# block 1

Figure 1. Zoomed window (block 1).
The bar under the picture is 10 µm long. Region (16, 3) to (41, 28) µm. Cells in gray, sequential cells in the stronger gray; small squares are vias.
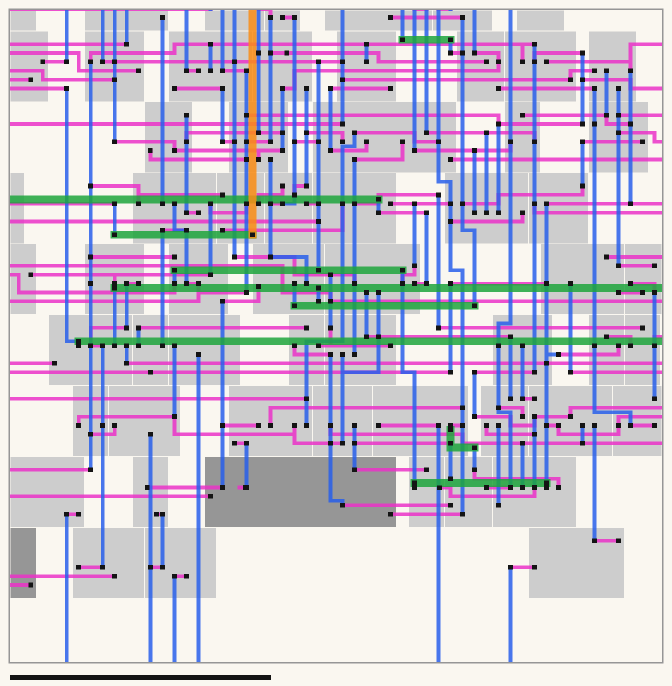

**src/rtl/intersection_scheduler.sv**
```systemverilog
// intersection_scheduler: NS/EW lamp sequencer with rest-in-green and a latched pedestrian walk phase
module intersection_scheduler #(
   parameter int GREEN_TIME   = 25,
   parameter int MIN_GREEN    = 10,
   parameter int YELLOW_TIME  = 5,
   parameter int ALL_RED_TIME = 2,
   parameter int WALK_TIME    = 8
) (
   input  logic       clk,
   input  logic       reset,
   input  logic       ns_car,
   input  logic       ew_car,
   input  logic       ped_req,
   output logic       ns_red,
   output logic       ns_yellow,
   output logic       ns_green,
   output logic       ew_red,
   output logic       ew_yellow,
   output logic       ew_green,
   output logic       walk,
   output logic       ped_ack,
   output logic [2:0] phase
);
   typedef enum logic [2:0] {
      NS_GREEN, NS_YELLOW, CLR_NS, EW_GREEN, EW_YELLOW, CLR_EW, PED_WALK
   } state_t;
   localparam logic [7:0] MIN_END   = 8'(MIN_GREEN - 1);
   localparam logic [7:0] GREEN_END = 8'(GREEN_TIME - 1);
   localparam logic [7:0] YEL_END   = 8'(YELLOW_TIME - 1);
   localparam logic [7:0] CLR_END   = 8'(ALL_RED_TIME - 1);
   localparam logic [7:0] PED_END   = 8'(WALK_TIME + ALL_RED_TIME - 1);
   localparam logic [7:0] WALK_LEN  = 8'(WALK_TIME);
   state_t     state, nxt;
   logic [7:0] timer;
   logic       ped_pending, last_dir, opp_car, green_exit, ped_start;
   always_comb begin
      opp_car    = (state == NS_GREEN) ? ew_car : ns_car;
      green_exit = (ped_pending && timer >= MIN_END) ||
                   (timer >= GREEN_END && (opp_car || ped_pending));
      nxt = state;
      case (state)
         NS_GREEN:  nxt = green_exit ? NS_YELLOW : NS_GREEN;
         NS_YELLOW: nxt = (timer == YEL_END) ? CLR_NS : NS_YELLOW;
         CLR_NS:    nxt = (timer != CLR_END) ? CLR_NS : ped_pending ? PED_WALK : EW_GREEN;
         EW_GREEN:  nxt = green_exit ? EW_YELLOW : EW_GREEN;
         EW_YELLOW: nxt = (timer == YEL_END) ? CLR_EW : EW_YELLOW;
         CLR_EW:    nxt = (timer != CLR_END) ? CLR_EW : ped_pending ? PED_WALK : NS_GREEN;
         PED_WALK:  nxt = (timer != PED_END) ? PED_WALK : last_dir ? NS_GREEN : EW_GREEN;
         default:   nxt = CLR_EW;
      endcase
      ped_start = (nxt == PED_WALK) && (state != PED_WALK);
   end
   // last_dir: 0 = NS was the last served approach, 1 = EW
   always_ff @(posedge clk) begin
      if (reset) begin
         state       <= CLR_EW;
         timer       <= '0;
         ped_pending <= 1'b0;
         last_dir    <= 1'b1;
         ped_ack     <= 1'b0;
      end else begin
         state       <= nxt;
         timer       <= (nxt != state) ? '0 : (timer == 8'hff) ? timer : timer + 8'd1;
         ped_pending <= ped_start ? 1'b0 : ped_pending | (ped_req && state != PED_WALK);
         last_dir    <= (state == NS_GREEN) ? 1'b0 : (state == EW_GREEN) ? 1'b1 : last_dir;
         ped_ack     <= ped_start;
      end
   end
   assign ns_green  = state == NS_GREEN;
   assign ns_yellow = state == NS_YELLOW;
   assign ns_red    = !(ns_green || ns_yellow);
   assign ew_green  = state == EW_GREEN;
   assign ew_yellow = state == EW_YELLOW;
   assign ew_red    = !(ew_green || ew_yellow);
   assign walk      = (state == PED_WALK) && (timer < WALK_LEN);
   assign phase     = state;
endmodule

```
**config.mk**
```make
export PLATFORM = sky130hd
export DESIGN_NAME = intersection_scheduler
export DESIGN_NICKNAME = d
export VERILOG_FILES = /design/src/rtl/intersection_scheduler.sv
export SDC_FILE = /design/constraint.sdc
export NUM_CORES = 1
export LEC_CHECK = 0
export ABC_CLOCK_PERIOD_IN_PS = 4650
export CAP_MARGIN = 0
export CORE_ASPECT_RATIO = 0.9
export CORE_MARGIN = 3
export CORE_UTILIZATION = 45
export CTS_CLUSTER_SIZE = 30
export DETAILED_ROUTE_END_ITERATION = 8
export PLACE_DENSITY = 0.64
export SYNTH_ARGS = -nofsm -noshare
export SYNTH_HDL_FRONTEND = slang
export SYNTH_SLANG_ARGS = --single-unit
export TNS_END_PERCENT = 100
```
**constraint.sdc**
```tcl
create_clock -name clk -period 4.65 [get_ports clk]
set_input_delay 1.395 -clock clk [delete_from_list [all_inputs] [get_ports clk]]
set_output_delay 1.395 -clock clk [all_outputs]
set_load 0.1 [all_outputs]
```
# block 2

==> config.mk <==
export PLATFORM = sky130hd
export DESIGN_NAME = spi_txn_scheduler
export DESIGN_NICKNAME = d
export VERILOG_FILES = /design/src/rtl/spi_txn_scheduler.sv
export SDC_FILE = /design/constraint.sdc
export NUM_CORES = 1
export LEC_CHECK = 0
export CORE_MARGIN = 5
export CORE_UTILIZATION = 35
export CTS_CLUSTER_SIZE = 8
export DETAILED_ROUTE_END_ITERATION = 10
export PLACE_DENSITY = 0.79
export SETUP_SLACK_MARGIN = 0.02
export SLEW_MARGIN = 10
export SYNTH_ARGS = -nofsm -noshare
export SYNTH_HDL_FRONTEND = slang
export SYNTH_SLANG_ARGS = --single-unit
export TNS_END_PERCENT = 50
==> constraint.sdc <==
create_clock -name CTRL_CLK -period 2.1 [get_ports CTRL_CLK]
set_clock_uncertainty 0.15 [all_clocks]
set_input_delay 0.42 -clock CTRL_CLK [delete_from_list [all_inputs] [get_ports CTRL_CLK]]
set_output_delay 0.42 -clock CTRL_CLK [all_outputs]
set_load 0.02 [all_outputs]
==> src/rtl/spi_txn_scheduler.sv <==
// spi_txn_scheduler: round-robin arbiter that runs one SPI burst at a time for the granted requester
// Ports: CTRL_CLK/RST (async active-high); REQ/REQ_ADDR/REQ_LEN requester side;
//        GNT/DONE/ERR/BUSY status; M_EN_N/M_BYTE_DONE/M_IDLE master handshake; STASH_PTR stash address.
// Optional: `define SPI_TXN_SCHED_TIMEOUT_EN adds a watchdog that aborts a burst after TIMEOUT_CYC idle cycles.
module spi_txn_scheduler #(
   parameter int N_REQ       = 4,
   parameter int PTR_W       = 8,
   parameter int LEN_W       = 4,
   parameter int TIMEOUT_CYC = 1024
) (
   input  logic                   CTRL_CLK,
   input  logic                   RST,
   input  logic [N_REQ-1:0]       REQ,
   input  logic [N_REQ*PTR_W-1:0] REQ_ADDR,
   input  logic [N_REQ*LEN_W-1:0] REQ_LEN,
   output logic [N_REQ-1:0]       GNT,
   output logic [N_REQ-1:0]       DONE,
   output logic                   ERR,
   output logic                   BUSY,
   output logic                   M_EN_N,
   input  logic                   M_BYTE_DONE,
   input  logic                   M_IDLE,
   output logic [PTR_W-1:0]       STASH_PTR
);
   localparam int IDX_W = $clog2(N_REQ);
   typedef enum logic [1:0] {IDLE, XFER, RELEASE} state_t;
   state_t state;
   logic [IDX_W-1:0] last_winner, winner, win;
   logic [LEN_W-1:0] cnt;
`ifdef SPI_TXN_SCHED_TIMEOUT_EN
   localparam int TO_W = $clog2(TIMEOUT_CYC + 1);
   logic [TO_W-1:0] wd;
`endif
   // scan farthest-to-nearest from last_winner so the nearest pending requester wins
   always_comb begin
      win = last_winner;
      for (int k = N_REQ; k >= 1; k--)
         if (REQ[(int'(last_winner) + k) % N_REQ]) win = IDX_W'((int'(last_winner) + k) % N_REQ);
   end
   always_ff @(posedge CTRL_CLK or posedge RST) begin
      if (RST) begin
         state       <= IDLE;
         GNT         <= '0;
         DONE        <= '0;
         ERR         <= 1'b0;
         BUSY        <= 1'b0;
         M_EN_N      <= 1'b1;
         STASH_PTR   <= '0;
         last_winner <= IDX_W'(N_REQ - 1);
         winner      <= '0;
         cnt         <= '0;
`ifdef SPI_TXN_SCHED_TIMEOUT_EN
         wd          <= '0;
`endif
      end else begin
         DONE <= '0;
         ERR  <= 1'b0;
         case (state)
            IDLE: if (|REQ) begin
               winner    <= win;
               STASH_PTR <= REQ_ADDR[win*PTR_W +: PTR_W];
               cnt       <= REQ_LEN[win*LEN_W +: LEN_W];
               GNT       <= N_REQ'(1) << win;
               M_EN_N    <= 1'b0;
               BUSY      <= 1'b1;
               state     <= XFER;
            end
            XFER: if (M_BYTE_DONE) begin
               if (cnt == '0) begin
                  M_EN_N <= 1'b1;
                  state  <= RELEASE;
               end else begin
                  STASH_PTR <= STASH_PTR + 1'b1;
                  cnt       <= cnt - 1'b1;
               end
            end
            RELEASE: if (M_IDLE) begin
               DONE        <= GNT;
               GNT         <= '0;
               BUSY        <= 1'b0;
               last_winner <= winner;
               state       <= IDLE;
            end
            default: state <= IDLE;
         endcase
`ifdef SPI_TXN_SCHED_TIMEOUT_EN
         // watchdog abort overrides any normal progress in the same cycle
         if (state == IDLE) wd <= '0;
         else begin
            wd <= M_BYTE_DONE ? '0 : wd + 1'b1;
            if (!M_BYTE_DONE && wd == TO_W'(TIMEOUT_CYC - 1)) begin
               ERR         <= 1'b1;
               DONE        <= '0;
               GNT         <= '0;
               M_EN_N      <= 1'b1;
               BUSY        <= 1'b0;
               last_winner <= winner;
               state       <= IDLE;
            end
         end
`endif
      end
   end
endmodule

Figure 2. Placement view (block 2).
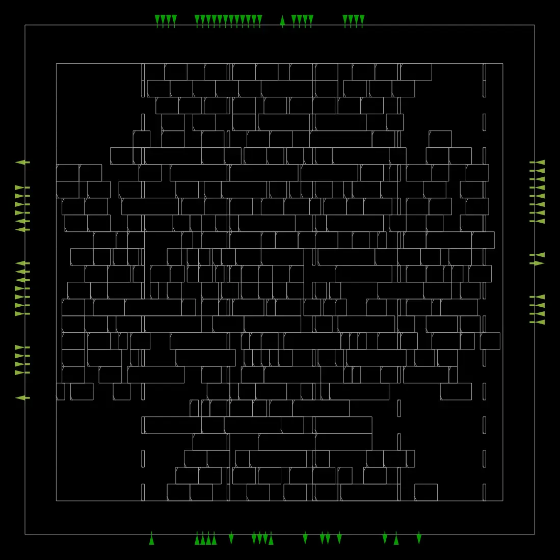
number of well taps: 70
final instance count without filler cells: 365

==> reports/metrics.cfg, block 2 <==
[clock_tree]
hold_buffers=0
post_cts.resized_instances=27
cts_post_setup_buffers_inserted=9
cts_tree=built

[placed_design]
pre_cts_ws_ns=-0.402
buffer_ports.inserted=73

[logic_synthesis]
ys_sh_simple_pct=17.5
synth-seq-cells=28
edf_count=0
synth_warnings=0
seq_area_frac_synth_pct=38.4
synthesis.nets=246
aoi_share_pct=17.2
top_area_cell=dfrtp_1

[final_layout]
clockBufferCount=3
drive_above_1_share_pct=26.4
finish.net_count=355
sequential_cell_area_um2=704
nNonClkInverters=6

[pwr]
switching_share_pct=39.3
share_comb_of_total_power_pct=66.6
powerClk_mw=0.435

[routing]
detailroute.via_count=1873
drcViolationCount=0
wl_met1_um=2440
detail_route.first_pass.iterations=4

[floorplanning]
rows=26
die-area_mm2=0.00679
fp.dieW_um=82.4

[status]
run_status=complete, but fails checks
violations=negative setup slack

[final_timing]
setup_slack_ns=-0.0716
setup-violations-final=3

[critical_path]
cp-endpoint=cnt[1]$_DFFE_PP0P_
critical_path_arrival_ns=2.20
criticalPathCategory=reg2reg
cp_slowest_cell=dfstp_2

[min_path]
worst_hold_path_type=reg2reg

[global_route]
globalRouteMet1Util_pct=21.1

## block 2: state kept, by name (all words and copies together) (netlist names)
register and cells:
DONE 4, STASH_PTR 8, GNT 4, state 2
M_EN_N 1, BUSY 1, winner 2, last_winner 2
cnt 4
## block 2: worst min-delay path by stage
stage                     startpoint                    endpoint  cells after the start
2_1_floorplan  winner[0]$_DFFE_PP0P_  last_winner[0]$_DFFE_PP1P_                      2
3_3_place_gp   winner[1]$_DFFE_PP0P_  last_winner[1]$_DFFE_PP1P_                      2
3_5_place_dp      M_EN_N$_DFFE_PP1P_          M_EN_N$_DFFE_PP1P_                      2
4_1_cts           M_EN_N$_DFFE_PP1P_          M_EN_N$_DFFE_PP1P_                      2
5_1_grt        winner[1]$_DFFE_PP0P_  last_winner[1]$_DFFE_PP1P_                      2
6_report          M_EN_N$_DFFE_PP1P_          M_EN_N$_DFFE_PP1P_                      2
## block 2: per-stage QoR
step	hold slack (ns)	TNS, ns	utilization [%]	cells
3_5_place_dp	0.306	-6.20	55.1	346
2_1_floorplan	0.290	0	-	187
3_3_place_gp	0.303	-5.87	55.1	346
4_1_cts	0.320	-0.00740	60.4	361
6_report	0.321	-0.107	61.9	365
5_1_grt	0.344	-0.875	61.9	365
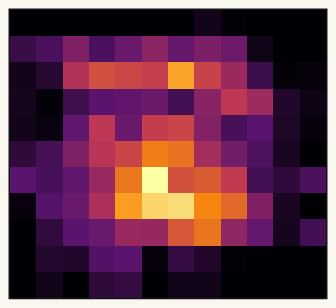
Figure 3: block 1, signal metal coverage by tile.
12 x 11 tiles, from black (low) to pale yellow (high), scaled to the fullest tile. Values are wire area over tile area, all layers added.
mean over tiles	0.14
tiles over half the peak	18%
nearly empty tiles	25%
densest ninth of the die	center
fullest tile	0.56
total track usage: 18.7%
drt total wl: 2590 µm
post-detailed-route wirelength per cell: 14.9 µm

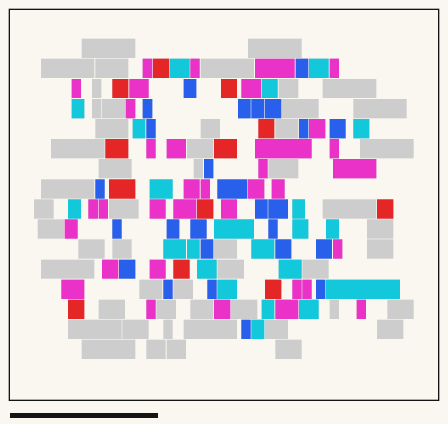
Figure 4: block 1, gate families picked out.
The bar under the picture is 20 µm long.
color	family	cells	most used
red	AND and OR gates	12	and3_1
blue	NAND gates	26	nand2_1
cyan	inverting AOI/OAI gates	22	a21oi_1
magenta	NOR gates	35	nor2_1
final instance count without filler cells: 174
proportion of cell area occupied by multi-input gates: 59.8%
top logic cell by instance count in the layout: nor2_1

Notes on Figure 1 above:
color	layer
green	met3
blue	met2
magenta	met1
orange	met4
most frequent	nand2_1 (4), buf_4 (4)
cells with their middle in the window	48
netlist names of flops here include	last_dir (1)
sequential cells in the window	1

==> reports/metrics.cfg, block 1 <==
[critical_path]
crit_path_start_kind=flip-flop
r2r_slack_ns=2.37
worst_r2r_startpoint=phase[2]$_SDFF_PP1_
critical_path_depth=3
cp_slowest_cell=clkdlybuf4s50_1
cpLargestDelayFamily=buffers and inverters
critical_path_arrival_ns=2.38
crit_path_max_incr_delay_ns=1.14

[logic_synthesis]
synth_warnings=0
ys_sh_simple_pct=39.5
area_leaders=dfxtp_1 26%, nor2_1 6.2%, nand2_1 3.8%
mappedNetlistArea_mm2=0.00109
seq_area_frac_synth_pct=25.6
yosys_most_used_dff=dfxtp_1
synth.top_cell.area_share_pct=25.6
post_synth_fa_ha_maj_area_fraction_pct=3.43

[routing]
antenna_left=0
detailroute.via_count=1046

[final_layout]
finish.net_count=156
layout.cells.most_common_list=16 x nor2_1, 14 x dfxtp_1, 11 x nand2_1
design_area_mm2=0.00126
drive_above_1_share_pct=12.9

[global_route]
largest_net_degree_at_the_start_of_global_routing=20
first_pass_grt_wire_length_um=4300
grt_util_met3_pct=4.43
globalRouteMet1Util_pct=27.8
number_of_antenna_violations_at_the_first_check_in_global_routing=0

[placed_design]
pre_cts_ws_ns=1.22
place_congestion=0.900

[floorplanning]
ioPinCount=16

[final_timing]
timing_max_transition_violations_final=0
rsz0062_at_grt=no
final.setup.tns_ns=0
finalClockSkew_ns=0.00328

[pwr]
fin_total_pwr_mw=0.646

[clock_tree]
cts_post_setup_buffers_inserted=0
path_clk_slew_ns=0.09

[status]
run_status=completed

[flow_run]
stage_log_warnings=28
drv.max_cap_violation_count=0

[block 1: worst reg2reg max path, delay by kind of cell, from the launching register on]
kind	cells	cell delay (ns)
DFF	1	0.71
AOI/OAI and AO/OA	3	0.98
and+or+nand+nor	2	0.50
[block 1: report_power, final]
part	total [mW]	switching, mW	internal [mW]	leakage, nW
combinational	0.376	0.268	0.108	0.363
sequential	0.180	0.0428	0.137	0.114
clock	0.0896	0.0419	0.0478	0.0210
total	0.646	0.353	0.293	0.498
[block 1: sequential cells by signal, summed over array words and instances (netlist names)]
register     cells
timer            8
ped_pending      1
phase            3
last_dir         1
ped_ack          1
[block 1: routing by layer]
metal,vias to the layer above,wire length [µm],part of all wire (%)
met2,36,1060,41
met3,2,180,6.9
met5,-,0,0
met1,476,1330,51
li1,532,-,-
met4,0,17,0.66
[block 1: layout make-up]
cell class	count	area (µm²)	share of cell area, %
clock buffer	4	36.3	2.88
inverter	5	18.8	1.49
multi-input combinational	109	754	59.8
sequential	14	280	22.2
tap	27	33.8	2.68
timing repair buffer	15	138	10.9

# block 3

--- config.mk ---
export PLATFORM = sky130hd
export DESIGN_NAME = tx_byte_serialiser
export DESIGN_NICKNAME = d
export VERILOG_FILES = /design/src/rtl/tx_byte_serialiser.sv
export SDC_FILE = /design/constraint.sdc
export NUM_CORES = 1
export LEC_CHECK = 0
export CAP_MARGIN = 10
export CORE_AREA = 2 2 66 74
export CTS_BUF_LIST = sky130_fd_sc_hd__clkbuf_8
export DETAILED_ROUTE_END_ITERATION = 12
export DIE_AREA = 0 0 68 76
export PLACE_DENSITY_LB_ADDON = 0.05
export SYNTH_ARGS = -nofsm -noshare
export SYNTH_HDL_FRONTEND = slang
export SYNTH_SLANG_ARGS = --single-unit
--- constraint.sdc ---
create_clock -name clk -period 3.7 [get_ports clk]
set_input_delay 0.74 -clock clk [delete_from_list [all_inputs] [get_ports clk]]
set_output_delay 0.74 -clock clk [all_outputs]
set_load 0.02 [all_outputs]
--- src/rtl/tx_byte_serialiser.sv ---
// rtl/tx_byte_serialiser.sv - byte-to-bit tx serialiser with one-byte prefetch
// Optional odd parity bit after every byte: define TX_PARITY_EN.
module tx_byte_serialiser #(
   parameter int UPSTREAM_LATENCY = 4
) (
   input  logic       clk,
   input  logic       rst_n,
   input  logic [7:0] in_data,
   input  logic [2:0] in_data_bits,
   input  logic       in_data_valid,
   output logic       in_req,
   output logic       out_data,
   output logic       out_last_bit_in_byte,
   output logic       out_data_valid,
   input  logic       out_req,
   output logic       underflow
);

   typedef enum logic [1:0] {IDLE, SEND, PARITY, STALL} state_t;

   localparam logic [3:0] PF_LOAD = 4'(UPSTREAM_LATENCY);

   state_t     state_q, state_d;
   logic [7:0] shift_q, shift_d;
   logic [3:0] bit_cnt_q, bit_cnt_d;
   logic [7:0] buf_data_q, buf_data_d;
   logic       buf_valid_q, buf_valid_d;
   logic       eof_q, eof_d;
   logic       pf_busy_q, pf_busy_d;
   logic [3:0] pf_cnt_q, pf_cnt_d;
   logic       in_req_d, underflow_d;
   logic       out_data_d, out_last_d, out_valid_d;
`ifdef TX_PARITY_EN
   logic       par_q, par_d;
   logic       to_parity;
   logic [7:0] first_mask;
`endif

   logic       pf_land;
   logic       eff_buf_valid;
   logic       eff_eof;
   logic [7:0] eff_data;
   logic [3:0] first_cnt;
   logic       start;
   logic       shift_step;
   logic       byte_end;
   logic       boundary;
   logic       bnd_load;
   logic       bnd_eof;
   logic       bnd_under;

   // Decode of events; a prefetch landing on the same edge as a byte boundary is used directly
   always_comb begin
      pf_land       = pf_busy_q && (pf_cnt_q == 4'd1);
      eff_buf_valid = buf_valid_q | (pf_land & in_data_valid);
      eff_eof       = eof_q | (pf_land & ~in_data_valid);
      eff_data      = buf_valid_q ? buf_data_q : in_data;
      first_cnt     = (in_data_bits == 3'd0) ? 4'd8 : {1'b0, in_data_bits};
      start         = (state_q == IDLE) && in_data_valid;
      shift_step    = (state_q == SEND) && out_req && (bit_cnt_q > 4'd1);
`ifdef TX_PARITY_EN
      first_mask    = 8'hFF >> (4'd8 - first_cnt);
      to_parity     = (state_q == SEND) && out_req && (bit_cnt_q == 4'd1);
      byte_end      = (state_q == PARITY) && out_req;
`else
      byte_end      = (state_q == SEND) && out_req && (bit_cnt_q == 4'd1);
`endif
      boundary      = byte_end | ((state_q == STALL) && (eff_buf_valid | eff_eof));
      bnd_load      = boundary & eff_buf_valid;
      bnd_eof       = boundary & ~eff_buf_valid & eff_eof;
      bnd_under     = boundary & ~eff_buf_valid & ~eff_eof;
   end

   // State register
   always_ff @(posedge clk or negedge rst_n) begin
      if (!rst_n) begin
         state_q <= IDLE;
      end else begin
         state_q <= state_d;
      end
   end

   // Next-state logic
   always_comb begin
      state_d = state_q;
      case (state_q)
         IDLE: begin
            if (in_data_valid) begin
               state_d = SEND;
            end
         end
         SEND, PARITY, STALL: begin
`ifdef TX_PARITY_EN
            if (to_parity) begin
               state_d = PARITY;
            end
`endif
            if (bnd_load) begin
               state_d = SEND;
            end else if (bnd_eof) begin
               state_d = IDLE;
            end else if (bnd_under) begin
               state_d = STALL;
            end
         end
         default: state_d = IDLE;
      endcase
   end

   // Next values of datapath and registered outputs; later events override earlier defaults
   always_comb begin
      shift_d     = shift_q;
      bit_cnt_d   = bit_cnt_q;
      buf_data_d  = buf_data_q;
      buf_valid_d = buf_valid_q;
      eof_d       = eof_q;
      pf_busy_d   = pf_busy_q;
      pf_cnt_d    = pf_cnt_q;
      in_req_d    = 1'b0;
      underflow_d = 1'b0;
      out_data_d  = out_data;
      out_last_d  = out_last_bit_in_byte;
      out_valid_d = out_data_valid;
`ifdef TX_PARITY_EN
      par_d       = par_q;
`endif

      if (pf_busy_q) begin
         pf_cnt_d = pf_cnt_q - 4'd1;
         if (pf_land) begin
            pf_busy_d = 1'b0;
            if (in_data_valid) begin
               buf_data_d  = in_data;
               buf_valid_d = 1'b1;
            end else begin
               eof_d = 1'b1;
            end
         end
      end

      if (start) begin
         shift_d     = in_data;
         bit_cnt_d   = first_cnt;
         out_data_d  = in_data[0];
         out_valid_d = 1'b1;
         in_req_d    = 1'b1;
         pf_busy_d   = 1'b1;
         pf_cnt_d    = PF_LOAD;
`ifdef TX_PARITY_EN
         par_d       = ~^(in_data & first_mask);
         out_last_d  = 1'b0;
`else
         out_last_d  = (first_cnt == 4'd1);
`endif
      end

      if (shift_step) begin
         shift_d    = {1'b0, shift_q[7:1]};
         bit_cnt_d  = bit_cnt_q - 4'd1;
         out_data_d = shift_q[1];
`ifdef TX_PARITY_EN
         out_last_d = 1'b0;
`else
         out_last_d = (bit_cnt_q == 4'd2);
`endif
      end

`ifdef TX_PARITY_EN
      if (to_parity) begin
         out_data_d = par_q;
         out_last_d = 1'b1;
      end
`endif

      if (bnd_load) begin
         shift_d     = eff_data;
         bit_cnt_d   = 4'd8;
         buf_valid_d = 1'b0;
         out_data_d  = eff_data[0];
         out_last_d  = 1'b0;
         in_req_d    = 1'b1;
         pf_busy_d   = 1'b1;
         pf_cnt_d    = PF_LOAD;
`ifdef TX_PARITY_EN
         par_d       = ~^eff_data;
`endif
      end

      if (bnd_eof) begin
         out_valid_d = 1'b0;
         out_last_d  = 1'b0;
         out_data_d  = 1'b0;
         eof_d       = 1'b0;
      end

      if (bnd_under) begin
         underflow_d = 1'b1;
      end
   end

   // Datapath and output registers; reset aborts any frame in progress
   always_ff @(posedge clk or negedge rst_n) begin
      if (!rst_n) begin
         shift_q              <= 8'h00;
         bit_cnt_q            <= 4'd0;
         buf_data_q           <= 8'h00;
         buf_valid_q          <= 1'b0;
         eof_q                <= 1'b0;
         pf_busy_q            <= 1'b0;
         pf_cnt_q             <= 4'd0;
         in_req               <= 1'b0;
         underflow            <= 1'b0;
         out_data             <= 1'b0;
         out_last_bit_in_byte <= 1'b0;
         out_data_valid       <= 1'b0;
`ifdef TX_PARITY_EN
         par_q                <= 1'b0;
`endif
      end else begin
         shift_q              <= shift_d;
         bit_cnt_q            <= bit_cnt_d;
         buf_data_q           <= buf_data_d;
         buf_valid_q          <= buf_valid_d;
         eof_q                <= eof_d;
         pf_busy_q            <= pf_busy_d;
         pf_cnt_q             <= pf_cnt_d;
         in_req               <= in_req_d;
         underflow            <= underflow_d;
         out_data             <= out_data_d;
         out_last_bit_in_byte <= out_last_d;
         out_data_valid       <= out_valid_d;
`ifdef TX_PARITY_EN
         par_q                <= par_d;
`endif
      end
   end

endmodule
# block 4

File: config.mk
export PLATFORM = sky130hd
export DESIGN_NAME = imem_loader
export DESIGN_NICKNAME = d
export VERILOG_FILES = /design/src/rtl/imem_loader.sv
export SDC_FILE = /design/constraint.sdc
export NUM_CORES = 1
export LEC_CHECK = 0
export ABC_AREA = 1
export CORE_MARGIN = 5
export CORE_UTILIZATION = 45
export DETAILED_ROUTE_END_ITERATION = 6
export MAX_ROUTING_LAYER = met4
export PLACE_DENSITY = 0.76
export SYNTH_ARGS = -nofsm -noshare
export SYNTH_HDL_FRONTEND = slang
export SYNTH_SLANG_ARGS = --single-unit
File: constraint.sdc
create_clock -name Clk_Core -period 5.6 [get_ports Clk_Core]
set_input_delay 0.84 -clock Clk_Core [delete_from_list [all_inputs] [get_ports Clk_Core]]
set_output_delay 0.84 -clock Clk_Core [all_outputs]
set_load 0.03 [all_outputs]
File: src/rtl/imem_loader.sv
// imem_loader: boot-time byte-stream loader for the core's instruction memory.
// Receives a 4-byte little-endian word-count header, N little-endian payload
// words and a mod-256 checksum byte, writes each word as it completes, and
// holds the core in reset until a session finishes with a matching checksum.
module imem_loader #(
    parameter int MEM_SIZE = 1024
) (
    input  logic        Clk_Core,
    input  logic        Rst_Core,
    input  logic        Load_Start,
    input  logic        Byte_Valid,
    input  logic [7:0]  Byte_Data,
    output logic        Byte_Ready,
    output logic        Mem_Wr_En,
    output logic [31:0] Mem_Wr_Addr,
    output logic [31:0] Mem_Wr_Data,
    output logic        Core_Hold,
    output logic        Load_Busy,
    output logic        Load_Done,
    output logic        Load_Error
);

    typedef enum logic [2:0] {
        ST_IDLE = 3'd0,
        ST_HDR  = 3'd1,
        ST_DATA = 3'd2,
        ST_CSUM = 3'd3,
        ST_DONE = 3'd4,
        ST_ERR  = 3'd5
    } state_t;

    state_t      state_r;
    state_t      state_next_s;

    logic [1:0]  byte_cnt_r;     // byte position within the current header/word
    logic [23:0] byte_buf_r;     // lower three bytes of the word being assembled
    logic [31:0] word_cnt_r;     // N taken from the header
    logic [31:0] word_idx_r;     // index of the next word to be written
    logic [7:0]  csum_r;         // running payload sum, wraps mod 256

    logic        ready_r;
    logic        wr_en_r;
    logic [31:0] wr_addr_r;
    logic [31:0] wr_data_r;
    logic        hold_r;
    logic        busy_r;
    logic        done_r;
    logic        err_r;

    logic        accept_s;
    logic        start_s;
    logic        last_byte_s;
    logic        last_word_s;
    logic        hdr_bad_s;
    logic [31:0] full_word_s;

    assign accept_s    = Byte_Valid & ready_r;
    assign last_byte_s = (byte_cnt_r == 2'd3);
    assign full_word_s = {Byte_Data, byte_buf_r};
    assign hdr_bad_s   = (full_word_s == 32'd0) || (full_word_s > 32'(MEM_SIZE));
    assign last_word_s = (word_idx_r == (word_cnt_r - 32'd1));
    // A session may only be (re)started from a quiescent state.
    assign start_s     = Load_Start &&
                         ((state_r == ST_IDLE) || (state_r == ST_DONE) || (state_r == ST_ERR));

    // State register.
    always_ff @(posedge Clk_Core or posedge Rst_Core) begin
        if (Rst_Core) begin
            state_r <= ST_IDLE;
        end else begin
            state_r <= state_next_s;
        end
    end

    // Next-state decode.
    always_comb begin
        state_next_s = state_r;
        case (state_r)
            ST_IDLE, ST_DONE, ST_ERR: begin
                if (start_s) begin
                    state_next_s = ST_HDR;
                end else begin
                    state_next_s = state_r;
                end
            end
            ST_HDR: begin
                if (accept_s && last_byte_s) begin
                    state_next_s = hdr_bad_s ? ST_ERR : ST_DATA;
                end else begin
                    state_next_s = ST_HDR;
                end
            end
            ST_DATA: begin
                if (accept_s && last_byte_s && last_word_s) begin
                    state_next_s = ST_CSUM;
                end else begin
                    state_next_s = ST_DATA;
                end
            end
            ST_CSUM: begin
                if (accept_s) begin
                    state_next_s = (Byte_Data == csum_r) ? ST_DONE : ST_ERR;
                end else begin
                    state_next_s = ST_CSUM;
                end
            end
            default: begin
                state_next_s = ST_IDLE;
            end
        endcase
    end

    // Byte assembly, header capture, checksum and memory write strobe.
    always_ff @(posedge Clk_Core or posedge Rst_Core) begin
        if (Rst_Core) begin
            byte_cnt_r <= 2'd0;
            byte_buf_r <= 24'd0;
            word_cnt_r <= 32'd0;
            word_idx_r <= 32'd0;
            csum_r     <= 8'd0;
            wr_en_r    <= 1'b0;
            wr_addr_r  <= 32'd0;
            wr_data_r  <= 32'd0;
        end else begin
            wr_en_r <= 1'b0;
            if (start_s) begin
                byte_cnt_r <= 2'd0;
                byte_buf_r <= 24'd0;
                word_cnt_r <= 32'd0;
                word_idx_r <= 32'd0;
                csum_r     <= 8'd0;
            end else if (accept_s) begin
                byte_cnt_r <= byte_cnt_r + 2'd1;
                byte_buf_r <= {Byte_Data, byte_buf_r[23:8]};
                case (state_r)
                    ST_HDR: begin
                        if (last_byte_s) begin
                            word_cnt_r <= full_word_s;
                        end
                    end
                    ST_DATA: begin
                        csum_r <= csum_r + Byte_Data;
                        if (last_byte_s) begin
                            wr_en_r    <= 1'b1;
                            wr_addr_r  <= {word_idx_r[29:0], 2'b00};
                            wr_data_r  <= full_word_s;
                            word_idx_r <= word_idx_r + 32'd1;
                        end
                    end
                    default: begin
                    end
                endcase
            end
        end
    end

    // Status outputs registered from the upcoming state so they line up with it.
    always_ff @(posedge Clk_Core or posedge Rst_Core) begin
        if (Rst_Core) begin
            ready_r <= 1'b0;
            busy_r  <= 1'b0;
            done_r  <= 1'b0;
            err_r   <= 1'b0;
            hold_r  <= 1'b1;
        end else begin
            ready_r <= (state_next_s == ST_HDR) || (state_next_s == ST_DATA) ||
                       (state_next_s == ST_CSUM);
            busy_r  <= (state_next_s == ST_HDR) || (state_next_s == ST_DATA) ||
                       (state_next_s == ST_CSUM);
            done_r  <= (state_next_s == ST_DONE);
            err_r   <= (state_next_s == ST_ERR);
            hold_r  <= (state_next_s != ST_DONE);
        end
    end

    assign Byte_Ready  = ready_r;
    assign Mem_Wr_En   = wr_en_r;
    assign Mem_Wr_Addr = wr_addr_r;
    assign Mem_Wr_Data = wr_data_r;
    assign Core_Hold   = hold_r;
    assign Load_Busy   = busy_r;
    assign Load_Done   = done_r;
    assign Load_Error  = err_r;

endmodule

Figure 5. Zoomed window (block 4).
The bar under the picture is 10 µm long. Region (63, 33) to (88, 58) µm. Cells in gray, sequential cells in the stronger gray; small squares are vias.
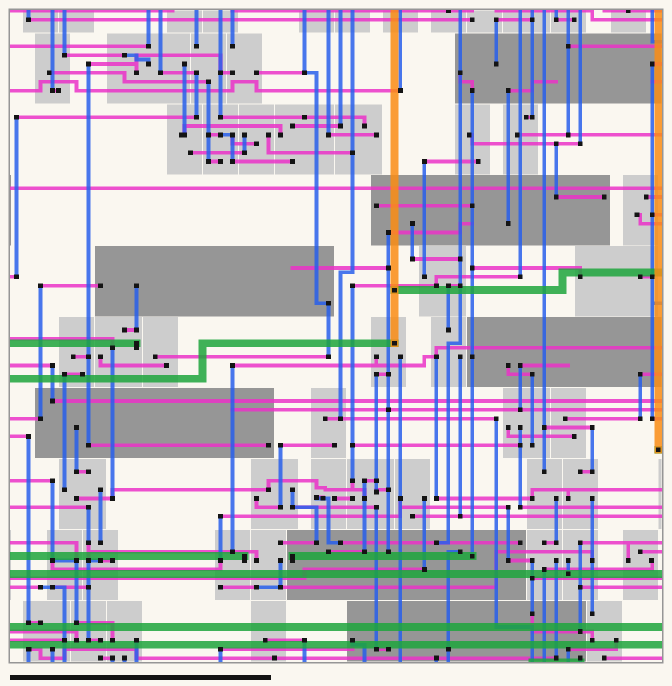
color	layer
green	met3
orange	met4
magenta	met1
blue	met2
sequential cells in the window	7
most frequent	inv_1 (11), nand2_1 (10), nor2_1 (9)
cells with their middle in the window	48
netlist names of flops here include	word_cnt_r (7)

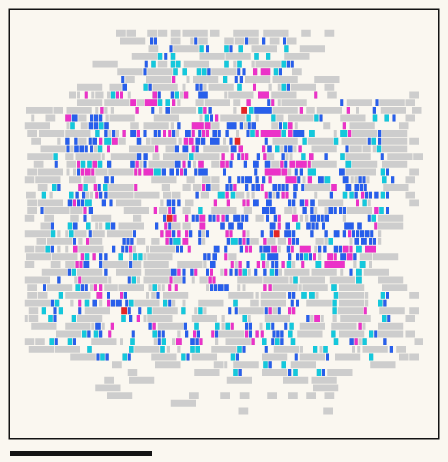
Figure 6: block 4, gate families picked out.
The bar under the picture is 50 µm long.
color	family	cells	most used
cyan	inverting AOI/OAI gates	169	o21ai_0
red	AND and OR gates	5	and3_1
magenta	NOR gates	192	nor2_1
blue	NAND gates	390	nand2_1
final instance count without filler cells: 1508
top logic cell by instance count in the layout: nand2_1
proportion of cell area occupied by multi-input gates: 38.1%

==> reports/metrics.cfg, block 4 <==
[pwr]
power.sequential.total_mw=1.63
power_leader=combinational logic
internal-power_mw=2.76
net-switching-power_mw=2.16

[routing]
drcViolationCount=4
post_drt_wl_per_cell_um=15.1
antenna_left=0
detail_route.first_pass.iterations=7

[final_timing]
finalClockSkew_ns=0.0125
rsz0062_at_grt=no
relSlewSlack_pct=39.1
setup-violations-final=0
fraction_of_the_cycle_the_final_worst_path_needs_pct=60.0
final_period_minus_worst_setup_slack_ns=3.36

[placed_design]
buffer_ports.inserted=79
placed_cell_area_mm2=0.00995

[clock_tree]
hold_buffers=0
clock_tree.buffer_depth=2
cts_post_setup_buffers_inserted=0
cts_inserted_buffers=17
post_cts.resized_instances=0

[critical_path]
worst_path_most_repeated_cell=buf_4
cp_data_required_time_ns=5.95
endpoint_of_the_most_critical_register_to_register_path=word_idx_r[2]$_DFFE_PP0P_
crit_path_max_incr_delay_ns=0.75
critical_path_arrival_ns=3.71
worstPathMaxFanout=77
cp-endpoint=word_idx_r[2]$_DFFE_PP0P_
timing.reg2reg.worst_path_depth=9

[final_layout]
num_antenna_cells=0
postLayoutCoreUtil_pct=54.0

[flow_run]
drv.max_cap_violation_count=0

[global_route]
number_of_antenna_violations_at_the_first_check_in_global_routing=0
first_pass_grt_wire_length_um=37800

[status]
run_status=complete, but fails checks
violations=design-rule violations

[min_path]
min-delay-start=Mem_Wr_Addr[22]$_DFFE_PP0P_

[floorplanning]
y_dimension_of_the_die_um=151
rows=51

[logic_synthesis]
edf_count=0
async_flop_share_pct=100

-- block 4: per-layer routing --
layer	share of wire, %	GRT usage [%]	vias up
met4	2.3	7.25	0
li1	-	-	3834
met3	6.1	3.62	46
met2	46	33.4	257
met1	45	28.7	3656
met5	0	-	-
-- block 4: cell usage after synthesis, types with 3 or more instances --
library cell,number
nand2_2,10
ha_1,10
clkbuf_1,28
nand2_1,292
o21bai_1,4
a21oi_1,16
nor4_1,8
xnor2_1,15
nor2_2,12
o21ai_0,131
nand3_1,56
nor3_1,16
dfrtp_1,167
buf_1,4
nand3_2,5
nand3b_1,5
nor2_4,5
nand4_1,19
xor2_1,24
buf_4,3
nor2_1,144
inv_1,134
inv_2,12
o21ai_1,3
o22ai_1,9
buf_2,5
-- block 4: layout make-up --
cell class	count	area share, %
Tap cell	265	3.15
Sequential cell	168	39.9
Inverter	148	5.33
Clock inverter	14	1.39
Multi-Input combinational cell	810	38.1
Clock buffer	18	4.17
Timing Repair Buffer	85	7.93
-- block 4: cells by family after synthesis --
kind of cell	Yosys count	share of synthesized area (%)
xor+xnor	39	3.82
compound gates	171	10.0
other cells	1	0.0419
fa+ha+maj	11	1.62
simple gates	587	29.3
flops	168	47.0
buf+inv	190	8.19
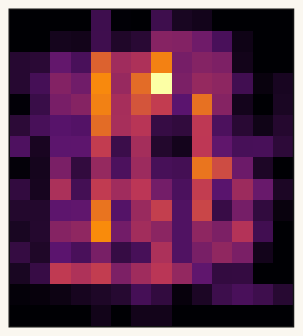
Figure 7: block 3, signal metal coverage by tile.
14 x 15 tiles, from black (low) to pale yellow (high), scaled to the fullest tile. Values are wire area over tile area, all layers added.
mean over tiles	0.12
nearly empty tiles	18%
tiles over half the peak	11%
densest ninth of the die	top center
vias: 1354
post-detailed-route wirelength per cell: 16.2 µm

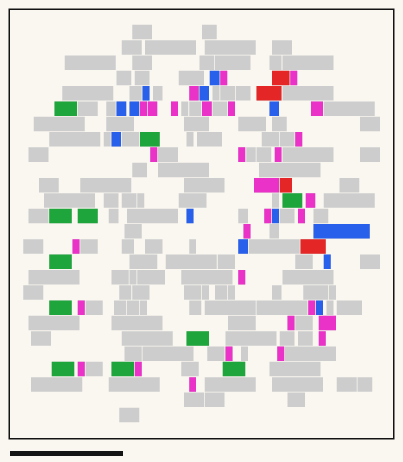
Figure 8: block 3, gate families picked out.
The bar under the picture is 20 µm long.
color	family	cells
magenta	NOR gates	30
green	multiplexers	11
blue	NAND gates	13
red	AND and OR gates	4

==> reports/metrics.cfg, block 3 <==
[routing]
wl_met2_um=1920

[final_layout]
areaGrowthSynthToFinish_pct=20.4
layout.cells.most_common_list=33 x dfrtp_1, 23 x nor2_1, 19 x clkdlybuf4s50_1
num_antenna_cells=0

[global_route]
gr-max-usage-layer=met2
grt_util_met3_pct=4.28
grt.total_usage_pct=17.7

[flow_run]
stage_log_warnings=29

[critical_path]
worstSetupStartpoint=in_data_valid
critical_path_depth=5
criticalPathCategory=in2reg
crit_path_start_kind=input pin
worst_r2r_startpoint=bit_cnt_q[1]$_DFFE_PN0P_
r2r_slack_ns=1.70
crit_path_max_incr_delay_ns=0.62

[min_path]
worst_hold_path_type=reg2reg

[status]
run_status=completed

[clock_tree]
clock_tree.buffer_depth=2

[logic_synthesis]
synth-seq-cells=33
post_synth_fa_ha_maj_area_fraction_pct=3.57
async_flop_share_pct=100
edf_count=0
ys_sh_simple_pct=14.6
synthesis.nets=187

[floorplanning]
fp.dieW_um=68

[pwr]
fin_total_pwr_mw=1.80

-- block 3: synthesized netlist by cell type, types with 2 or more instances --
cell type	number
o31ai_1	6
inv_1	13
clkbuf_1	2
a221oi_1	6
xnor2_1	2
ha_1	5
o21ai_1	3
nor2_1	23
nor3_1	4
mux2_2	8
buf_2	3
nand3_1	7
a21oi_1	3
o22ai_1	6
dfrtp_1	33
mux2i_1	3
a31oi_1	3
o2bb2ai_1	6
a211oi_1	6
nand2_1	5
-- block 3: registers in the layout, indices dropped and copies added, names as in the netlist --
register	count
pf_busy_q	1
bit_cnt_q	4
buf_data_q	8
state_q	2
out_last_bit_in_byte	1
in_req	1
pf_cnt_q	4
out_data	1
buf_valid_q	1
eof_q	1
out_data_valid	1
shift_q	7
underflow	1
-- block 3: layout make-up --
class,count,area [µm²]
inverter,13,48.8
clock inverter,2,33.8
tap,56,70.1
clock buffer,6,82.6
multi-input combinational,115,846
sequential,33,826
fill,440,2380
timing repair buffer,21,205
-- block 3: report_power, final --
group	switching, mW	leakage [nW]	internal (mW)
Clock	0.133	0.0626	0.217
Sequential	0.171	0.398	0.531
Combinational	0.395	0.439	0.353

==> screenshots <==
Placement view.
(a)
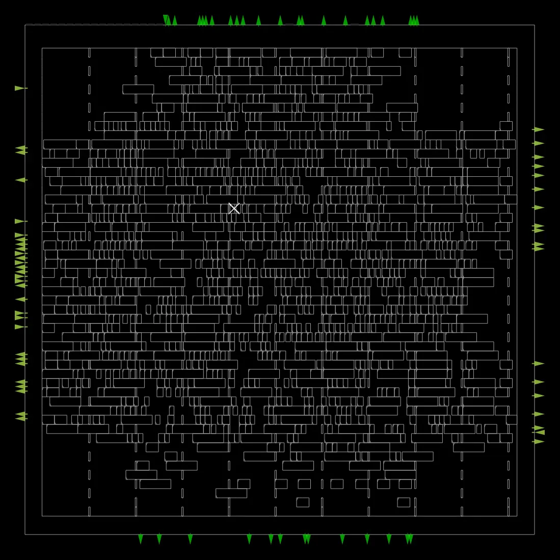
(b)
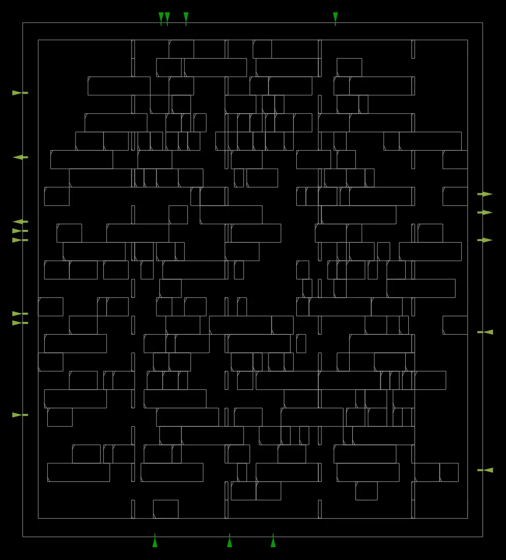
(a) comes from block 4.
(b) comes from block 3.


# block 5

Figure 9. Signal metal coverage by tile (block 5).
24 x 24 tiles, from black (low) to pale yellow (high), scaled to the fullest tile. Values are wire area over tile area, all layers added.
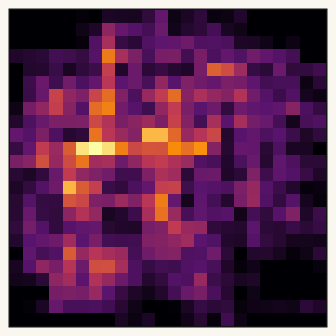

--- config.mk ---
export PLATFORM = sky130hd
export DESIGN_NAME = imem_uart_loader
export DESIGN_NICKNAME = d
export VERILOG_FILES = /design/src/rtl/imem_uart_loader.sv
export SDC_FILE = /design/constraint.sdc
export NUM_CORES = 1
export LEC_CHECK = 0
export ABC_AREA = 1
export CAP_MARGIN = 30
export CORE_UTILIZATION = 40
export DETAILED_ROUTE_END_ITERATION = 6
export GPL_TIMING_DRIVEN = 1
export HOLD_SLACK_MARGIN = 0.12
export PLACE_DENSITY_LB_ADDON = 0.25
export REMOVE_ABC_BUFFERS = 1
export SLEW_MARGIN = 20
export SYNTH_ARGS = -nofsm -noshare
export SYNTH_HDL_FRONTEND = slang
export SYNTH_SLANG_ARGS = --single-unit
--- constraint.sdc ---
create_clock -name clk -period 2.35 [get_ports clk]
set_clock_uncertainty 0.15 [all_clocks]
set_input_delay 0.3525 -clock clk [delete_from_list [all_inputs] [get_ports clk]]
set_output_delay 0.3525 -clock clk [all_outputs]
set_load 0.01 [all_outputs]
--- src/rtl/imem_uart_loader.sv ---
// Boot loader: parses SYNC/LEN/data/CSUM byte frames into imem word writes and holds the core in reset until a frame checks out.
// Latency: write pulse 1 clk after a word's 4th byte; no backpressure, a byte may arrive every cycle.
module imem_uart_loader #(
    parameter int unsigned ADDR_W    = 6,
    parameter logic [7:0]  SYNC_BYTE = 8'hA5,
    parameter int unsigned TIMEOUT   = 100000
) (
    input  logic              clk,
    input  logic              reset,
    input  logic              rx_valid,
    input  logic [7:0]        rx_data,
    output logic              imem_we,
    output logic [ADDR_W-1:0] imem_addr,
    output logic [31:0]       imem_wdata,
    output logic              cpu_reset,
    output logic              load_done,
    output logic              load_error
);

    localparam int unsigned TMO_W = $clog2(TIMEOUT + 1);
    localparam logic [16:0] DEPTH = 17'(2 ** ADDR_W);

    typedef enum logic [2:0] {
        S_IDLE,
        S_LEN0,
        S_LEN1,
        S_DATA,
        S_CSUM,
        S_DONE,
        S_ERR
    } state_t;

    state_t            state_q, state_d;
    logic [15:0]       len_q, len_d;
    logic [ADDR_W-1:0] idx_q, idx_d;
    logic [1:0]        byte_cnt_q, byte_cnt_d;
    logic [23:0]       shift_q, shift_d;
    logic [7:0]        csum_q, csum_d;
    logic [TMO_W-1:0]  tmo_q, tmo_d;
    logic              we_q, we_d;
    logic [ADDR_W-1:0] addr_q, addr_d;
    logic [31:0]       wdata_q, wdata_d;
    logic              cpu_rst_q, cpu_rst_d;
    logic              done_q, done_d;
    logic              err_q, err_d;

    logic              in_frame;
    logic [15:0]       len_full;
    logic [31:0]       word;

    always_comb begin
        state_d    = state_q;
        len_d      = len_q;
        idx_d      = idx_q;
        byte_cnt_d = byte_cnt_q;
        shift_d    = shift_q;
        csum_d     = csum_q;
        we_d       = 1'b0;
        addr_d     = addr_q;
        wdata_d    = wdata_q;
        cpu_rst_d  = cpu_rst_q;
        done_d     = done_q;
        err_d      = err_q;

        in_frame = (state_q == S_LEN0) || (state_q == S_LEN1) ||
                   (state_q == S_DATA) || (state_q == S_CSUM);
        len_full = {rx_data, len_q[7:0]};
        // Three buffered bytes plus the arriving one form the little-endian word.
        word     = {rx_data, shift_q};

        tmo_d = '0;
        if (in_frame && !rx_valid) begin
            tmo_d = tmo_q + TMO_W'(1);
        end

        case (state_q)
            S_IDLE, S_DONE, S_ERR: begin
                if (rx_valid && rx_data == SYNC_BYTE) begin
                    state_d    = S_LEN0;
                    cpu_rst_d  = 1'b1;
                    done_d     = 1'b0;
                    err_d      = 1'b0;
                    csum_d     = '0;
                    idx_d      = '0;
                    byte_cnt_d = '0;
                    shift_d    = '0;
                end
            end
            S_LEN0: begin
                if (rx_valid) begin
                    len_d   = {8'h00, rx_data};
                    csum_d  = csum_q ^ rx_data;
                    state_d = S_LEN1;
                end
            end
            S_LEN1: begin
                if (rx_valid) begin
                    len_d  = len_full;
                    csum_d = csum_q ^ rx_data;
                    if ({1'b0, len_full} > DEPTH) begin
                        state_d = S_ERR;
                        err_d   = 1'b1;
                    end else if (len_full == 16'h0000) begin
                        state_d = S_CSUM;
                    end else begin
                        state_d = S_DATA;
                    end
                end
            end
            S_DATA: begin
                if (rx_valid) begin
                    csum_d     = csum_q ^ rx_data;
                    shift_d    = word[31:8];
                    byte_cnt_d = byte_cnt_q + 2'd1;
                    if (byte_cnt_q == 2'd3) begin
                        we_d    = 1'b1;
                        addr_d  = idx_q;
                        wdata_d = word;
                        idx_d   = idx_q + ADDR_W'(1);
                        if (16'(idx_q) == len_q - 16'd1) begin
                            state_d = S_CSUM;
                        end
                    end
                end
            end
            S_CSUM: begin
                if (rx_valid) begin
                    if (rx_data == csum_q) begin
                        state_d   = S_DONE;
                        cpu_rst_d = 1'b0;
                        done_d    = 1'b1;
                    end else begin
                        state_d = S_ERR;
                        err_d   = 1'b1;
                    end
                end
            end
            default: state_d = S_IDLE;
        endcase

        // A stalled sender abandons the frame; any partial word is simply never written.
        if (in_frame && !rx_valid && tmo_q == TMO_W'(TIMEOUT - 1)) begin
            state_d = S_ERR;
            err_d   = 1'b1;
        end
    end

    always_ff @(posedge clk or negedge reset) begin
        if (!reset) begin
            state_q    <= S_IDLE;
            len_q      <= '0;
            idx_q      <= '0;
            byte_cnt_q <= '0;
            shift_q    <= '0;
            csum_q     <= '0;
            tmo_q      <= '0;
            we_q       <= 1'b0;
            addr_q     <= '0;
            wdata_q    <= '0;
            cpu_rst_q  <= 1'b1;
            done_q     <= 1'b0;
            err_q      <= 1'b0;
        end else begin
            state_q    <= state_d;
            len_q      <= len_d;
            idx_q      <= idx_d;
            byte_cnt_q <= byte_cnt_d;
            shift_q    <= shift_d;
            csum_q     <= csum_d;
            tmo_q      <= tmo_d;
            we_q       <= we_d;
            addr_q     <= addr_d;
            wdata_q    <= wdata_d;
            cpu_rst_q  <= cpu_rst_d;
            done_q     <= done_d;
            err_q      <= err_d;
        end
    end

    assign imem_we    = we_q;
    assign imem_addr  = addr_q;
    assign imem_wdata = wdata_q;
    assign cpu_reset  = cpu_rst_q;
    assign load_done  = done_q;
    assign load_error = err_q;

endmodule

# block 6

<file path="src/rtl/jtframe_sdram_stats_pkg.sv">
// Shared command encodings, readout map and counter arithmetic for the
// SDRAM command profiler.
package jtframe_sdram_stats_pkg;

    localparam logic [2:0] CMD_ACT = 3'b011;
    localparam logic [2:0] CMD_RD  = 3'b101;
    localparam logic [2:0] CMD_WR  = 3'b100;
    localparam logic [2:0] CMD_REF = 3'b001;

    localparam int IDX_REF    = 16;
    localparam int IDX_FRAMES = 17;
    localparam int IDX_ID     = 18;

    // Per-bank counter slot; also the low two bits of the readout index.
    typedef enum logic [1:0] {
        K_ACT  = 2'd0,
        K_RD   = 2'd1,
        K_WR   = 2'd2,
        K_SAME = 2'd3
    } cnt_kind_e;

    function automatic logic [15:0] sat_inc(input logic [15:0] val, input logic [15:0] max);
        return (val >= max) ? val : val + 16'd1;
    endfunction

    // A frame restarts the window; the event of that cycle belongs to the new one.
    function automatic logic [15:0] cnt_next(input logic [15:0] val, input logic ev,
                                             input logic frame, input logic [15:0] max);
        if (frame) return {15'd0, ev};
        return ev ? sat_inc(val, max) : val;
    endfunction

endpackage

</file>
<file path="src/rtl/jtframe_sdram_stats_bank.sv">
// One bank's live counters, frame snapshots and same-row tracker.
module jtframe_sdram_stats_bank
    import jtframe_sdram_stats_pkg::*;
#(
    parameter int CW   = 16,
    parameter int ROWW = 13
) (
    input  logic                 clk,
    input  logic                 rst,
    input  logic                 cmd_act,
    input  logic                 cmd_rd,
    input  logic                 cmd_wr,
    input  logic                 frame,
    input  logic                 hold,
    input  logic [ROWW-1:0]      row,
    output logic [3:0][CW-1:0]   o_shadow
);

    localparam logic [15:0] MAX = 16'((1 << CW) - 1);

    logic [3:0][CW-1:0] r_live;
    logic [3:0][CW-1:0] r_shadow;
    logic [ROWW-1:0]    r_last_row;
    logic               r_row_vld;
    logic [3:0]         w_ev;

    always_comb begin
        // NOTE: every output of a combinational block gets a default first so no latch is inferred.
        w_ev         = '0;
        w_ev[K_ACT]  = cmd_act;
        w_ev[K_RD]   = cmd_rd;
        w_ev[K_WR]   = cmd_wr;
        w_ev[K_SAME] = cmd_act && r_row_vld && (row == r_last_row);
    end

    always_ff @(posedge clk) begin
        // NOTE: all profiling state is reset (not just control) so a reset discards the partial window.
        if (!rst) begin
            r_live     <= '0;
            r_shadow   <= '0;
            r_last_row <= '0;
            r_row_vld  <= 1'b0;
        end else begin
            for (int k = 0; k < 4; k++) begin
                // NOTE: non-blocking assignment, so the shadow takes the pre-edge live value.
                r_live[k] <= CW'(cnt_next(16'(r_live[k]), w_ev[k], frame, MAX));
                if (frame && !hold) r_shadow[k] <= r_live[k];
            end
            if (cmd_act) begin
                r_last_row <= row;
                r_row_vld  <= 1'b1;
            end
        end
    end

    assign o_shadow = r_shadow;

endmodule

</file>
<file path="src/rtl/jtframe_sdram_stats.sv">
// Per-bank SDRAM command profiler: snoops command pins, snapshots counts on
// each LVBL falling edge and serves them byte-wise on st_addr/st_dout.
module jtframe_sdram_stats
    import jtframe_sdram_stats_pkg::*;
#(
    parameter int BANKS = 4,
    parameter int CW    = 16,
    parameter int ROWW  = 13
) (
    input  logic            clk,
    input  logic            rst,
    input  logic            sdram_ncs,
    input  logic            sdram_nras,
    input  logic            sdram_ncas,
    input  logic            sdram_nwe,
    input  logic [1:0]      sdram_ba,
    input  logic [ROWW-1:0] sdram_a,
    input  logic            LVBL,
    input  logic            hold,
    input  logic [7:0]      st_addr,
    output logic [7:0]      st_dout
);

    localparam logic [15:0] MAX     = 16'((1 << CW) - 1);
    localparam logic [15:0] ID_WORD = {8'd0, 4'(BANKS), 4'(CW) - 4'd1};

    logic [2:0]         w_cmd;
    logic               w_act;
    logic               w_rd;
    logic               w_wr;
    logic               w_ref;
    logic               w_frame;
    logic               r_lvbl_l;
    logic [CW-1:0]      r_ref;
    logic [CW-1:0]      r_ref_sh;
    logic [CW-1:0]      r_frames;
    logic [CW-1:0]      r_frames_sh;
    logic [3:0][CW-1:0] w_bank_sh [4];
    logic [6:0]         w_idx;
    logic [15:0]        w_word;

    assign w_cmd   = {sdram_nras, sdram_ncas, sdram_nwe};
    assign w_act   = !sdram_ncs && (w_cmd == CMD_ACT);
    assign w_rd    = !sdram_ncs && (w_cmd == CMD_RD);
    assign w_wr    = !sdram_ncs && (w_cmd == CMD_WR);
    assign w_ref   = !sdram_ncs && (w_cmd == CMD_REF);
    assign w_frame = !LVBL && r_lvbl_l;

    for (genvar b = 0; b < 4; b++) begin : g_bank
        if (b < BANKS) begin : g_on
            logic w_hit;
            assign w_hit = (sdram_ba == 2'(b));
            jtframe_sdram_stats_bank #(
                .CW   (CW),
                .ROWW (ROWW)
            ) u_bank (
                .clk      (clk),
                .rst      (rst),
                .cmd_act  (w_act && w_hit),
                .cmd_rd   (w_rd && w_hit),
                .cmd_wr   (w_wr && w_hit),
                .frame    (w_frame),
                .hold     (hold),
                .row      (sdram_a),
                .o_shadow (w_bank_sh[b])
            );
        end else begin : g_off
            assign w_bank_sh[b] = '0;
        end
    end

    always_ff @(posedge clk) begin
        if (!rst) begin
            r_lvbl_l    <= 1'b0;
            r_ref       <= '0;
            r_ref_sh    <= '0;
            r_frames    <= '0;
            r_frames_sh <= '0;
            st_dout     <= '0;
        end else begin
            r_lvbl_l <= LVBL;
            r_ref    <= CW'(cnt_next(16'(r_ref), w_ref, w_frame, MAX));
            if (w_frame) begin
                // Frame count runs across windows and is published even while held.
                r_frames    <= CW'(sat_inc(16'(r_frames), MAX));
                r_frames_sh <= CW'(sat_inc(16'(r_frames), MAX));
                if (!hold) r_ref_sh <= r_ref;
            end
            st_dout <= st_addr[0] ? w_word[15:8] : w_word[7:0];
        end
    end

    assign w_idx = st_addr[7:1];

    always_comb begin
        w_word = '0;
        if (w_idx < 7'(IDX_REF))
            w_word = 16'(w_bank_sh[w_idx[3:2]][w_idx[1:0]]);
        else if (w_idx == 7'(IDX_REF))
            w_word = 16'(r_ref_sh);
        else if (w_idx == 7'(IDX_FRAMES))
            w_word = 16'(r_frames_sh);
        else if (w_idx == 7'(IDX_ID))
            w_word = ID_WORD;
    end

endmodule

</file>
<file path="config.mk">
export PLATFORM = sky130hd
export DESIGN_NAME = jtframe_sdram_stats
export DESIGN_NICKNAME = d
export VERILOG_FILES = /design/src/rtl/jtframe_sdram_stats_pkg.sv /design/src/rtl/jtframe_sdram_stats_bank.sv /design/src/rtl/jtframe_sdram_stats.sv
export SDC_FILE = /design/constraint.sdc
export NUM_CORES = 1
export LEC_CHECK = 0
export ABC_AREA = 0
export ABC_CLOCK_PERIOD_IN_PS = 3000
export CAP_MARGIN = 10
export CORE_ASPECT_RATIO = 1.75
export CORE_UTILIZATION = 45
export CTS_CLUSTER_SIZE = 28
export DETAILED_ROUTE_END_ITERATION = 16
export RECOVER_POWER = 25
export SYNTH_ARGS = -nofsm -noshare
export SYNTH_HDL_FRONTEND = slang
export SYNTH_HIERARCHICAL = 1
export SYNTH_SLANG_ARGS = --single-unit
</file>
<file path="constraint.sdc">
create_clock -name clk -period 3 [get_ports clk]
set_input_delay 0.45 -clock clk [delete_from_list [all_inputs] [get_ports clk]]
set_output_delay 0.45 -clock clk [all_outputs]
set_load 0.03 [all_outputs]
</file>
# block 7

File: src/rtl/mult_err_monitor_pkg.sv
// ----------------------------------------------------------------------------
// mult_err_monitor_pkg
//   Shared definitions for the multiplier error monitor: default product
//   width, default window length and the FSM state encoding.
//   No ports (package).
// ----------------------------------------------------------------------------
package mult_err_monitor_pkg;

   localparam int DEF_WIDTH  = 16;
   localparam int DEF_WINDOW = 256;

   typedef enum logic [1:0] {
      IDLE  = 2'd0,
      RUN   = 2'd1,
      DRAIN = 2'd2,
      DONE  = 2'd3
   } state_t;

endpackage

File: src/rtl/mult_err_monitor_err_dist_stage.sv
// ----------------------------------------------------------------------------
// err_dist_stage
//   Registered first pipeline stage: error distance |a - b| and its
//   non-zero flag for one accepted sample.
//   Ports:
//     clk, rst     clock, async active-high reset
//     v_in         sample valid (accepted this cycle)
//     a, b         approximate / exact product
//     v_out        registered valid
//     ed           registered |a - b|
//     nz           registered (ed != 0)
// ----------------------------------------------------------------------------
module err_dist_stage #(
   parameter int WIDTH = 16
) (
   input  logic             clk,
   input  logic             rst,
   input  logic             v_in,
   input  logic [WIDTH-1:0] a,
   input  logic [WIDTH-1:0] b,
   output logic             v_out,
   output logic [WIDTH-1:0] ed,
   output logic             nz
);

   logic signed [WIDTH:0] diff;
   logic [WIDTH-1:0]      ed_d;
   logic                  v_q, nz_q;
   logic [WIDTH-1:0]      ed_q;

   // One extra bit keeps the sign; the magnitude of a WIDTH+1 signed
   // difference of two unsigned WIDTH values always fits in WIDTH bits.
   assign diff = $signed({1'b0, a}) - $signed({1'b0, b});
   assign ed_d = diff[WIDTH] ? WIDTH'(-diff) : WIDTH'(diff);

   always_ff @(posedge clk or posedge rst) begin
      if (rst) begin
         v_q  <= 1'b0;
         ed_q <= '0;
         nz_q <= 1'b0;
      end else begin
         v_q <= v_in;
         if (v_in) begin
            ed_q <= ed_d;
            nz_q <= |ed_d;
         end
      end
   end

   assign v_out = v_q;
   assign ed    = ed_q;
   assign nz    = nz_q;

endmodule

File: src/rtl/mult_err_monitor.sv
// ----------------------------------------------------------------------------
// mult_err_monitor
//   Windowed error-metric collector for approximate vs. exact multiplier
//   products. Over WINDOW accepted samples it accumulates the sum of error
//   distances, the maximum error distance and the count of mismatches.
//   Results hold until the next window is started.
//   Ports:
//     clk, rst             clock, async active-high reset
//     start                open a window (only in IDLE/DONE)
//     in_valid / in_ready  sample handshake
//     p_approx, p_exact    products for the same operands
//     busy                 window in progress (RUN or DRAIN)
//     done                 one-cycle pulse when results are final
//     ed_sum, ed_max       sum / max of error distance
//     err_count            samples with non-zero error distance
//     smp_count            samples accepted in this window
// ----------------------------------------------------------------------------
module mult_err_monitor
   import mult_err_monitor_pkg::*;
#(
   parameter int WIDTH  = DEF_WIDTH,
   parameter int WINDOW = DEF_WINDOW,
   parameter int CNT_W  = $clog2(WINDOW + 1),
   parameter int SUM_W  = WIDTH + $clog2(WINDOW + 1)
) (
   input  logic             clk,
   input  logic             rst,
   input  logic             start,
   input  logic             in_valid,
   output logic             in_ready,
   input  logic [WIDTH-1:0] p_approx,
   input  logic [WIDTH-1:0] p_exact,
   output logic             busy,
   output logic             done,
   output logic [SUM_W-1:0] ed_sum,
   output logic [WIDTH-1:0] ed_max,
   output logic [CNT_W-1:0] err_count,
   output logic [CNT_W-1:0] smp_count
);

   localparam logic [CNT_W-1:0] WIN_C = CNT_W'(WINDOW);

   state_t state_q, state_d;

   logic             accept, clear;
   logic             s1_v, s1_nz;
   logic [WIDTH-1:0] s1_ed;
   // [0] = sample entering S1 this cycle, [1] = S1 holding a sample
   logic [1:0]       vld_pipe;

   logic [CNT_W-1:0] smp_count_q, smp_count_d, smp_inc;
   logic [CNT_W-1:0] err_count_q, err_count_d;
   logic [SUM_W-1:0] ed_sum_q, ed_sum_d;
   logic [WIDTH-1:0] ed_max_q, ed_max_d;

   assign accept   = in_valid & in_ready;
   assign clear    = start & ((state_q == IDLE) | (state_q == DONE));
   assign smp_inc  = smp_count_q + CNT_W'(1);
   assign vld_pipe = {s1_v, accept};

   // ---------------- S1: error distance ----------------
   err_dist_stage #(.WIDTH(WIDTH)) u_s1 (
      .clk   (clk),
      .rst   (rst),
      .v_in  (accept),
      .a     (p_approx),
      .b     (p_exact),
      .v_out (s1_v),
      .ed    (s1_ed),
      .nz    (s1_nz)
   );

   // ---------------- FSM ----------------
   always_ff @(posedge clk or posedge rst) begin
      if (rst) state_q <= IDLE;
      else     state_q <= state_d;
   end

   always_comb begin
      state_d = state_q;
      case (state_q)
         IDLE:    if (start) state_d = RUN;
         // Leave RUN on the accept that fills the window so in_ready drops
         // on the very next cycle.
         RUN:     if (accept && (smp_inc == WIN_C)) state_d = DRAIN;
         DRAIN:   if (~|vld_pipe) state_d = DONE;
         DONE:    state_d = start ? RUN : IDLE;
         default: state_d = IDLE;
      endcase
   end

   always_comb begin
      in_ready = 1'b0;
      busy     = 1'b0;
      done     = 1'b0;
      case (state_q)
         RUN: begin
            in_ready = (smp_count_q < WIN_C);
            busy     = 1'b1;
         end
         DRAIN:   busy = 1'b1;
         DONE:    done = 1'b1;
         default: ;
      endcase
   end

   // ---------------- counters and S2 accumulation ----------------
   always_comb begin
      smp_count_d = smp_count_q;
      err_count_d = err_count_q;
      ed_sum_d    = ed_sum_q;
      ed_max_d    = ed_max_q;
      if (clear) begin
         smp_count_d = '0;
         err_count_d = '0;
         ed_sum_d    = '0;
         ed_max_d    = '0;
      end else begin
         if (accept) smp_count_d = smp_inc;
         if (s1_v) begin
            ed_sum_d    = ed_sum_q + SUM_W'(s1_ed);
            err_count_d = err_count_q + CNT_W'(s1_nz);
            if (s1_ed > ed_max_q) ed_max_d = s1_ed;
         end
      end
   end

   always_ff @(posedge clk or posedge rst) begin
      if (rst) begin
         smp_count_q <= '0;
         err_count_q <= '0;
         ed_sum_q    <= '0;
         ed_max_q    <= '0;
      end else begin
         smp_count_q <= smp_count_d;
         err_count_q <= err_count_d;
         ed_sum_q    <= ed_sum_d;
         ed_max_q    <= ed_max_d;
      end
   end

   assign ed_sum    = ed_sum_q;
   assign ed_max    = ed_max_q;
   assign err_count = err_count_q;
   assign smp_count = smp_count_q;

endmodule
File: config.mk
export PLATFORM = sky130hd
export DESIGN_NAME = mult_err_monitor
export DESIGN_NICKNAME = d
export VERILOG_FILES = /design/src/rtl/mult_err_monitor_pkg.sv /design/src/rtl/mult_err_monitor_err_dist_stage.sv /design/src/rtl/mult_err_monitor.sv
export SDC_FILE = /design/constraint.sdc
export NUM_CORES = 1
export LEC_CHECK = 0
export CORE_UTILIZATION = 55
export DETAILED_ROUTE_END_ITERATION = 10
export GPL_ROUTABILITY_DRIVEN = 1
export PLACE_DENSITY_LB_ADDON = 0.15
export SLEW_MARGIN = 0
export SYNTH_ARGS = -nofsm -noshare
export SYNTH_HDL_FRONTEND = slang
export SYNTH_SLANG_ARGS = --single-unit
File: constraint.sdc
create_clock -name clk -period 4.15 [get_ports clk]
set_input_delay 0.83 -clock clk [delete_from_list [all_inputs] [get_ports clk]]
set_output_delay 0.83 -clock clk [all_outputs]
set_load 0.05 [all_outputs]
# block 8

$ cat src/rtl/comparator_pkg.sv
// comparator_pkg: shared op/state types and popcount helper for stream_comparator
package comparator_pkg;
  typedef enum logic [2:0] {
    OP_EQ  = 3'd0,
    OP_LT  = 3'd1,
    OP_GT  = 3'd2,
    OP_LE  = 3'd3,
    OP_GE  = 3'd4,
    OP_NE  = 3'd5,
    OP_SLT = 3'd6,
    OP_SGT = 3'd7
  } cmp_op_e;
  typedef enum logic {IDLE, ACTIVE} frame_state_e;
  function automatic int unsigned popcount(input logic [63:0] v);
    int unsigned n;
    n = 0;
    for (int i = 0; i < 64; i++) n += v[i] ? 1 : 0;
    return n;
  endfunction
endpackage

$ cat src/rtl/comparator_lane.sv
// comparator_lane: one combinational compare lane (signed ops need STREAM_COMPARATOR_SIGNED_EN)
module comparator_lane
  import comparator_pkg::*;
#(
  parameter int INPUT_SIZE = 4
) (
  input  cmp_op_e               op,
  input  logic [INPUT_SIZE-1:0] in_0,
  input  logic [INPUT_SIZE-1:0] in_1,
  output logic                  comp_out
);
  always_comb begin
    comp_out = 1'b0;
    case (op)
      OP_EQ:  comp_out = in_1 == in_0;
      OP_LT:  comp_out = in_1 < in_0;
      OP_GT:  comp_out = in_1 > in_0;
      OP_LE:  comp_out = in_1 <= in_0;
      OP_GE:  comp_out = in_1 >= in_0;
      OP_NE:  comp_out = in_1 != in_0;
`ifdef STREAM_COMPARATOR_SIGNED_EN
      OP_SLT: comp_out = $signed(in_1) < $signed(in_0);
      OP_SGT: comp_out = $signed(in_1) > $signed(in_0);
`endif
      default: comp_out = 1'b0;
    endcase
  end
endmodule

$ cat src/rtl/stream_comparator.sv
// stream_comparator: LANES-wide registered comparator with valid/ready and per-frame saturating match count
// Signed ops 6/7 are enabled by defining STREAM_COMPARATOR_SIGNED_EN; otherwise they yield 0.
module stream_comparator
  import comparator_pkg::*;
#(
  parameter int INPUT_SIZE = 4,
  parameter int LANES      = 4,
  parameter int CNT_W      = 8
) (
  input  logic                        clk,
  input  logic                        rst,
  input  logic                        in_valid,
  output logic                        in_ready,
  input  logic [2:0]                  op,
  input  logic [LANES*INPUT_SIZE-1:0] in_0,
  input  logic [LANES*INPUT_SIZE-1:0] in_1,
  input  logic                        in_last,
  output logic                        out_valid,
  input  logic                        out_ready,
  output logic [LANES-1:0]            comp_out,
  output logic [CNT_W-1:0]            match_cnt,
  output logic                        out_last
);
  localparam int PC_W = $clog2(LANES + 1);
  frame_state_e     state;
  logic [CNT_W-1:0] acc;
  logic [CNT_W-1:0] acc_next;
  logic [CNT_W:0]   sum;
  logic [PC_W-1:0]  pc;
  logic [LANES-1:0] res;
  logic             in_fire;
  for (genvar l = 0; l < LANES; l++) begin : g_lane
    comparator_lane #(.INPUT_SIZE(INPUT_SIZE)) u_lane (
      .op      (cmp_op_e'(op)),
      .in_0    (in_0[l*INPUT_SIZE +: INPUT_SIZE]),
      .in_1    (in_1[l*INPUT_SIZE +: INPUT_SIZE]),
      .comp_out(res[l])
    );
  end
  assign in_ready = !out_valid || out_ready;
  assign in_fire  = in_valid && in_ready;
  assign pc       = PC_W'(popcount(64'(res)));
  // one extra bit catches the overflow so the count pins at all-ones instead of wrapping
  assign sum      = (state == IDLE ? '0 : {1'b0, acc}) + (CNT_W+1)'(pc);
  assign acc_next = sum[CNT_W] ? {CNT_W{1'b1}} : sum[CNT_W-1:0];
  always_ff @(posedge clk or posedge rst) begin
    if (rst) begin
      state     <= IDLE;
      acc       <= '0;
      out_valid <= 1'b0;
      comp_out  <= '0;
      match_cnt <= '0;
      out_last  <= 1'b0;
    end else if (in_fire) begin
      state     <= in_last ? IDLE : ACTIVE;
      acc       <= in_last ? '0 : acc_next;
      out_valid <= 1'b1;
      comp_out  <= res;
      match_cnt <= acc_next;
      out_last  <= in_last;
    end else if (out_ready) begin
      out_valid <= 1'b0;
    end
  end
endmodule

$ cat config.mk
export PLATFORM = sky130hd
export DESIGN_NAME = stream_comparator
export DESIGN_NICKNAME = d
export VERILOG_FILES = /design/src/rtl/comparator_pkg.sv /design/src/rtl/comparator_lane.sv /design/src/rtl/stream_comparator.sv
export SDC_FILE = /design/constraint.sdc
export NUM_CORES = 1
export LEC_CHECK = 0
export CORE_MARGIN = 3
export CORE_UTILIZATION = 49
export DETAILED_ROUTE_END_ITERATION = 8
export GPL_TIMING_DRIVEN = 0
export PLACE_DENSITY = 0.81
export SLEW_MARGIN = 10
export SYNTH_ARGS = -nofsm -noshare
export SYNTH_HDL_FRONTEND = slang
export SYNTH_HIERARCHICAL = 1
export SYNTH_SLANG_ARGS = --single-unit
$ cat constraint.sdc
create_clock -name clk -period 3.4 [get_ports clk]
set_input_delay 0.68 -clock clk [delete_from_list [all_inputs] [get_ports clk]]
set_output_delay 0.68 -clock clk [all_outputs]
set_load 0.01 [all_outputs]

==> screenshots <==
Gate families picked out.
picture 1
The bar under the picture is 20 µm long.
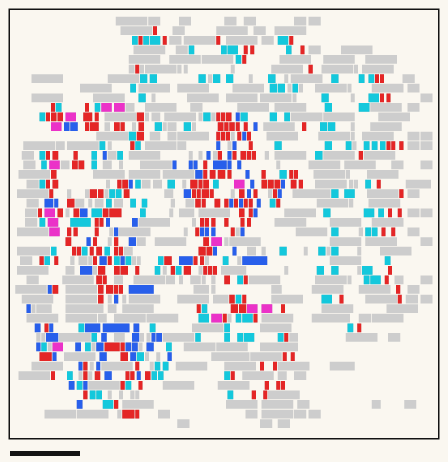
picture 2
The bar under the picture is 50 µm long.
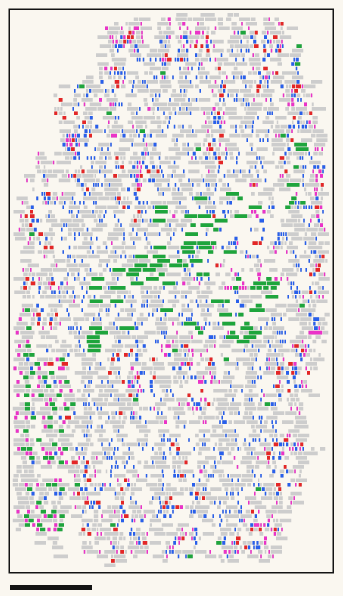
picture 3
The bar under the picture is 20 µm long.
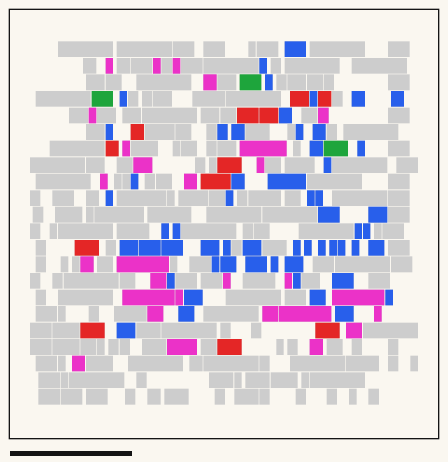
picture 4
The bar under the picture is 20 µm long.
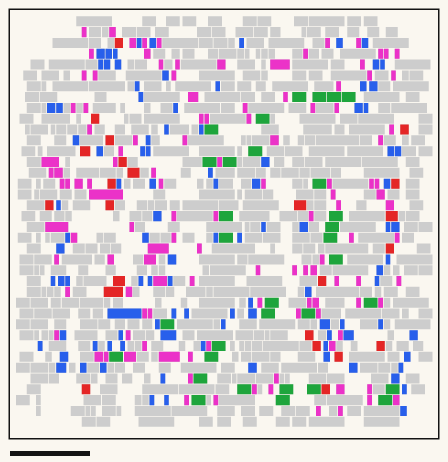
The one with the fewest cells is picture 3.
The one with the most cells is picture 2.
- picture 1 = block 5
- picture 2 = block 6
- picture 4 = block 7
- picture 3 = block 8

Figure 10. Placement view (block 6).
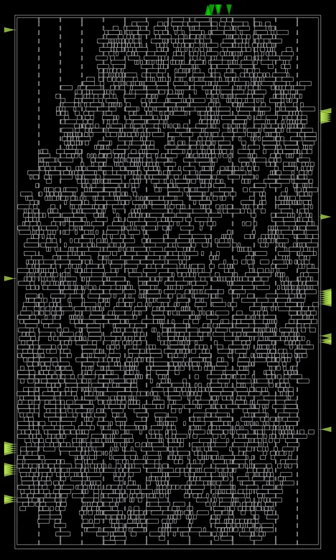
number of filler instances in the final layout: 6125
sequential portion of the cell area: 37.5%
area of the core: 0.0652 mm²

==> reports/metrics.cfg, block 6 <==
[status]
run_status=complete, but fails checks
violations=max-capacitance violations, max-slew violations

[floorplanning]
y_dimension_of_the_die_um=342
rows=124

[critical_path]
worst_r2r_startpoint=r_frames_sh[11]$_SDFFE_PN0P_
crit_path_start_kind=input pin
worstPathMaxFanout=15
cp_slowest_cell=dlygate4sd3_1

[min_path]
holdPathEnd=g_bank[3].g_on.u_bank/r_row_vld$_SDFFE_PN0P_

[logic_synthesis]
synth_cells=3411
synth.yosys.num_cells=3411
avgSynthCellArea_um2=8.69
post_synth_xor_area_fraction_pct=6.06
synth.mux.area_fraction_pct=8.21

[final_layout]
nNonClkInverters=30
clockBufferCount=77

[final_timing]
timing_max_transition_violations_final=58
rsz0062_at_grt=no

[clock_tree]
clock_tree.root_cell=clkbuf_16
path_clk_slew_ns=0.07
post_cts.resized_instances=0

[pwr]
internal-power_mw=12.9
pwr.group.combinational_mw=0.736

[flow_run]
drv.max_cap_violation_count=1

## block 6: registers in the layout (all words and copies together), names as in the netlist
| register | count |
|---|---|
| st_dout | 8 |
| g_bank.g_on.u_bank/r_row_vld | 4 |
| g_bank.g_on.u_bank/o_shadow | 256 |
| r_lvbl_l | 1 |
| r_ref | 16 |
| g_bank.g_on.u_bank/r_live | 256 |
| r_frames_sh | 16 |
| r_ref_sh | 16 |
| g_bank.g_on.u_bank/r_last_row | 52 |
## block 6: per-stage QoR
step	area, µm²	TNS, ns
6_report	33400	0
5_1_grt	33400	0
4_1_cts	33500	0
3_5_place_dp	31500	-0.406
3_3_place_gp	31500	-0.0819
2_1_floorplan	29600	0
## block 6: metal layers
layer	vias to the layer above	global-route usage (%)	wire length, µm
met5	-	0	8
met3	290	3.42	3730
li1	12193	-	-
met2	683	53.7	50500
met4	2	24.6	9520
met1	12528	29.6	34500
## block 6: critical path, delay by kind of cell
kind / cells / cell delay, ns
AOI/OAI and AO/OA: 1 / 0.19
buffers and inverters: 5 / 1.79
and+or+nand+nor: 3 / 0.70
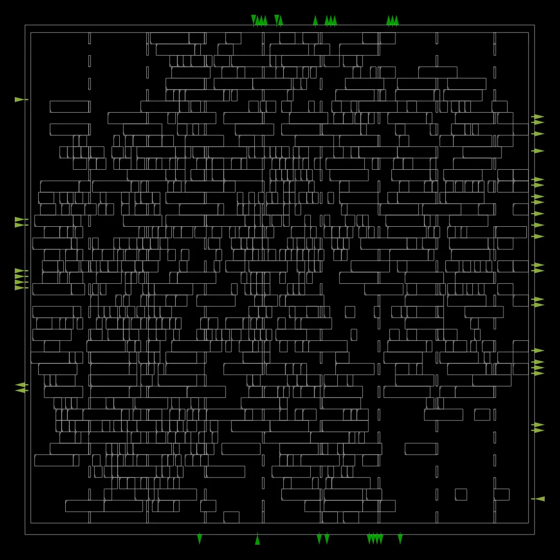
Figure 11: block 5, placement view.
final instance count without filler cells: 939
area of the core: 0.0139 mm²

About Figure 9:
densest ninth of the die	center
fullest tile	0.63
nearly empty tiles	15%
total track usage: 19.5%
vias: 4712

==> reports/metrics.cfg, block 5 <==
[clock_tree]
clock_tree.root_cell=clkbuf_16
clock_sinks=118
path_clk_slew_ns=0.06

[placed_design]
pre_cts_ws_ns=0.0475
buffer_ports.inserted=52
placed_cells=906

[pwr]
fin_total_pwr_mw=8.06

[final_timing]
fin_hold_ws_ns=0.146

[final_layout]
n_multi_input_combinational_cell=434
sequential_cell_area_mm2=0.00295
layout.cells.most_common_list=144 x nand2_1, 117 x dfrtp_1, 87 x inv_1
clock_cell_area_share_pct=8.84
fillerInstances=1303
drive_above_1_share_pct=13.6

[flow_run]
drv.max_cap_violation_count=0

[logic_synthesis]
post_synth_xor_area_fraction_pct=2.15
avgSynthCellArea_um2=8.61
synth.mux.area_fraction_pct=0
yosys-stat-area_mm2=0.00571
yosys.cell_types.count=39

[status]
run_status=completed

[critical_path]
endpoint_of_the_most_critical_register_to_register_path=state_q[0]$_DFFE_PN0P_
r2r_slack_ns=0.20

[global_route]
grt_util_met3_pct=4.93

[routing]
antenna_left=0

[block 5: critical path, cell delays in order (launching register included)]
cell	delay, ns
dfrtp_1	0.45
nor2_2	0.24
nand2_2	0.09
nor2_4	0.17
nand2_1	0.07
nand2_1	0.06
nand2_1	0.05
nor2_1	0.11
nand2_1	0.07
nor2_1	0.12
nand2_1	0.11
nand2_2	0.11
nand2_2	0.07
nand3_1	0.08
nand2_1	0.07
[block 5: power breakdown]
group | leakage [nW] | internal, mW | switching, mW | total (mW)
Combinational | 1.55 | 0.925 | 1.68 | 2.61
Sequential | 1.54 | 2.38 | 0.286 | 2.67
Clock | 0.305 | 1.88 | 0.909 | 2.79
Total | 3.39 | 5.18 | 2.88 | 8.06
[block 5: flip-flops by register name, summed over array words and instances (netlist names), 2 cells and up]
name,cells
byte_cnt_q,2
csum_q,8
idx_q,6
imem_addr,6
imem_wdata,32
len_q,16
shift_q,24
state_q,3
tmo_q,17
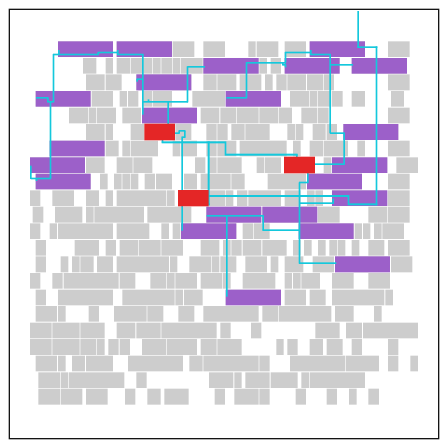
Figure 12: block 8, routed clock nets over the placement.
[red] cells driving clock nets | count: 3
[cyan] clock wires | length: 328 µm
[purple] flip-flops | count: 23
routed clock nets	4
clk ins delay skew pair: 0.27 ns
final clock skew: 0.00774 ns
power attributed to the clock group: 0.174 mW

==> reports/metrics.cfg, block 8 <==
[pwr]
power_leader=combinational logic
seq_power_share_pct=36.0

[final_layout]
sequential_cell_area_um2=576
layout_top_cell_excl_fill_tap=nand2_1
postLayoutCoreUtil_pct=75.0

[logic_synthesis]
synth-seq-cells=23
async_flop_share_pct=100

[final_timing]
setup-violations-final=16
worst-slew-pin-transition_ns=0.862
final_period_minus_worst_setup_slack_ns=3.63
setup_slack_ns=-0.228

[placed_design]
placed_cell_area_mm2=0.00275

[routing]
detail_route.first_pass.iterations=4
detailroute.via_count=1943

[status]
run_status=complete, but fails checks
violations=negative setup slack

[global_route]
gr-total-overflow=0
grt_util_met3_pct=3.17

[critical_path]
worstSetupStartpoint=in_0[13]

-- block 8: repair_timing --
item                                    in CTS  in global routing
buffers inserted                             7                  2
gates resized                              114                 16
endpoints found under the setup margin      16                 16
pin swaps                                   33                 12
-- block 8: worst paths after layout --
path                                           end  slack [ns]  cells after the start
setup / recovery                acc[2]$_DFFE_PP0P_       -0.23                     14
hold / removal             comp_out[1]$_DFFE_PP0P_        0.49                      2
setup reg to reg                acc[2]$_DFFE_PP0P_        0.65                      8
hold reg to reg            comp_out[1]$_DFFE_PP0P_        0.49                      2
max in group asynchronous       acc[1]$_DFFE_PP0P_        1.98                      2
min in group asynchronous  comp_out[1]$_DFFE_PP0P_        0.89                      2
-- block 8: layout make-up --
type | instances | share of cell area, %
buffer | 6 | 0.916
clock buffer | 3 | 1.44
clock inverter | 1 | 0.175
inverter | 23 | 3.45
multi-input combinational | 169 | 54.0
sequential | 23 | 20.1
tap | 48 | 2.09
timing repair buffer | 63 | 17.8
-- block 8: cell families (layout without fill, tap and decap cells) --
family,Yosys count,in the layout
AND/OR/NAND/NOR,96,96
AND-OR/OR-AND,47,47
buffers and inverters,30,96
flip-flops,23,23
adder cells (fa/ha/maj),20,20
XOR/XNOR,3,3
multiplexers,3,3
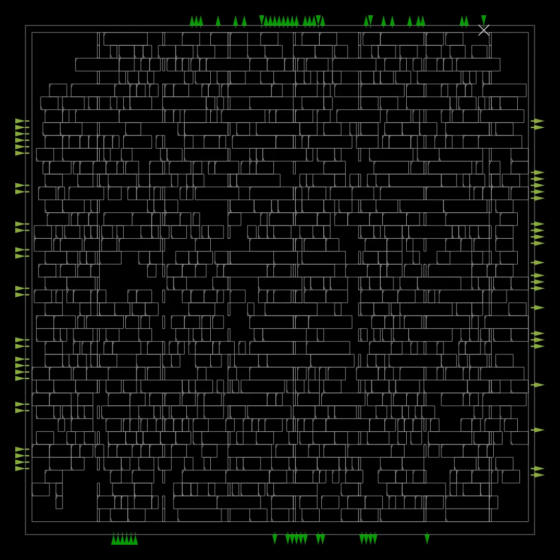
Figure 13: block 7, placement view.
area of the core: 0.0108 mm²
number of well taps: 140
row count: 38
utilization after layout: 70.7%
final instance count without filler cells: 948

==> reports/metrics.cfg, block 7 <==
[global_route]
first_pass_grt_wire_length_um=23800
globalRouteMet1Util_pct=30.8
largest_net_degree_at_the_start_of_global_routing=43
gr-max-usage-layer=met2

[pwr]
pwr.group.combinational_mw=2.55
fin_total_pwr_mw=4.49
internal-power_mw=2.45

[final_timing]
fin_hold_ws_ns=0.559
relSlewSlack_pct=56.0
timing_max_transition_violations_final=0
fraction_of_the_cycle_the_final_worst_path_needs_pct=93.4

[logic_synthesis]
yosys.cell_types.count=76
post_synth_fa_ha_maj_area_fraction_pct=12.7
synthesis.nets=785
mappedNetlistArea_mm2=0.00613
async_flop_share_pct=100
top_area_cell=dfrtp_1
yosys_most_used_dff=dfrtp_1
synth.top_cell.area_share_pct=32.3
ys_sh_simple_pct=19.9

[status]
run_status=complete, but fails checks
violations=design-rule violations

[min_path]
min-delay-start=err_count[8]$_DFFE_PP0P_
hold-path-cell-count=2

[routing]
wl_met1_um=6170
drcViolationCount=2
viasPerCell=5.66
wl_met3_um=351

[critical_path]
timing.critical_path.buf_inv=2
r2r_slack_ns=0.65
worst_r2r_startpoint=u_s1.ed[0]$_DFFE_PP0P_
criticalPathCategory=in2reg
endpoint_of_the_most_critical_register_to_register_path=ed_sum[22]$_DFFE_PP0P_
worstPathCellList=clkdlybuf4s50_1 > ha_1 > inv_1 > fa_1 > a211oi_4 > o21ai_2 > a221o_1 > a21oi_1 > xnor2_2 > or3b_1 > a21oi_1 > a21oi_1 > nor4b_2 > a31oi_1
cp_data_required_time_ns=4.36

[clock_tree]
clock_tree.root_cell=clkbuf_8
cts_tree=built
cts_inserted_buffers=9

[final_layout]
layout_top_cell_excl_fill_tap=clkdlybuf4s50_1

-- block 7: area by class of cell --
| type | count | area [µm²] |
|---|---|---|
| repair buffers | 125 | 1180 |
| flip-flops and latches | 79 | 1980 |
| clock buffers | 10 | 128 |
| multi-input cells | 544 | 3900 |
| fillers | 894 | 3180 |
| inverters | 44 | 165 |
| well taps | 140 | 175 |
| clock inverters | 6 | 133 |
-- block 7: flip-flops by register name (all words and copies together) (netlist names) --
register    flops
state_q         2
u_s1.ed        16
ed_max         16
u_s1.nz         1
err_count       9
ed_sum         25
smp_count       9
u_s1.v_out      1
-- block 7: worst max-delay path by stage --
| stage | from | end | depth (start not counted) |
|---|---|---|---|
| 5_1_grt | p_exact[0] | u_s1.nz$_DFFE_PP0P_ | 15 |
| 6_report | p_exact[0] | u_s1.nz$_DFFE_PP0P_ | 14 |
| 2_1_floorplan | p_approx[0] | u_s1.nz$_DFFE_PP0P_ | 14 |
| 3_5_place_dp | p_exact[0] | u_s1.nz$_DFFE_PP0P_ | 14 |
| 4_1_cts | p_exact[0] | u_s1.nz$_DFFE_PP0P_ | 14 |
| 3_3_place_gp | p_exact[0] | u_s1.nz$_DFFE_PP0P_ | 14 |

# block 9

Figure 14. Signal metal coverage by tile (block 9).
33 x 33 tiles, from black (low) to pale yellow (high), scaled to the fullest tile. Values are wire area over tile area, all layers added.
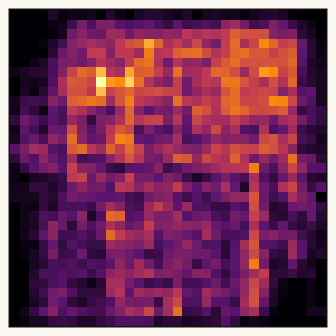

<file path="config.mk">
export PLATFORM = sky130hd
export DESIGN_NAME = freq_tracker_flat
export DESIGN_NICKNAME = d
export VERILOG_FILES = /design/src/rtl/freq_tracker_if.sv /design/src/rtl/freq_tracker.sv /design/src/flat_wrapper.sv
export SDC_FILE = /design/constraint.sdc
export NUM_CORES = 1
export LEC_CHECK = 0
export CORE_MARGIN = 2
export CORE_UTILIZATION = 55
export CTS_BUF_LIST = sky130_fd_sc_hd__clkbuf_8 sky130_fd_sc_hd__clkbuf_16
export DETAILED_ROUTE_END_ITERATION = 8
export MAX_ROUTING_LAYER = met4
export PLACE_DENSITY = 0.75
export RECOVER_POWER = 50
export SYNTH_ARGS = -nofsm -noshare
export SYNTH_HDL_FRONTEND = slang
export SYNTH_SLANG_ARGS = --single-unit
</file>
<file path="constraint.sdc">
create_clock -name clk_100M -period 13.73 [get_ports clk_100M]
set_input_delay 2.746 -clock clk_100M [delete_from_list [all_inputs] [get_ports clk_100M]]
set_output_delay 2.746 -clock clk_100M [all_outputs]
set_load 0.01 [all_outputs]
</file>
<file path="src/rtl/freq_tracker_if.sv">
// Signal bundle between the comparator front end / power stage and the frequency tracker.
interface freq_tracker_if;
   logic [31:0]        drive_frequency;
   logic               track_en;
   logic               v_zc;
   logic               i_zc;
   logic [31:0]        ftw;
   logic               drive_out;
   logic signed [15:0] phase_diff;
   logic               phase_valid;
   logic               locked;

   // Stimulus / control side
   modport master (
      output drive_frequency, track_en, v_zc, i_zc,
      input  ftw, drive_out, phase_diff, phase_valid, locked
   );

   // Tracker side
   modport slave (
      input  drive_frequency, track_en, v_zc, i_zc,
      output ftw, drive_out, phase_diff, phase_valid, locked
   );
endinterface

</file>
<file path="src/rtl/freq_tracker.sv">
// Resonant-frequency tracker: NCO drive generator, V/I zero-crossing phase measurement and
// closed-loop tuning-word correction with deadband, span clamp, lock detect and timeout.
module freq_tracker #(
   parameter logic [31:0] FTW_STEP   = 32'd43,
   parameter logic [31:0] FTW_SPAN   = 32'd429497,
   parameter logic [15:0] DEADBAND   = 16'd2,
   parameter int unsigned LOCK_COUNT = 8,
   parameter logic [15:0] TIMEOUT    = 16'hFFFF
) (
   input logic           clk_100M,
   input logic           rst,
   freq_tracker_if.slave bus
);

   localparam logic [7:0] LockMax = 8'(LOCK_COUNT);

   logic [2:0]         r_v_sync;
   logic [2:0]         r_i_sync;
   logic               r_v_edge;
   logic               r_i_edge;
   logic [31:0]        r_acc;
   logic [31:0]        r_ftw;
   logic [15:0]        r_per_cnt;
   logic [16:0]        r_period;
   logic               r_seen;
   logic               r_p_valid;
   logic               r_armed;
   logic [15:0]        r_vi_cnt;
   logic signed [15:0] r_phase_diff;
   logic               r_phase_valid;
   logic [7:0]         r_lock_cnt;

   logic               w_timeout;
   logic [15:0]        w_per_inc;
   logic               w_capture;
   logic               w_pv_now;
   logic [16:0]        w_t;
   logic [16:0]        w_half;
   logic signed [17:0] w_phase_wide;
   logic signed [15:0] w_phase_sat;
   logic [15:0]        w_abs;
   logic               w_in_band;
   logic [31:0]        w_lo;
   logic [31:0]        w_hi;
   logic [32:0]        w_cand;
   logic               w_neg;
   logic [31:0]        w_ftw_next;

   // Two-flop synchronizers plus registered rising-edge pulses for both comparators
   always_ff @(posedge clk_100M or negedge rst) begin
      if (!rst) begin
         r_v_sync <= '0;
         r_i_sync <= '0;
         r_v_edge <= 1'b0;
         r_i_edge <= 1'b0;
      end else begin
         r_v_sync <= {r_v_sync[1:0], bus.v_zc};
         r_i_sync <= {r_i_sync[1:0], bus.i_zc};
         r_v_edge <= r_v_sync[1] & ~r_v_sync[2];
         r_i_edge <= r_i_sync[1] & ~r_i_sync[2];
      end
   end

   // NCO phase accumulator
   always_ff @(posedge clk_100M or negedge rst) begin
      if (!rst) begin
         r_acc <= '0;
      end else begin
         r_acc <= r_acc + r_ftw;
      end
   end

   // Measurement control terms; a V edge in the timeout cycle restarts the period instead
   always_comb begin
      w_timeout = (r_per_cnt == TIMEOUT) && !r_v_edge;
      w_per_inc = (r_per_cnt == 16'hFFFF) ? r_per_cnt : r_per_cnt + 16'd1;
      w_capture = r_i_edge && (r_v_edge || r_armed);
      // A coincident V edge makes the period valid in the same cycle it is confirmed
      w_pv_now  = r_v_edge ? r_seen : r_p_valid;
      w_t       = r_v_edge ? 17'd0 : {1'b0, r_vi_cnt} + 17'd1;
   end

   // Period counter, period capture and period-valid qualification
   always_ff @(posedge clk_100M or negedge rst) begin
      if (!rst) begin
         r_per_cnt <= '0;
         r_period  <= '0;
         r_seen    <= 1'b0;
         r_p_valid <= 1'b0;
      end else if (r_v_edge) begin
         r_per_cnt <= '0;
         r_period  <= {1'b0, r_per_cnt} + 17'd1;
         r_seen    <= 1'b1;
         r_p_valid <= r_seen;
      end else begin
         r_per_cnt <= w_per_inc;
         if (w_timeout) begin
            r_seen    <= 1'b0;
            r_p_valid <= 1'b0;
         end
      end
   end

   // V-to-I lag counter: armed by a V edge, disarmed by the capturing I edge
   always_ff @(posedge clk_100M or negedge rst) begin
      if (!rst) begin
         r_armed  <= 1'b0;
         r_vi_cnt <= '0;
      end else if (w_timeout) begin
         r_armed <= 1'b0;
      end else if (r_v_edge && r_i_edge) begin
         r_armed  <= 1'b0;
         r_vi_cnt <= '0;
      end else if (r_v_edge) begin
         r_armed  <= 1'b1;
         r_vi_cnt <= '0;
      end else if (r_i_edge && r_armed) begin
         r_armed <= 1'b0;
      end else if (r_armed && (r_vi_cnt != 16'hFFFF)) begin
         r_vi_cnt <= r_vi_cnt + 16'd1;
      end
   end

   // Fold lag into (-P/2, P/2] and saturate to the 16-bit output range
   always_comb begin
      w_half = r_period >> 1;
      if (w_t <= w_half) begin
         w_phase_wide = $signed({1'b0, w_t});
      end else begin
         w_phase_wide = $signed({1'b0, w_t}) - $signed({1'b0, r_period});
      end
      if (w_phase_wide > 18'sd32767) begin
         w_phase_sat = 16'sd32767;
      end else if (w_phase_wide < -18'sd32767) begin
         w_phase_sat = -16'sd32767;
      end else begin
         w_phase_sat = w_phase_wide[15:0];
      end
   end

   // Phase result register and its one-cycle valid strobe
   always_ff @(posedge clk_100M or negedge rst) begin
      if (!rst) begin
         r_phase_diff  <= '0;
         r_phase_valid <= 1'b0;
      end else begin
         r_phase_valid <= w_capture && w_pv_now && !w_timeout;
         if (w_capture && w_pv_now && !w_timeout) begin
            r_phase_diff <= w_phase_sat;
         end
      end
   end

   // Corrected tuning word, clamped to the tracking window around nominal
   always_comb begin
      w_abs     = r_phase_diff[15] ? 16'(-r_phase_diff) : 16'(r_phase_diff);
      w_in_band = (w_abs <= DEADBAND);
      w_lo      = (bus.drive_frequency >= FTW_SPAN) ? bus.drive_frequency - FTW_SPAN : 32'd0;
      w_hi      = (bus.drive_frequency > ~FTW_SPAN) ? 32'hFFFF_FFFF
                                                    : bus.drive_frequency + FTW_SPAN;
      if (r_phase_diff > 0) begin
         // Current lags: lower the frequency; bit 32 flags a borrow below zero
         w_cand = {1'b0, r_ftw} - {1'b0, FTW_STEP};
         w_neg  = w_cand[32];
      end else begin
         w_cand = {1'b0, r_ftw} + {1'b0, FTW_STEP};
         w_neg  = 1'b0;
      end
      if (w_neg || (w_cand < {1'b0, w_lo})) begin
         w_ftw_next = w_lo;
      end else if (w_cand > {1'b0, w_hi}) begin
         w_ftw_next = w_hi;
      end else begin
         w_ftw_next = w_cand[31:0];
      end
   end

   // Tracking loop: open-loop follow, or per-measurement correction and lock counting
   always_ff @(posedge clk_100M or negedge rst) begin
      if (!rst) begin
         r_ftw      <= '0;
         r_lock_cnt <= '0;
      end else if (!bus.track_en) begin
         r_ftw      <= bus.drive_frequency;
         r_lock_cnt <= '0;
      end else if (w_timeout) begin
         r_lock_cnt <= '0;
      end else if (r_phase_valid) begin
         if (w_in_band) begin
            if (r_lock_cnt != LockMax) begin
               r_lock_cnt <= r_lock_cnt + 8'd1;
            end
         end else begin
            r_ftw      <= w_ftw_next;
            r_lock_cnt <= '0;
         end
      end
   end

   assign bus.ftw         = r_ftw;
   assign bus.drive_out   = r_acc[31];
   assign bus.phase_diff  = r_phase_diff;
   assign bus.phase_valid = r_phase_valid;
   assign bus.locked      = (r_lock_cnt == LockMax);

endmodule

</file>
<file path="src/flat_wrapper.sv">
// flat-port wrapper written by rule: the top's interface ports become plain ports
module freq_tracker_flat 
#(
   parameter logic [31:0] FTW_STEP   = 32'd43,
   parameter logic [31:0] FTW_SPAN   = 32'd429497,
   parameter logic [15:0] DEADBAND   = 16'd2,
   parameter int unsigned LOCK_COUNT = 8,
   parameter logic [15:0] TIMEOUT    = 16'hFFFF
)
  (clk_100M, rst, bus_drive_frequency, bus_track_en, bus_v_zc, bus_i_zc, bus_ftw, bus_drive_out, bus_phase_diff, bus_phase_valid, bus_locked);
  freq_tracker_if bus_i ();
  input logic clk_100M;
  input logic rst;
  input wire logic [$bits(bus_i.drive_frequency)-1:0] bus_drive_frequency;
  input wire logic [$bits(bus_i.track_en)-1:0] bus_track_en;
  input wire logic [$bits(bus_i.v_zc)-1:0] bus_v_zc;
  input wire logic [$bits(bus_i.i_zc)-1:0] bus_i_zc;
  output wire logic [$bits(bus_i.ftw)-1:0] bus_ftw;
  output wire logic [$bits(bus_i.drive_out)-1:0] bus_drive_out;
  output wire logic [$bits(bus_i.phase_diff)-1:0] bus_phase_diff;
  output wire logic [$bits(bus_i.phase_valid)-1:0] bus_phase_valid;
  output wire logic [$bits(bus_i.locked)-1:0] bus_locked;
  assign bus_i.drive_frequency = bus_drive_frequency;
  assign bus_i.track_en = bus_track_en;
  assign bus_i.v_zc = bus_v_zc;
  assign bus_i.i_zc = bus_i_zc;
  assign bus_ftw = bus_i.ftw;
  assign bus_drive_out = bus_i.drive_out;
  assign bus_phase_diff = bus_i.phase_diff;
  assign bus_phase_valid = bus_i.phase_valid;
  assign bus_locked = bus_i.locked;
  freq_tracker #(.FTW_STEP(FTW_STEP), .FTW_SPAN(FTW_SPAN), .DEADBAND(DEADBAND), .LOCK_COUNT(LOCK_COUNT), .TIMEOUT(TIMEOUT)) u_core (.clk_100M(clk_100M), .rst(rst), .bus(bus_i));
endmodule
</file>
# block 10

--- src/rtl/cipher_regfile_pkg.sv ---
// rtl/cipher_regfile_pkg.sv - register map, CTRL/STATUS bit positions and commit FSM states
package cipher_regfile_pkg;
   localparam int ADDR_SELECT = 'h00;
   localparam int ADDR_CTRL   = 'h02;
   localparam int ADDR_STATUS = 'h04;

   localparam int CTRL_COMMIT = 0;
   localparam int CTRL_LOCK   = 1;

   typedef enum logic [0:0] {
      ST_IDLE    = 1'b0,
      ST_PENDING = 1'b1
   } state_t;
endpackage

--- src/rtl/cipher_regfile_commit_ctrl.sv ---
// rtl/cipher_regfile_commit_ctrl.sv - commit FSM: defers the shadow-to-active copy until busy drops
module cipher_regfile_commit_ctrl
   import cipher_regfile_pkg::*;
(
   input  logic       clk,
   input  logic       rst_n,
   input  logic       commit_req,
   input  logic       busy,
   output logic       pending,
   output logic       apply,
   output logic [7:0] commit_count
);
   state_t state;

   assign pending = (state == ST_PENDING);
   // apply is combinational so the copy lands on the same edge the FSM leaves PENDING
   assign apply   = pending && !busy;

   always_ff @(posedge clk) begin
      if (!rst_n) begin
         state        <= ST_IDLE;
         commit_count <= 8'd0;
      end else begin
         case (state)
            ST_IDLE:    if (commit_req) state <= ST_PENDING;
            ST_PENDING: if (!busy) begin
               state        <= ST_IDLE;
               commit_count <= commit_count + 8'd1;
            end
            default:    state <= ST_IDLE;
         endcase
      end
   end
endmodule

--- src/rtl/cipher_regfile.sv ---
// rtl/cipher_regfile.sv - shadow/active cipher select and key registers with atomic deferred commit
module cipher_regfile
   import cipher_regfile_pkg::*;
#(
   parameter int                              ADDR_WIDTH = 8,
   parameter int                              REG_WIDTH  = 16,
   parameter int                              NUM_KEYS   = 3,
   parameter logic [ADDR_WIDTH-1:0]           KEY_BASE   = 8'h10,
   parameter int                              KEY_STRIDE = 2,
   parameter logic [NUM_KEYS*REG_WIDTH-1:0]   KEY_RST    = {16'h2, 16'hFFFF, 16'h0}
) (
   input  logic                           clk,
   input  logic                           rst_n,
   input  logic [ADDR_WIDTH-1:0]          addr,
   input  logic                           read,
   input  logic                           write,
   input  logic [REG_WIDTH-1:0]           wdata,
   input  logic                           busy,
   output logic [REG_WIDTH-1:0]           rdata,
   output logic                           done,
   output logic                           error,
   output logic [REG_WIDTH-1:0]           select,
   output logic [NUM_KEYS*REG_WIDTH-1:0]  keys
);
   localparam int SEL_W = $clog2(NUM_KEYS);

   logic [SEL_W-1:0]     sel_sh, sel_act;
   logic [REG_WIDTH-1:0] key_sh  [NUM_KEYS];
   logic [REG_WIDTH-1:0] key_act [NUM_KEYS];
   logic                 lock;
   logic                 pending, apply;
   logic [7:0]           commit_count;

   logic                 is_sel, is_ctrl, is_status, key_hit;
   logic [NUM_KEYS-1:0]  key_sel;
   logic [REG_WIDTH-1:0] key_rd, rd_val;
   logic                 err, wr_ok, commit_req;

   assign is_sel    = (addr == ADDR_WIDTH'(ADDR_SELECT));
   assign is_ctrl   = (addr == ADDR_WIDTH'(ADDR_CTRL));
   assign is_status = (addr == ADDR_WIDTH'(ADDR_STATUS));
   assign key_hit   = |key_sel;

   always_comb begin
      key_sel = '0;
      key_rd  = '0;
      for (int i = 0; i < NUM_KEYS; i++) begin
         if (addr == KEY_BASE + ADDR_WIDTH'(i * KEY_STRIDE)) begin
            key_sel[i] = 1'b1;
            key_rd     = key_sh[i];
         end
      end
   end

   always_comb begin
      rd_val = '0;
      if (is_sel)         rd_val = REG_WIDTH'(sel_sh);
      else if (is_ctrl)   rd_val = REG_WIDTH'({lock, pending});
      else if (is_status) rd_val = REG_WIDTH'({pending, commit_count});
      else                rd_val = key_rd;
   end

   // Shadow writes are refused while a commit is pending so the copied snapshot is the one software saw
   assign err = (read && write)
             || !(is_sel || is_ctrl || is_status || key_hit)
             || (write && is_status)
             || (write && (is_sel || key_hit) && (lock || pending))
             || (write && is_sel && (wdata >= REG_WIDTH'(NUM_KEYS)));

   assign wr_ok      = write && !err;
   assign commit_req = wr_ok && is_ctrl && wdata[CTRL_COMMIT];

   cipher_regfile_commit_ctrl u_commit_ctrl (
      .clk          (clk),
      .rst_n        (rst_n),
      .commit_req   (commit_req),
      .busy         (busy),
      .pending      (pending),
      .apply        (apply),
      .commit_count (commit_count)
   );

   always_ff @(posedge clk) begin
      if (!rst_n) begin
         rdata   <= '0;
         done    <= 1'b0;
         error   <= 1'b0;
         lock    <= 1'b0;
         sel_sh  <= '0;
         sel_act <= '0;
         for (int i = 0; i < NUM_KEYS; i++) begin
            key_sh[i]  <= KEY_RST[i*REG_WIDTH +: REG_WIDTH];
            key_act[i] <= KEY_RST[i*REG_WIDTH +: REG_WIDTH];
         end
      end else begin
         done  <= read || write;
         error <= (read || write) && err;
         rdata <= (read && !err) ? rd_val : '0;
         if (wr_ok && is_sel)  sel_sh <= wdata[SEL_W-1:0];
         if (wr_ok && is_ctrl) lock   <= wdata[CTRL_LOCK];
         for (int i = 0; i < NUM_KEYS; i++) begin
            if (wr_ok && key_sel[i]) key_sh[i] <= wdata;
         end
         if (apply) begin
            sel_act <= sel_sh;
            for (int i = 0; i < NUM_KEYS; i++) key_act[i] <= key_sh[i];
         end
      end
   end

   assign select = REG_WIDTH'(sel_act);

   for (genvar g = 0; g < NUM_KEYS; g++) begin : g_keys
      assign keys[g*REG_WIDTH +: REG_WIDTH] = key_act[g];
   end
endmodule

--- config.mk ---
export PLATFORM = sky130hd
export DESIGN_NAME = cipher_regfile
export DESIGN_NICKNAME = d
export VERILOG_FILES = /design/src/rtl/cipher_regfile_pkg.sv /design/src/rtl/cipher_regfile_commit_ctrl.sv /design/src/rtl/cipher_regfile.sv
export SDC_FILE = /design/constraint.sdc
export NUM_CORES = 1
export LEC_CHECK = 0
export CAP_MARGIN = 20
export CORE_ASPECT_RATIO = 0.5
export CORE_MARGIN = 1
export CORE_UTILIZATION = 53
export CTS_BUF_LIST = sky130_fd_sc_hd__clkbuf_8
export CTS_CLUSTER_DIAMETER = 30
export DETAILED_ROUTE_END_ITERATION = 8
export GPL_TIMING_DRIVEN = 0
export MAX_ROUTING_LAYER = met4
export PLACE_DENSITY = 0.79
export SYNTH_ARGS = -nofsm -noshare
export SYNTH_HDL_FRONTEND = slang
export SYNTH_SLANG_ARGS = --single-unit
--- constraint.sdc ---
create_clock -name clk -period 3.9 [get_ports clk]
set_input_delay 0.39 -clock clk [delete_from_list [all_inputs] [get_ports clk]]
set_output_delay 0.39 -clock clk [all_outputs]
set_load 0.01 [all_outputs]
# block 11

## src/rtl/ula_seq.sv

```systemverilog
// Handshaked ALU with registered result/flags and an iterative shift-add multiplier.
// Single-cycle ops complete at the accept edge; MUL finishes WIDTH cycles later.
`timescale 1ns/1ps
module ula_seq #(
    parameter int WIDTH = 32
) (
    input  logic             clk,
    input  logic             rst,
    input  logic             in_valid,
    output logic             in_ready,
    input  logic [WIDTH-1:0] A,
    input  logic [WIDTH-1:0] B,
    input  logic [2:0]       F,
    output logic             out_valid,
    input  logic             out_ready,
    output logic [WIDTH-1:0] Resultado,
    output logic             Zero,
    output logic             Overflow,
    output logic             Negativo,
    output logic             Carry
);

    // state     | meaning
    // S_IDLE    | waiting for an operation; output register may hold a result
    // S_MUL_RUN | shift-add multiply in progress, WIDTH iterations
    typedef enum logic {S_IDLE, S_MUL_RUN} state_t;

    localparam int CW = $clog2(WIDTH + 1);
    localparam int W2 = 2 * WIDTH;
    localparam logic [CW-1:0] CNT_LAST = CW'(WIDTH - 1);

    localparam logic [2:0] OP_ADD = 3'b000;
    localparam logic [2:0] OP_SUB = 3'b001;
    localparam logic [2:0] OP_AND = 3'b010;
    localparam logic [2:0] OP_OR  = 3'b011;
    localparam logic [2:0] OP_XOR = 3'b100;
    localparam logic [2:0] OP_SLT = 3'b101;
    localparam logic [2:0] OP_MUL = 3'b110;

    state_t           state_q, state_d;
    logic             out_valid_q, out_valid_d;
    logic [WIDTH-1:0] res_q, res_d;
    logic             zero_q, zero_d, ovf_q, ovf_d, neg_q, neg_d, carry_q, carry_d;
    logic [W2-1:0]    mcand_q, mcand_d, acc_q, acc_d;
    logic [WIDTH-1:0] mplier_q, mplier_d;
    logic [CW-1:0]    cnt_q, cnt_d;

    logic [WIDTH-1:0] b_op, alu_res;
    logic [WIDTH:0]   sum;
    logic             alu_c, alu_v, accept;
    logic [W2-1:0]    mul_sum;

    assign in_ready = (state_q == S_IDLE) && (!out_valid_q || out_ready);
    assign accept   = in_valid && in_ready;

    always_comb begin
        b_op    = F[0] ? ~B : B;
        sum     = {1'b0, A} + {1'b0, b_op} + {{WIDTH{1'b0}}, F[0]};
        alu_res = '0;
        alu_c   = 1'b0;
        alu_v   = 1'b0;
        case (F)
            OP_ADD, OP_SUB: begin
                alu_res = sum[WIDTH-1:0];
                alu_c   = sum[WIDTH];
                alu_v   = ~(A[WIDTH-1] ^ B[WIDTH-1] ^ F[0]) & (A[WIDTH-1] ^ sum[WIDTH-1]);
            end
            OP_AND:  alu_res = A & B;
            OP_OR:   alu_res = A | B;
            OP_XOR:  alu_res = A ^ B;
            OP_SLT:  alu_res = {{(WIDTH-1){1'b0}}, ($signed(A) < $signed(B))};
            OP_MUL:  alu_res = '0;
            default: alu_res = ~(A | B);
        endcase
    end

    assign mul_sum = acc_q + (mplier_q[0] ? mcand_q : '0);

    always_comb begin
        state_d     = state_q;
        out_valid_d = out_valid_q;
        res_d       = res_q;
        zero_d      = zero_q;
        ovf_d       = ovf_q;
        neg_d       = neg_q;
        carry_d     = carry_q;
        mcand_d     = mcand_q;
        mplier_d    = mplier_q;
        acc_d       = acc_q;
        cnt_d       = cnt_q;

        if (out_valid_q && out_ready) begin
            out_valid_d = 1'b0;
        end

        case (state_q)
            S_IDLE: begin
                if (accept) begin
                    if (F == OP_MUL) begin
                        mcand_d  = {{WIDTH{1'b0}}, A};
                        mplier_d = B;
                        acc_d    = '0;
                        cnt_d    = '0;
                        state_d  = S_MUL_RUN;
                    end else begin
                        res_d       = alu_res;
                        carry_d     = alu_c;
                        ovf_d       = alu_v;
                        zero_d      = (alu_res == '0);
                        neg_d       = alu_res[WIDTH-1];
                        out_valid_d = 1'b1;
                    end
                end
            end
            S_MUL_RUN: begin
                acc_d    = mul_sum;
                mcand_d  = mcand_q << 1;
                mplier_d = mplier_q >> 1;
                cnt_d    = cnt_q + CW'(1);
                if (cnt_q == CNT_LAST) begin
                    res_d       = mul_sum[WIDTH-1:0];
                    carry_d     = (mul_sum[W2-1:WIDTH] != '0);
                    ovf_d       = 1'b0;
                    zero_d      = (mul_sum[WIDTH-1:0] == '0);
                    neg_d       = mul_sum[WIDTH-1];
                    out_valid_d = 1'b1;
                    state_d     = S_IDLE;
                end
            end
            default: state_d = S_IDLE;
        endcase
    end

    always_ff @(posedge clk) begin
        if (rst) begin
            state_q     <= S_IDLE;
            out_valid_q <= 1'b0;
            res_q       <= '0;
            zero_q      <= 1'b0;
            ovf_q       <= 1'b0;
            neg_q       <= 1'b0;
            carry_q     <= 1'b0;
            mcand_q     <= '0;
            mplier_q    <= '0;
            acc_q       <= '0;
            cnt_q       <= '0;
        end else begin
            state_q     <= state_d;
            out_valid_q <= out_valid_d;
            res_q       <= res_d;
            zero_q      <= zero_d;
            ovf_q       <= ovf_d;
            neg_q       <= neg_d;
            carry_q     <= carry_d;
            mcand_q     <= mcand_d;
            mplier_q    <= mplier_d;
            acc_q       <= acc_d;
            cnt_q       <= cnt_d;
        end
    end

    assign out_valid = out_valid_q;
    assign Resultado = res_q;
    assign Zero      = zero_q;
    assign Overflow  = ovf_q;
    assign Negativo  = neg_q;
    assign Carry     = carry_q;

endmodule

```

## config.mk

```make
export PLATFORM = sky130hd
export DESIGN_NAME = ula_seq
export DESIGN_NICKNAME = d
export VERILOG_FILES = /design/src/rtl/ula_seq.sv
export SDC_FILE = /design/constraint.sdc
export NUM_CORES = 1
export LEC_CHECK = 0
export ABC_CLOCK_PERIOD_IN_PS = 12900
export CAP_MARGIN = 20
export CORE_ASPECT_RATIO = 0.8
export CORE_UTILIZATION = 35
export DETAILED_ROUTE_END_ITERATION = 16
export PLACE_DENSITY = 0.63
export SLEW_MARGIN = 20
export SYNTH_ARGS = -nofsm -noshare
export SYNTH_HDL_FRONTEND = slang
export SYNTH_SLANG_ARGS = --single-unit
```

## constraint.sdc

```tcl
create_clock -name clk -period 12.9 [get_ports clk]
set_input_delay 3.225 -clock clk [delete_from_list [all_inputs] [get_ports clk]]
set_output_delay 3.225 -clock clk [all_outputs]
set_load 0.01 [all_outputs]
```

Figure 15. Zoomed window (block 10).
The bar under the picture is 10 µm long. Region (59, 9) to (84, 34) µm. Cells in gray, sequential cells in the stronger gray; small squares are vias.
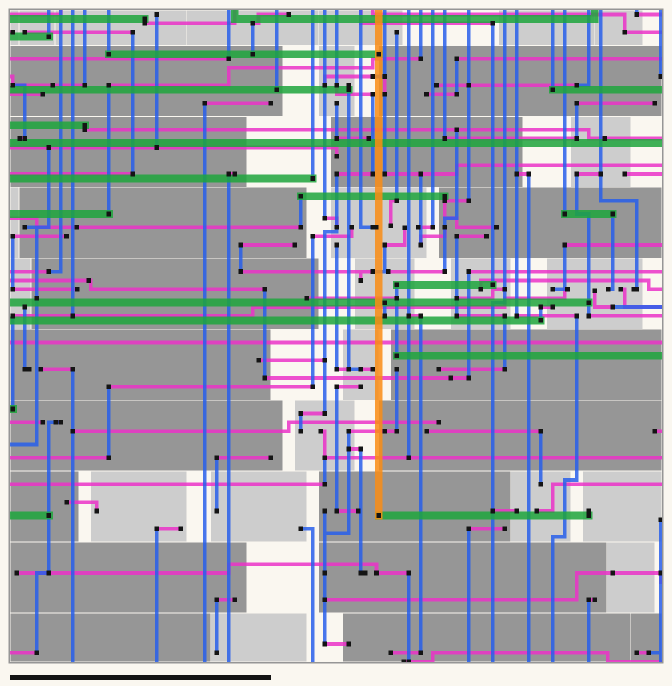
color	layer
orange	met4
green	met3
blue	met2
magenta	met1
netlist names of flops here include	key_act (7), key_sh (7), rdata (2)
most frequent	edfxtp_1 (14), clkdlybuf4s50_1 (3)
cells with their middle in the window	30
sequential cells in the window	16

==> reports/metrics.cfg, block 10 <==
[status]
run_status=completed

[pwr]
leakage_power_nw=2.46

[flow_run]
stage_log_warnings=26

[clock_tree]
clock_latency_ns=0.45
hold_buffers=0

[floorplanning]
y_dimension_of_the_die_um=73.0

[logic_synthesis]
post_synth_fa_ha_maj_area_fraction_pct=0.234
post_synth_xor_area_fraction_pct=0.820

[final_layout]
layout.area.top_class=registers
fillerInstances=664
seq_share_pct=50.8
proportion_of_cell_area_occupied_by_multi_input_gates_pct=23.6

[min_path]
holdPathEnd=rdata[0]$_SDFF_PN0_

[global_route]
first_global_vias=3597
grt.total_usage_pct=26.8

[final_timing]
setup-violations-final=0
final_period_minus_worst_setup_slack_ns=3.08

[placed_design]
place_congestion=0.924

[critical_path]
cp_slowest_cell=o21ai_2

==> block 10: where the power goes <==
group          internal [mW]  leakage (nW)  switching, mW
clock                  0.594         0.204          0.567
sequential              1.50          1.16         0.0173
combinational         0.0835          1.09         0.0939
total                   2.17          2.46          0.678
==> block 10: cell usage after synthesis, types with 2 or more instances <==
cell type	count	share of area [%]
a211oi_1	3	0.42
a21boi_0	6	0.84
a21oi_1	5	0.47
a222oi_1	7	1.3
a22o_1	12	2.0
a22oi_1	7	0.98
and2_0	2	0.23
and2_1	22	2.6
and3_1	32	3.7
buf_2	5	0.47
buf_4	15	2.1
buf_6	3	0.63
clkbuf_1	15	1.1
dfxtp_1	32	12
edfxtp_1	96	54
inv_1	3	0.21
mux2_2	2	0.42
mux2i_1	3	0.56
nand2_1	24	1.7
nand2b_1	36	4.2
nand4_1	5	0.59
nor2_1	12	0.84
nor3_1	6	0.56
nor4_1	5	0.59
nor4_2	2	0.47
nor4b_4	2	0.89
o21ai_0	13	1.2
o21ai_1	3	0.28
or2b_1	2	0.28
or3_1	2	0.23
xnor2_1	3	0.49
xor2_1	2	0.33
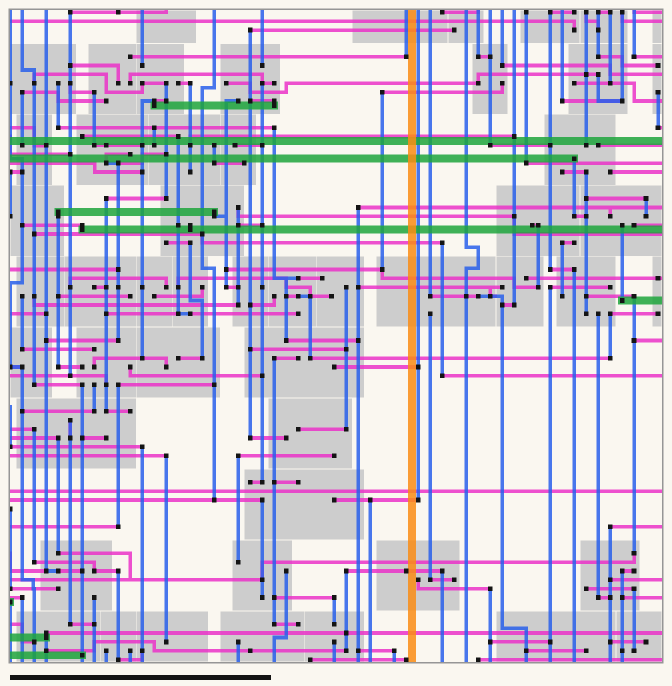
Figure 16: block 11, zoomed window.
The bar under the picture is 10 µm long. Region (112, 47) to (137, 72) µm. Cells in gray, sequential cells in the stronger gray; small squares are vias.
color	layer
green	met3
magenta	met1
blue	met2
orange	met4
sequential cells in the window	0
cells with their middle in the window	41
most frequent	ha_1 (5), o22ai_1 (4)

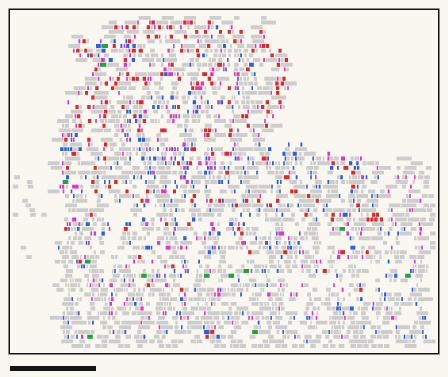
Figure 17: block 11, gate families picked out.
The bar under the picture is 50 µm long.
color	family	cells	most used
red	AND and OR gates	170	and2_1
blue	NAND gates	323	nand2_1
green	multiplexers	12	mux2i_1
magenta	NOR gates	270	nor2_1
proportion of cell area occupied by multi-input gates: 62.0%
final instance count without filler cells: 2943
top logic cell by instance count in the layout: a21oi_1

==> reports/metrics.cfg, block 11 <==
[pwr]
seq_power_share_pct=36.2
powerClk_mw=0.747
net-switching-power_mw=0.574
leakage_power_nw=8.26
power_leader=the clock network
power.sequential.total_mw=0.655

[final_timing]
finalClockSkew_ns=0.0366
setup-violations-final=0
final.setup.tns_ns=0
fraction_of_the_cycle_the_final_worst_path_needs_pct=60.2
finalHoldViolCount=0

[global_route]
grt_use_met2_pct=35.6
gr-max-usage-layer=met2
number_of_antenna_violations_at_the_first_check_in_global_routing=1

[status]
run_status=completed

[placed_design]
placed_cell_area_mm2=0.0185
buffer_ports.inserted=108

[logic_synthesis]
yosys-stat-area_mm2=0.0170
synth_warnings=0
async_flop_share_pct=0
seq_area_frac_synth_pct=23.9
synth.yosys.num_cells=2285
post_synth_fa_ha_maj_area_fraction_pct=14.9
synth-seq-cells=203
ys_sh_simple_pct=21.4

[clock_tree]
cts_tree=built
hold_buffers=0
clock_tree.root_cell=clkbuf_16
cts_inserted_buffers=26
cts-htree-levels=1
clock_sinks=203
clock_tree.buffer_depth=3

[final_layout]
design_area_mm2=0.0194

[critical_path]
timing.reg2reg.worst_path_depth=15
cp-endpoint=in_ready
r2r_slack_ns=7.67
cp-end-kind=primary output
worst_r2r_startpoint=mplier_q[0]$_SDFFE_PP0P_

[routing]
viasPerCell=5.83
postRouteWirelength_um=58300

[floorplanning]
y_dimension_of_the_die_um=199

[flow_run]
stage_log_warnings=98

[min_path]
hold-path-cell-count=2
min-delay-start=mplier_q[29]$_SDFFE_PP0P_

block 11: area by class of cell:
type | count | area, µm² | share of cell area [%]
clock buffers | 36 | 728 | 3.76
clock inverters | 10 | 133 | 0.685
inverters | 107 | 402 | 2.07
multi-input cells | 1836 | 12000 | 62.0
flip-flops and latches | 203 | 4070 | 21.0
well taps | 620 | 776 | 4.01
repair buffers | 131 | 1250 | 6.46
block 11: critical path, stage by stage:
cell and delay (ns):
clkdlybuf4s50_1 0.45, nand2b_1 0.14, and2_1 0.18, clkdlybuf4s50_1 0.55
block 11: stage by stage:
| step | setup WS (ns) | util, % | instances |
|---|---|---|---|
| final | 5.14 | 40.8 | 2943 |
| after global routing | 5.08 | 40.8 | 2943 |
| after CTS | 5.13 | 40.8 | 2943 |
| after detailed placement | 4.92 | 39.0 | 2897 |
| after global placement | 5.06 | 39.0 | 2897 |
| after floorplan | 5.22 | - | 2285 |
block 11: registers in the layout, summed over array words and instances (netlist names):
signal / cells
Resultado: 32
out_valid: 1
acc_q: 64
cnt_q: 6
Zero: 1
mplier_q: 32
state_q: 1
Carry: 1
mcand_q: 64
Overflow: 1
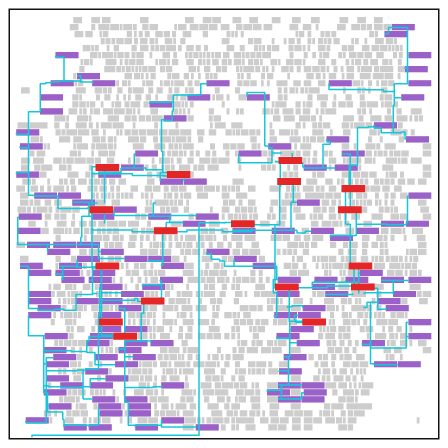
Figure 18: block 9, routed clock nets over the placement.
[cyan] clock wires | length: 2180 µm
[red] cells driving clock nets | count: 17
[purple] flip-flops | count: 149
flops lie	spread over the die

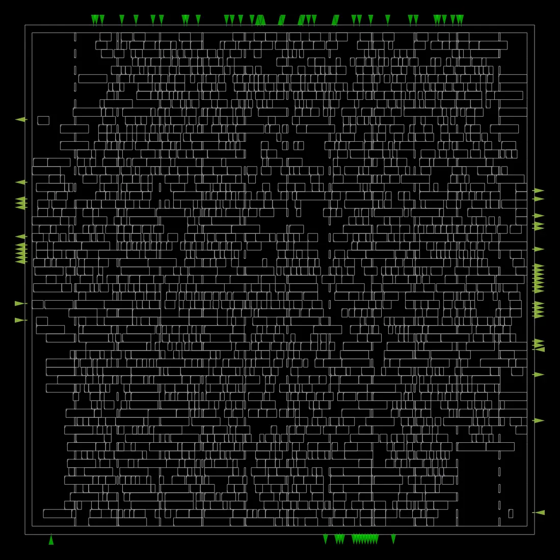
Figure 19: block 9, placement view.
sequential portion of the cell area: 23.4%
Seq Cell Count: 149
row count: 59
area of the core: 0.0258 mm²
number of filler instances in the final layout: 2291

## Picture notes: Figure 14
mean over tiles	0.25
emptiest ninth of the die	lower left
densest ninth of the die	top center
nearly empty tiles	6.7%

==> reports/metrics.cfg, block 9 <==
[critical_path]
critical_path_arrival_ns=8.87
cp_data_required_time_ns=13.13
crit_path_start_kind=input pin
worst_r2r_startpoint=u_core.bus.phase_diff[0]$_DFFE_PN0P_
cp-end-kind=async pin
worstSetupStartpoint=rst

[logic_synthesis]
netlist_top_cells_count=164 x nor2_1, 158 x nand2_1, 149 x dfrtp_1
avgSynthCellArea_um2=8.15
synth.mux.area_fraction_pct=3.16
top_area_cell=dfrtp_1
yosys-stat-area_mm2=0.0144
mappedNetlistArea_mm2=0.0144

[clock_tree]
cts_tree=built
hold_buffers=0
clock_tree.buffer_depth=2
clock_latency_ns=0.44

[global_route]
number_of_antenna_violations_at_the_first_check_in_global_routing=0
first_pass_grt_wire_length_um=67300

[final_timing]
finalHoldViolCount=0
setup-violations-final=0
timing_max_transition_violations_final=226
fmaxAchievable_ghz=0.106
fin_hold_ws_ns=0.357
final_period_minus_worst_setup_slack_ns=9.47
finalClockSkew_ns=0.0188

[final_layout]
num_antenna_cells=0
finish.net_count=1956
drive_above_1_share_pct=6.92

[floorplanning]
initial_core_util_pct=55.7
fp.dieW_um=166
die-area_mm2=0.0275

[status]
run_status=complete, but fails checks
violations=max-capacitance violations, max-slew violations

[flow_run]
drv.max_cap_violation_count=3

[placed_design]
placed_cell_area_mm2=0.0153
place_congestion=0.998
buffer_ports.inserted=87

[min_path]
worst_hold_path_type=reg2reg

[routing]
viasPerCell=6.49

[pwr]
fin_total_pwr_mw=2.46

block 9: placed cells by master, fill, tap and decap left out, types with 59 or more instances in the layout:
master	synthesis	routed
xor2_1	63	63
o21ai_0	74	74
xnor2_1	89	89
a21oi_1	125	125
ha_1	139	139
clkdlybuf4s50_1	0	84
dfrtp_1	149	148
nand3_1	59	59
nand2_1	158	158
nor2_1	164	164
inv_1	66	66
block 9: report_power, final:
group | switching, mW | total, mW | internal, mW | leakage (nW)
combinational | 0.708 | 1.28 | 0.574 | 4.67
sequential | 0.141 | 0.691 | 0.550 | 1.83
clock | 0.235 | 0.485 | 0.249 | 0.300
block 9: area by class of cell:
type,count,area [µm²]
multi-input combinational,1445,9960
fill,2291,9920
sequential,149,3730
timing repair buffer,97,925
clock buffer,17,425
tap,335,419
inverter,68,255
clock inverter,15,194
block 9: per-layer routing:
layer	up-vias	GRT usage [%]
met4	0	9.60
met1	6586	43.3
li1	6513	-
met3	102	5.04
met2	597	45.9
met5	-	-
block 9: through the flow:
stage	util [%]	instances
6_report	61.6	2126
5_1_grt	61.6	2126
2_1_floorplan	-	1765
4_1_cts	61.7	2126
3_5_place_dp	59.3	2094
3_3_place_gp	59.3	2094


==> gallery <==
Zoomed window.
shot_01.png
The bar under the picture is 10 µm long. Region (23, 9) to (48, 34) µm. Cells in gray, sequential cells in the stronger gray; small squares are vias.
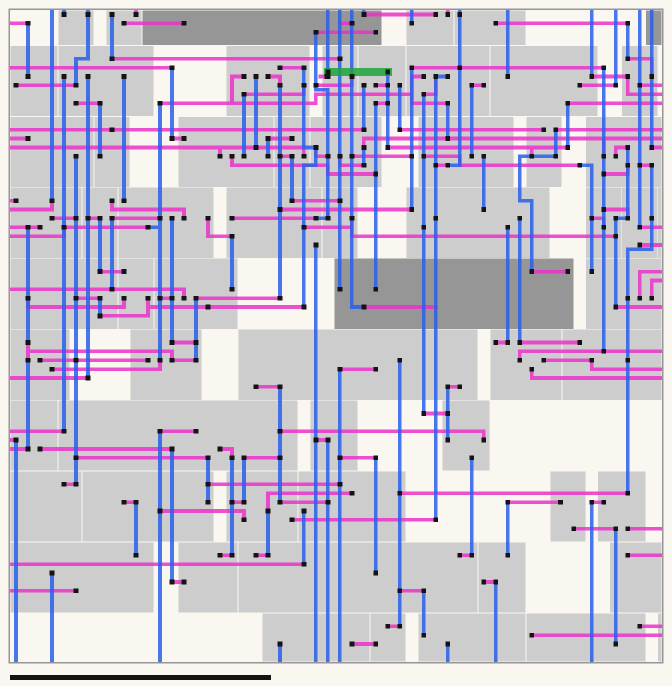
shot_02.png
The bar under the picture is 10 µm long. Region (29, 12) to (54, 37) µm. Cells in gray, sequential cells in the stronger gray; small squares are vias.
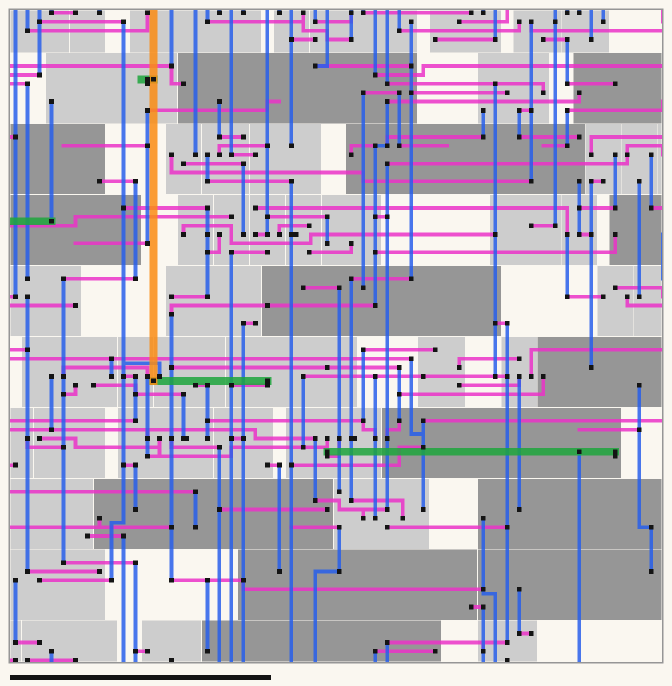
shot_03.png
The bar under the picture is 10 µm long. Region (41, 20) to (66, 45) µm. Cells in gray, sequential cells in the stronger gray; small squares are vias.
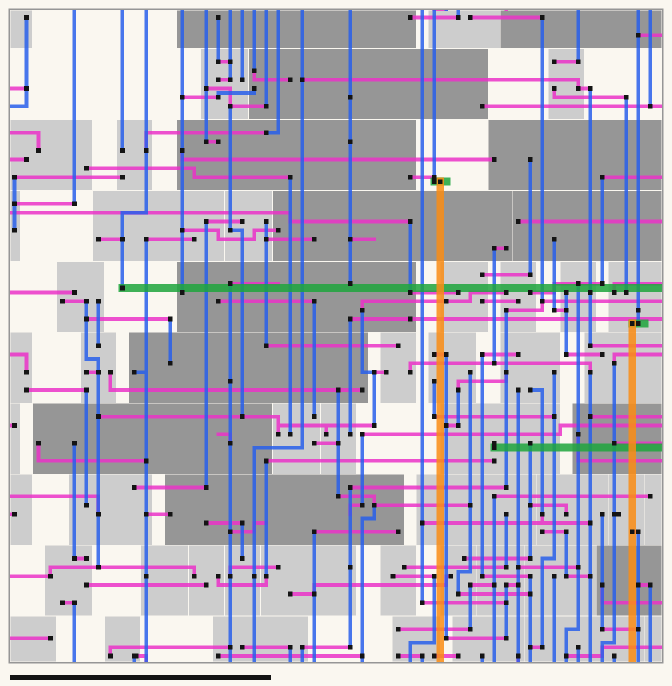
shot_04.png
The bar under the picture is 10 µm long. Region (86, 90) to (111, 115) µm. Cells in gray, sequential cells in the stronger gray; small squares are vias.
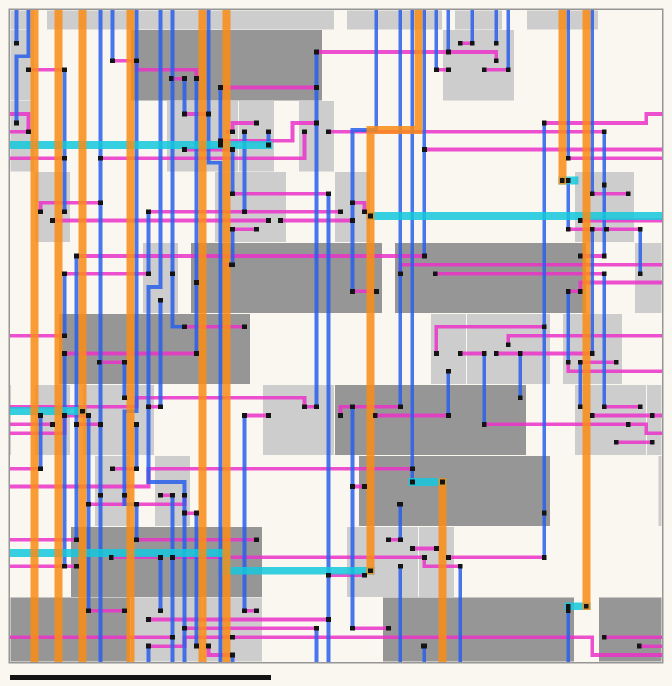
shot_05.png
The bar under the picture is 10 µm long. Region (22, 10) to (47, 35) µm. Cells in gray, sequential cells in the stronger gray; small squares are vias.
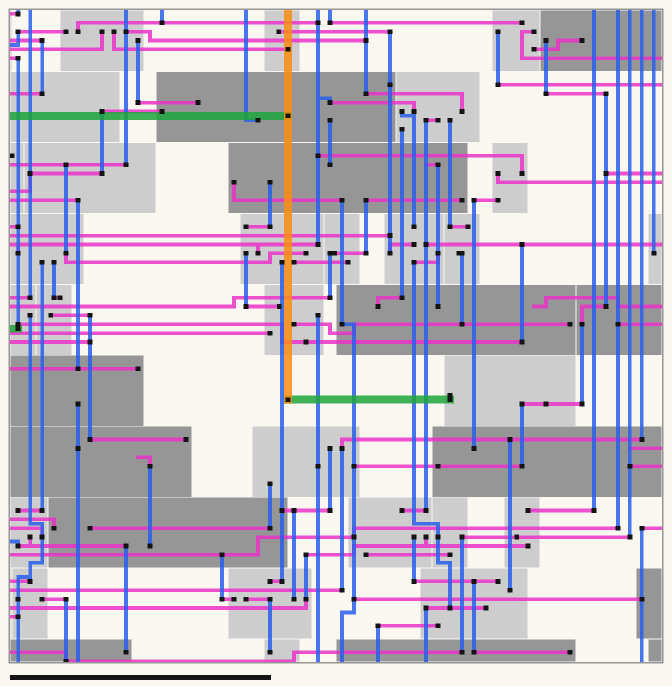
shot_06.png
The bar under the picture is 10 µm long. Region (70, 37) to (95, 62) µm. Cells in gray, sequential cells in the stronger gray; small squares are vias.
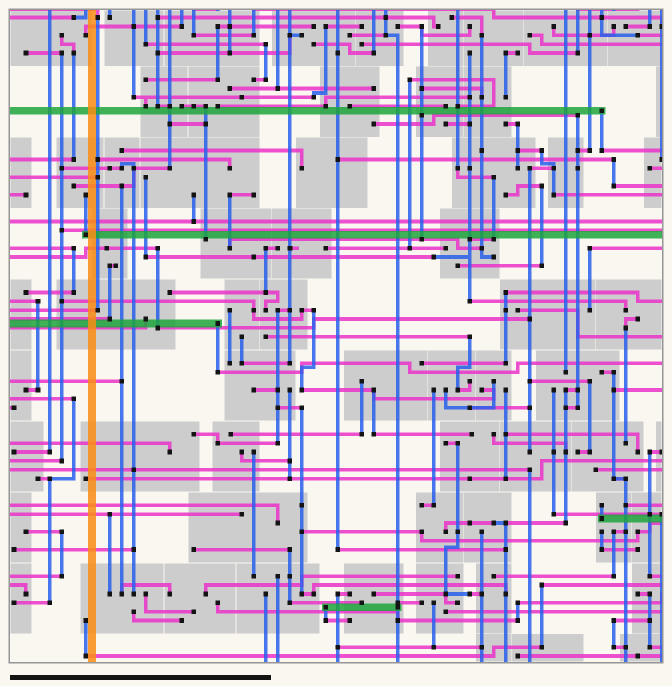
For block 3, see shot_05.png.
For block 9, see shot_06.png.
For block 6, see shot_04.png.
For block 8, see shot_01.png.
For block 7, see shot_03.png.
For block 2, see shot_02.png.

Key to shot_06.png:
color	layer
magenta	met1
orange	met4
blue	met2
green	met3
sequential cells in the window	0
cells with their middle in the window	51
most frequent	a21oi_1 (6), ha_1 (5)


==> screenshots <==
Routed clock nets over the placement.
image #1
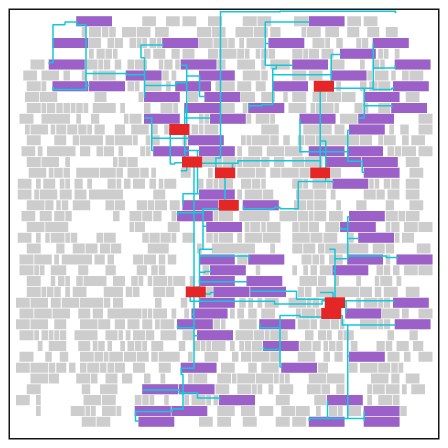
image #2
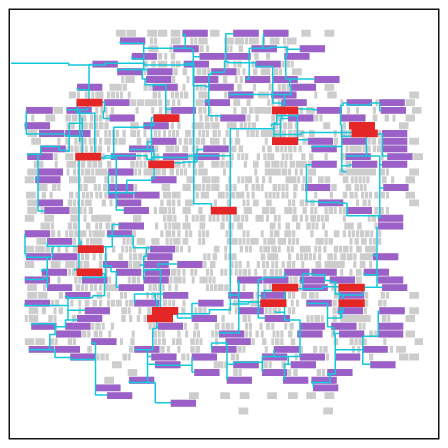
image #3
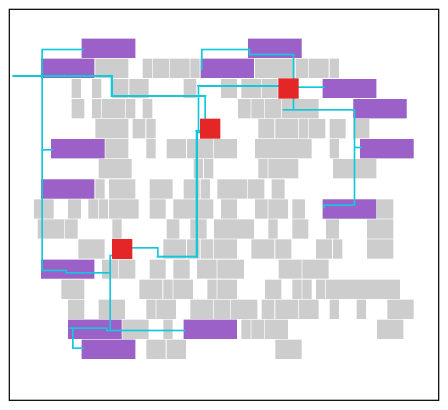
image #4
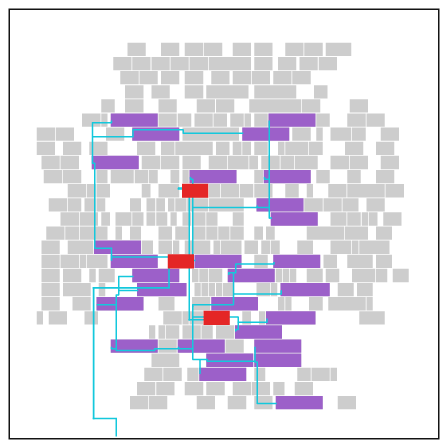
image #5
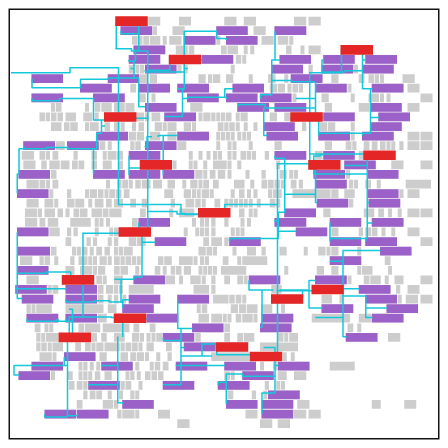
block 1: image #3
block 7: image #1
block 5: image #5
block 2: image #4
block 4: image #2
- most sequential cells: image #2
- fewest sequential cells: image #3

Key to image #3:
[purple] flip-flops | count: 14
[red] cells driving clock nets | count: 3
[cyan] clock wires | length: 215 µm
flops lie	spread over the die
routed clock nets	4

Power is estimated from default activity; no workload was simulated.
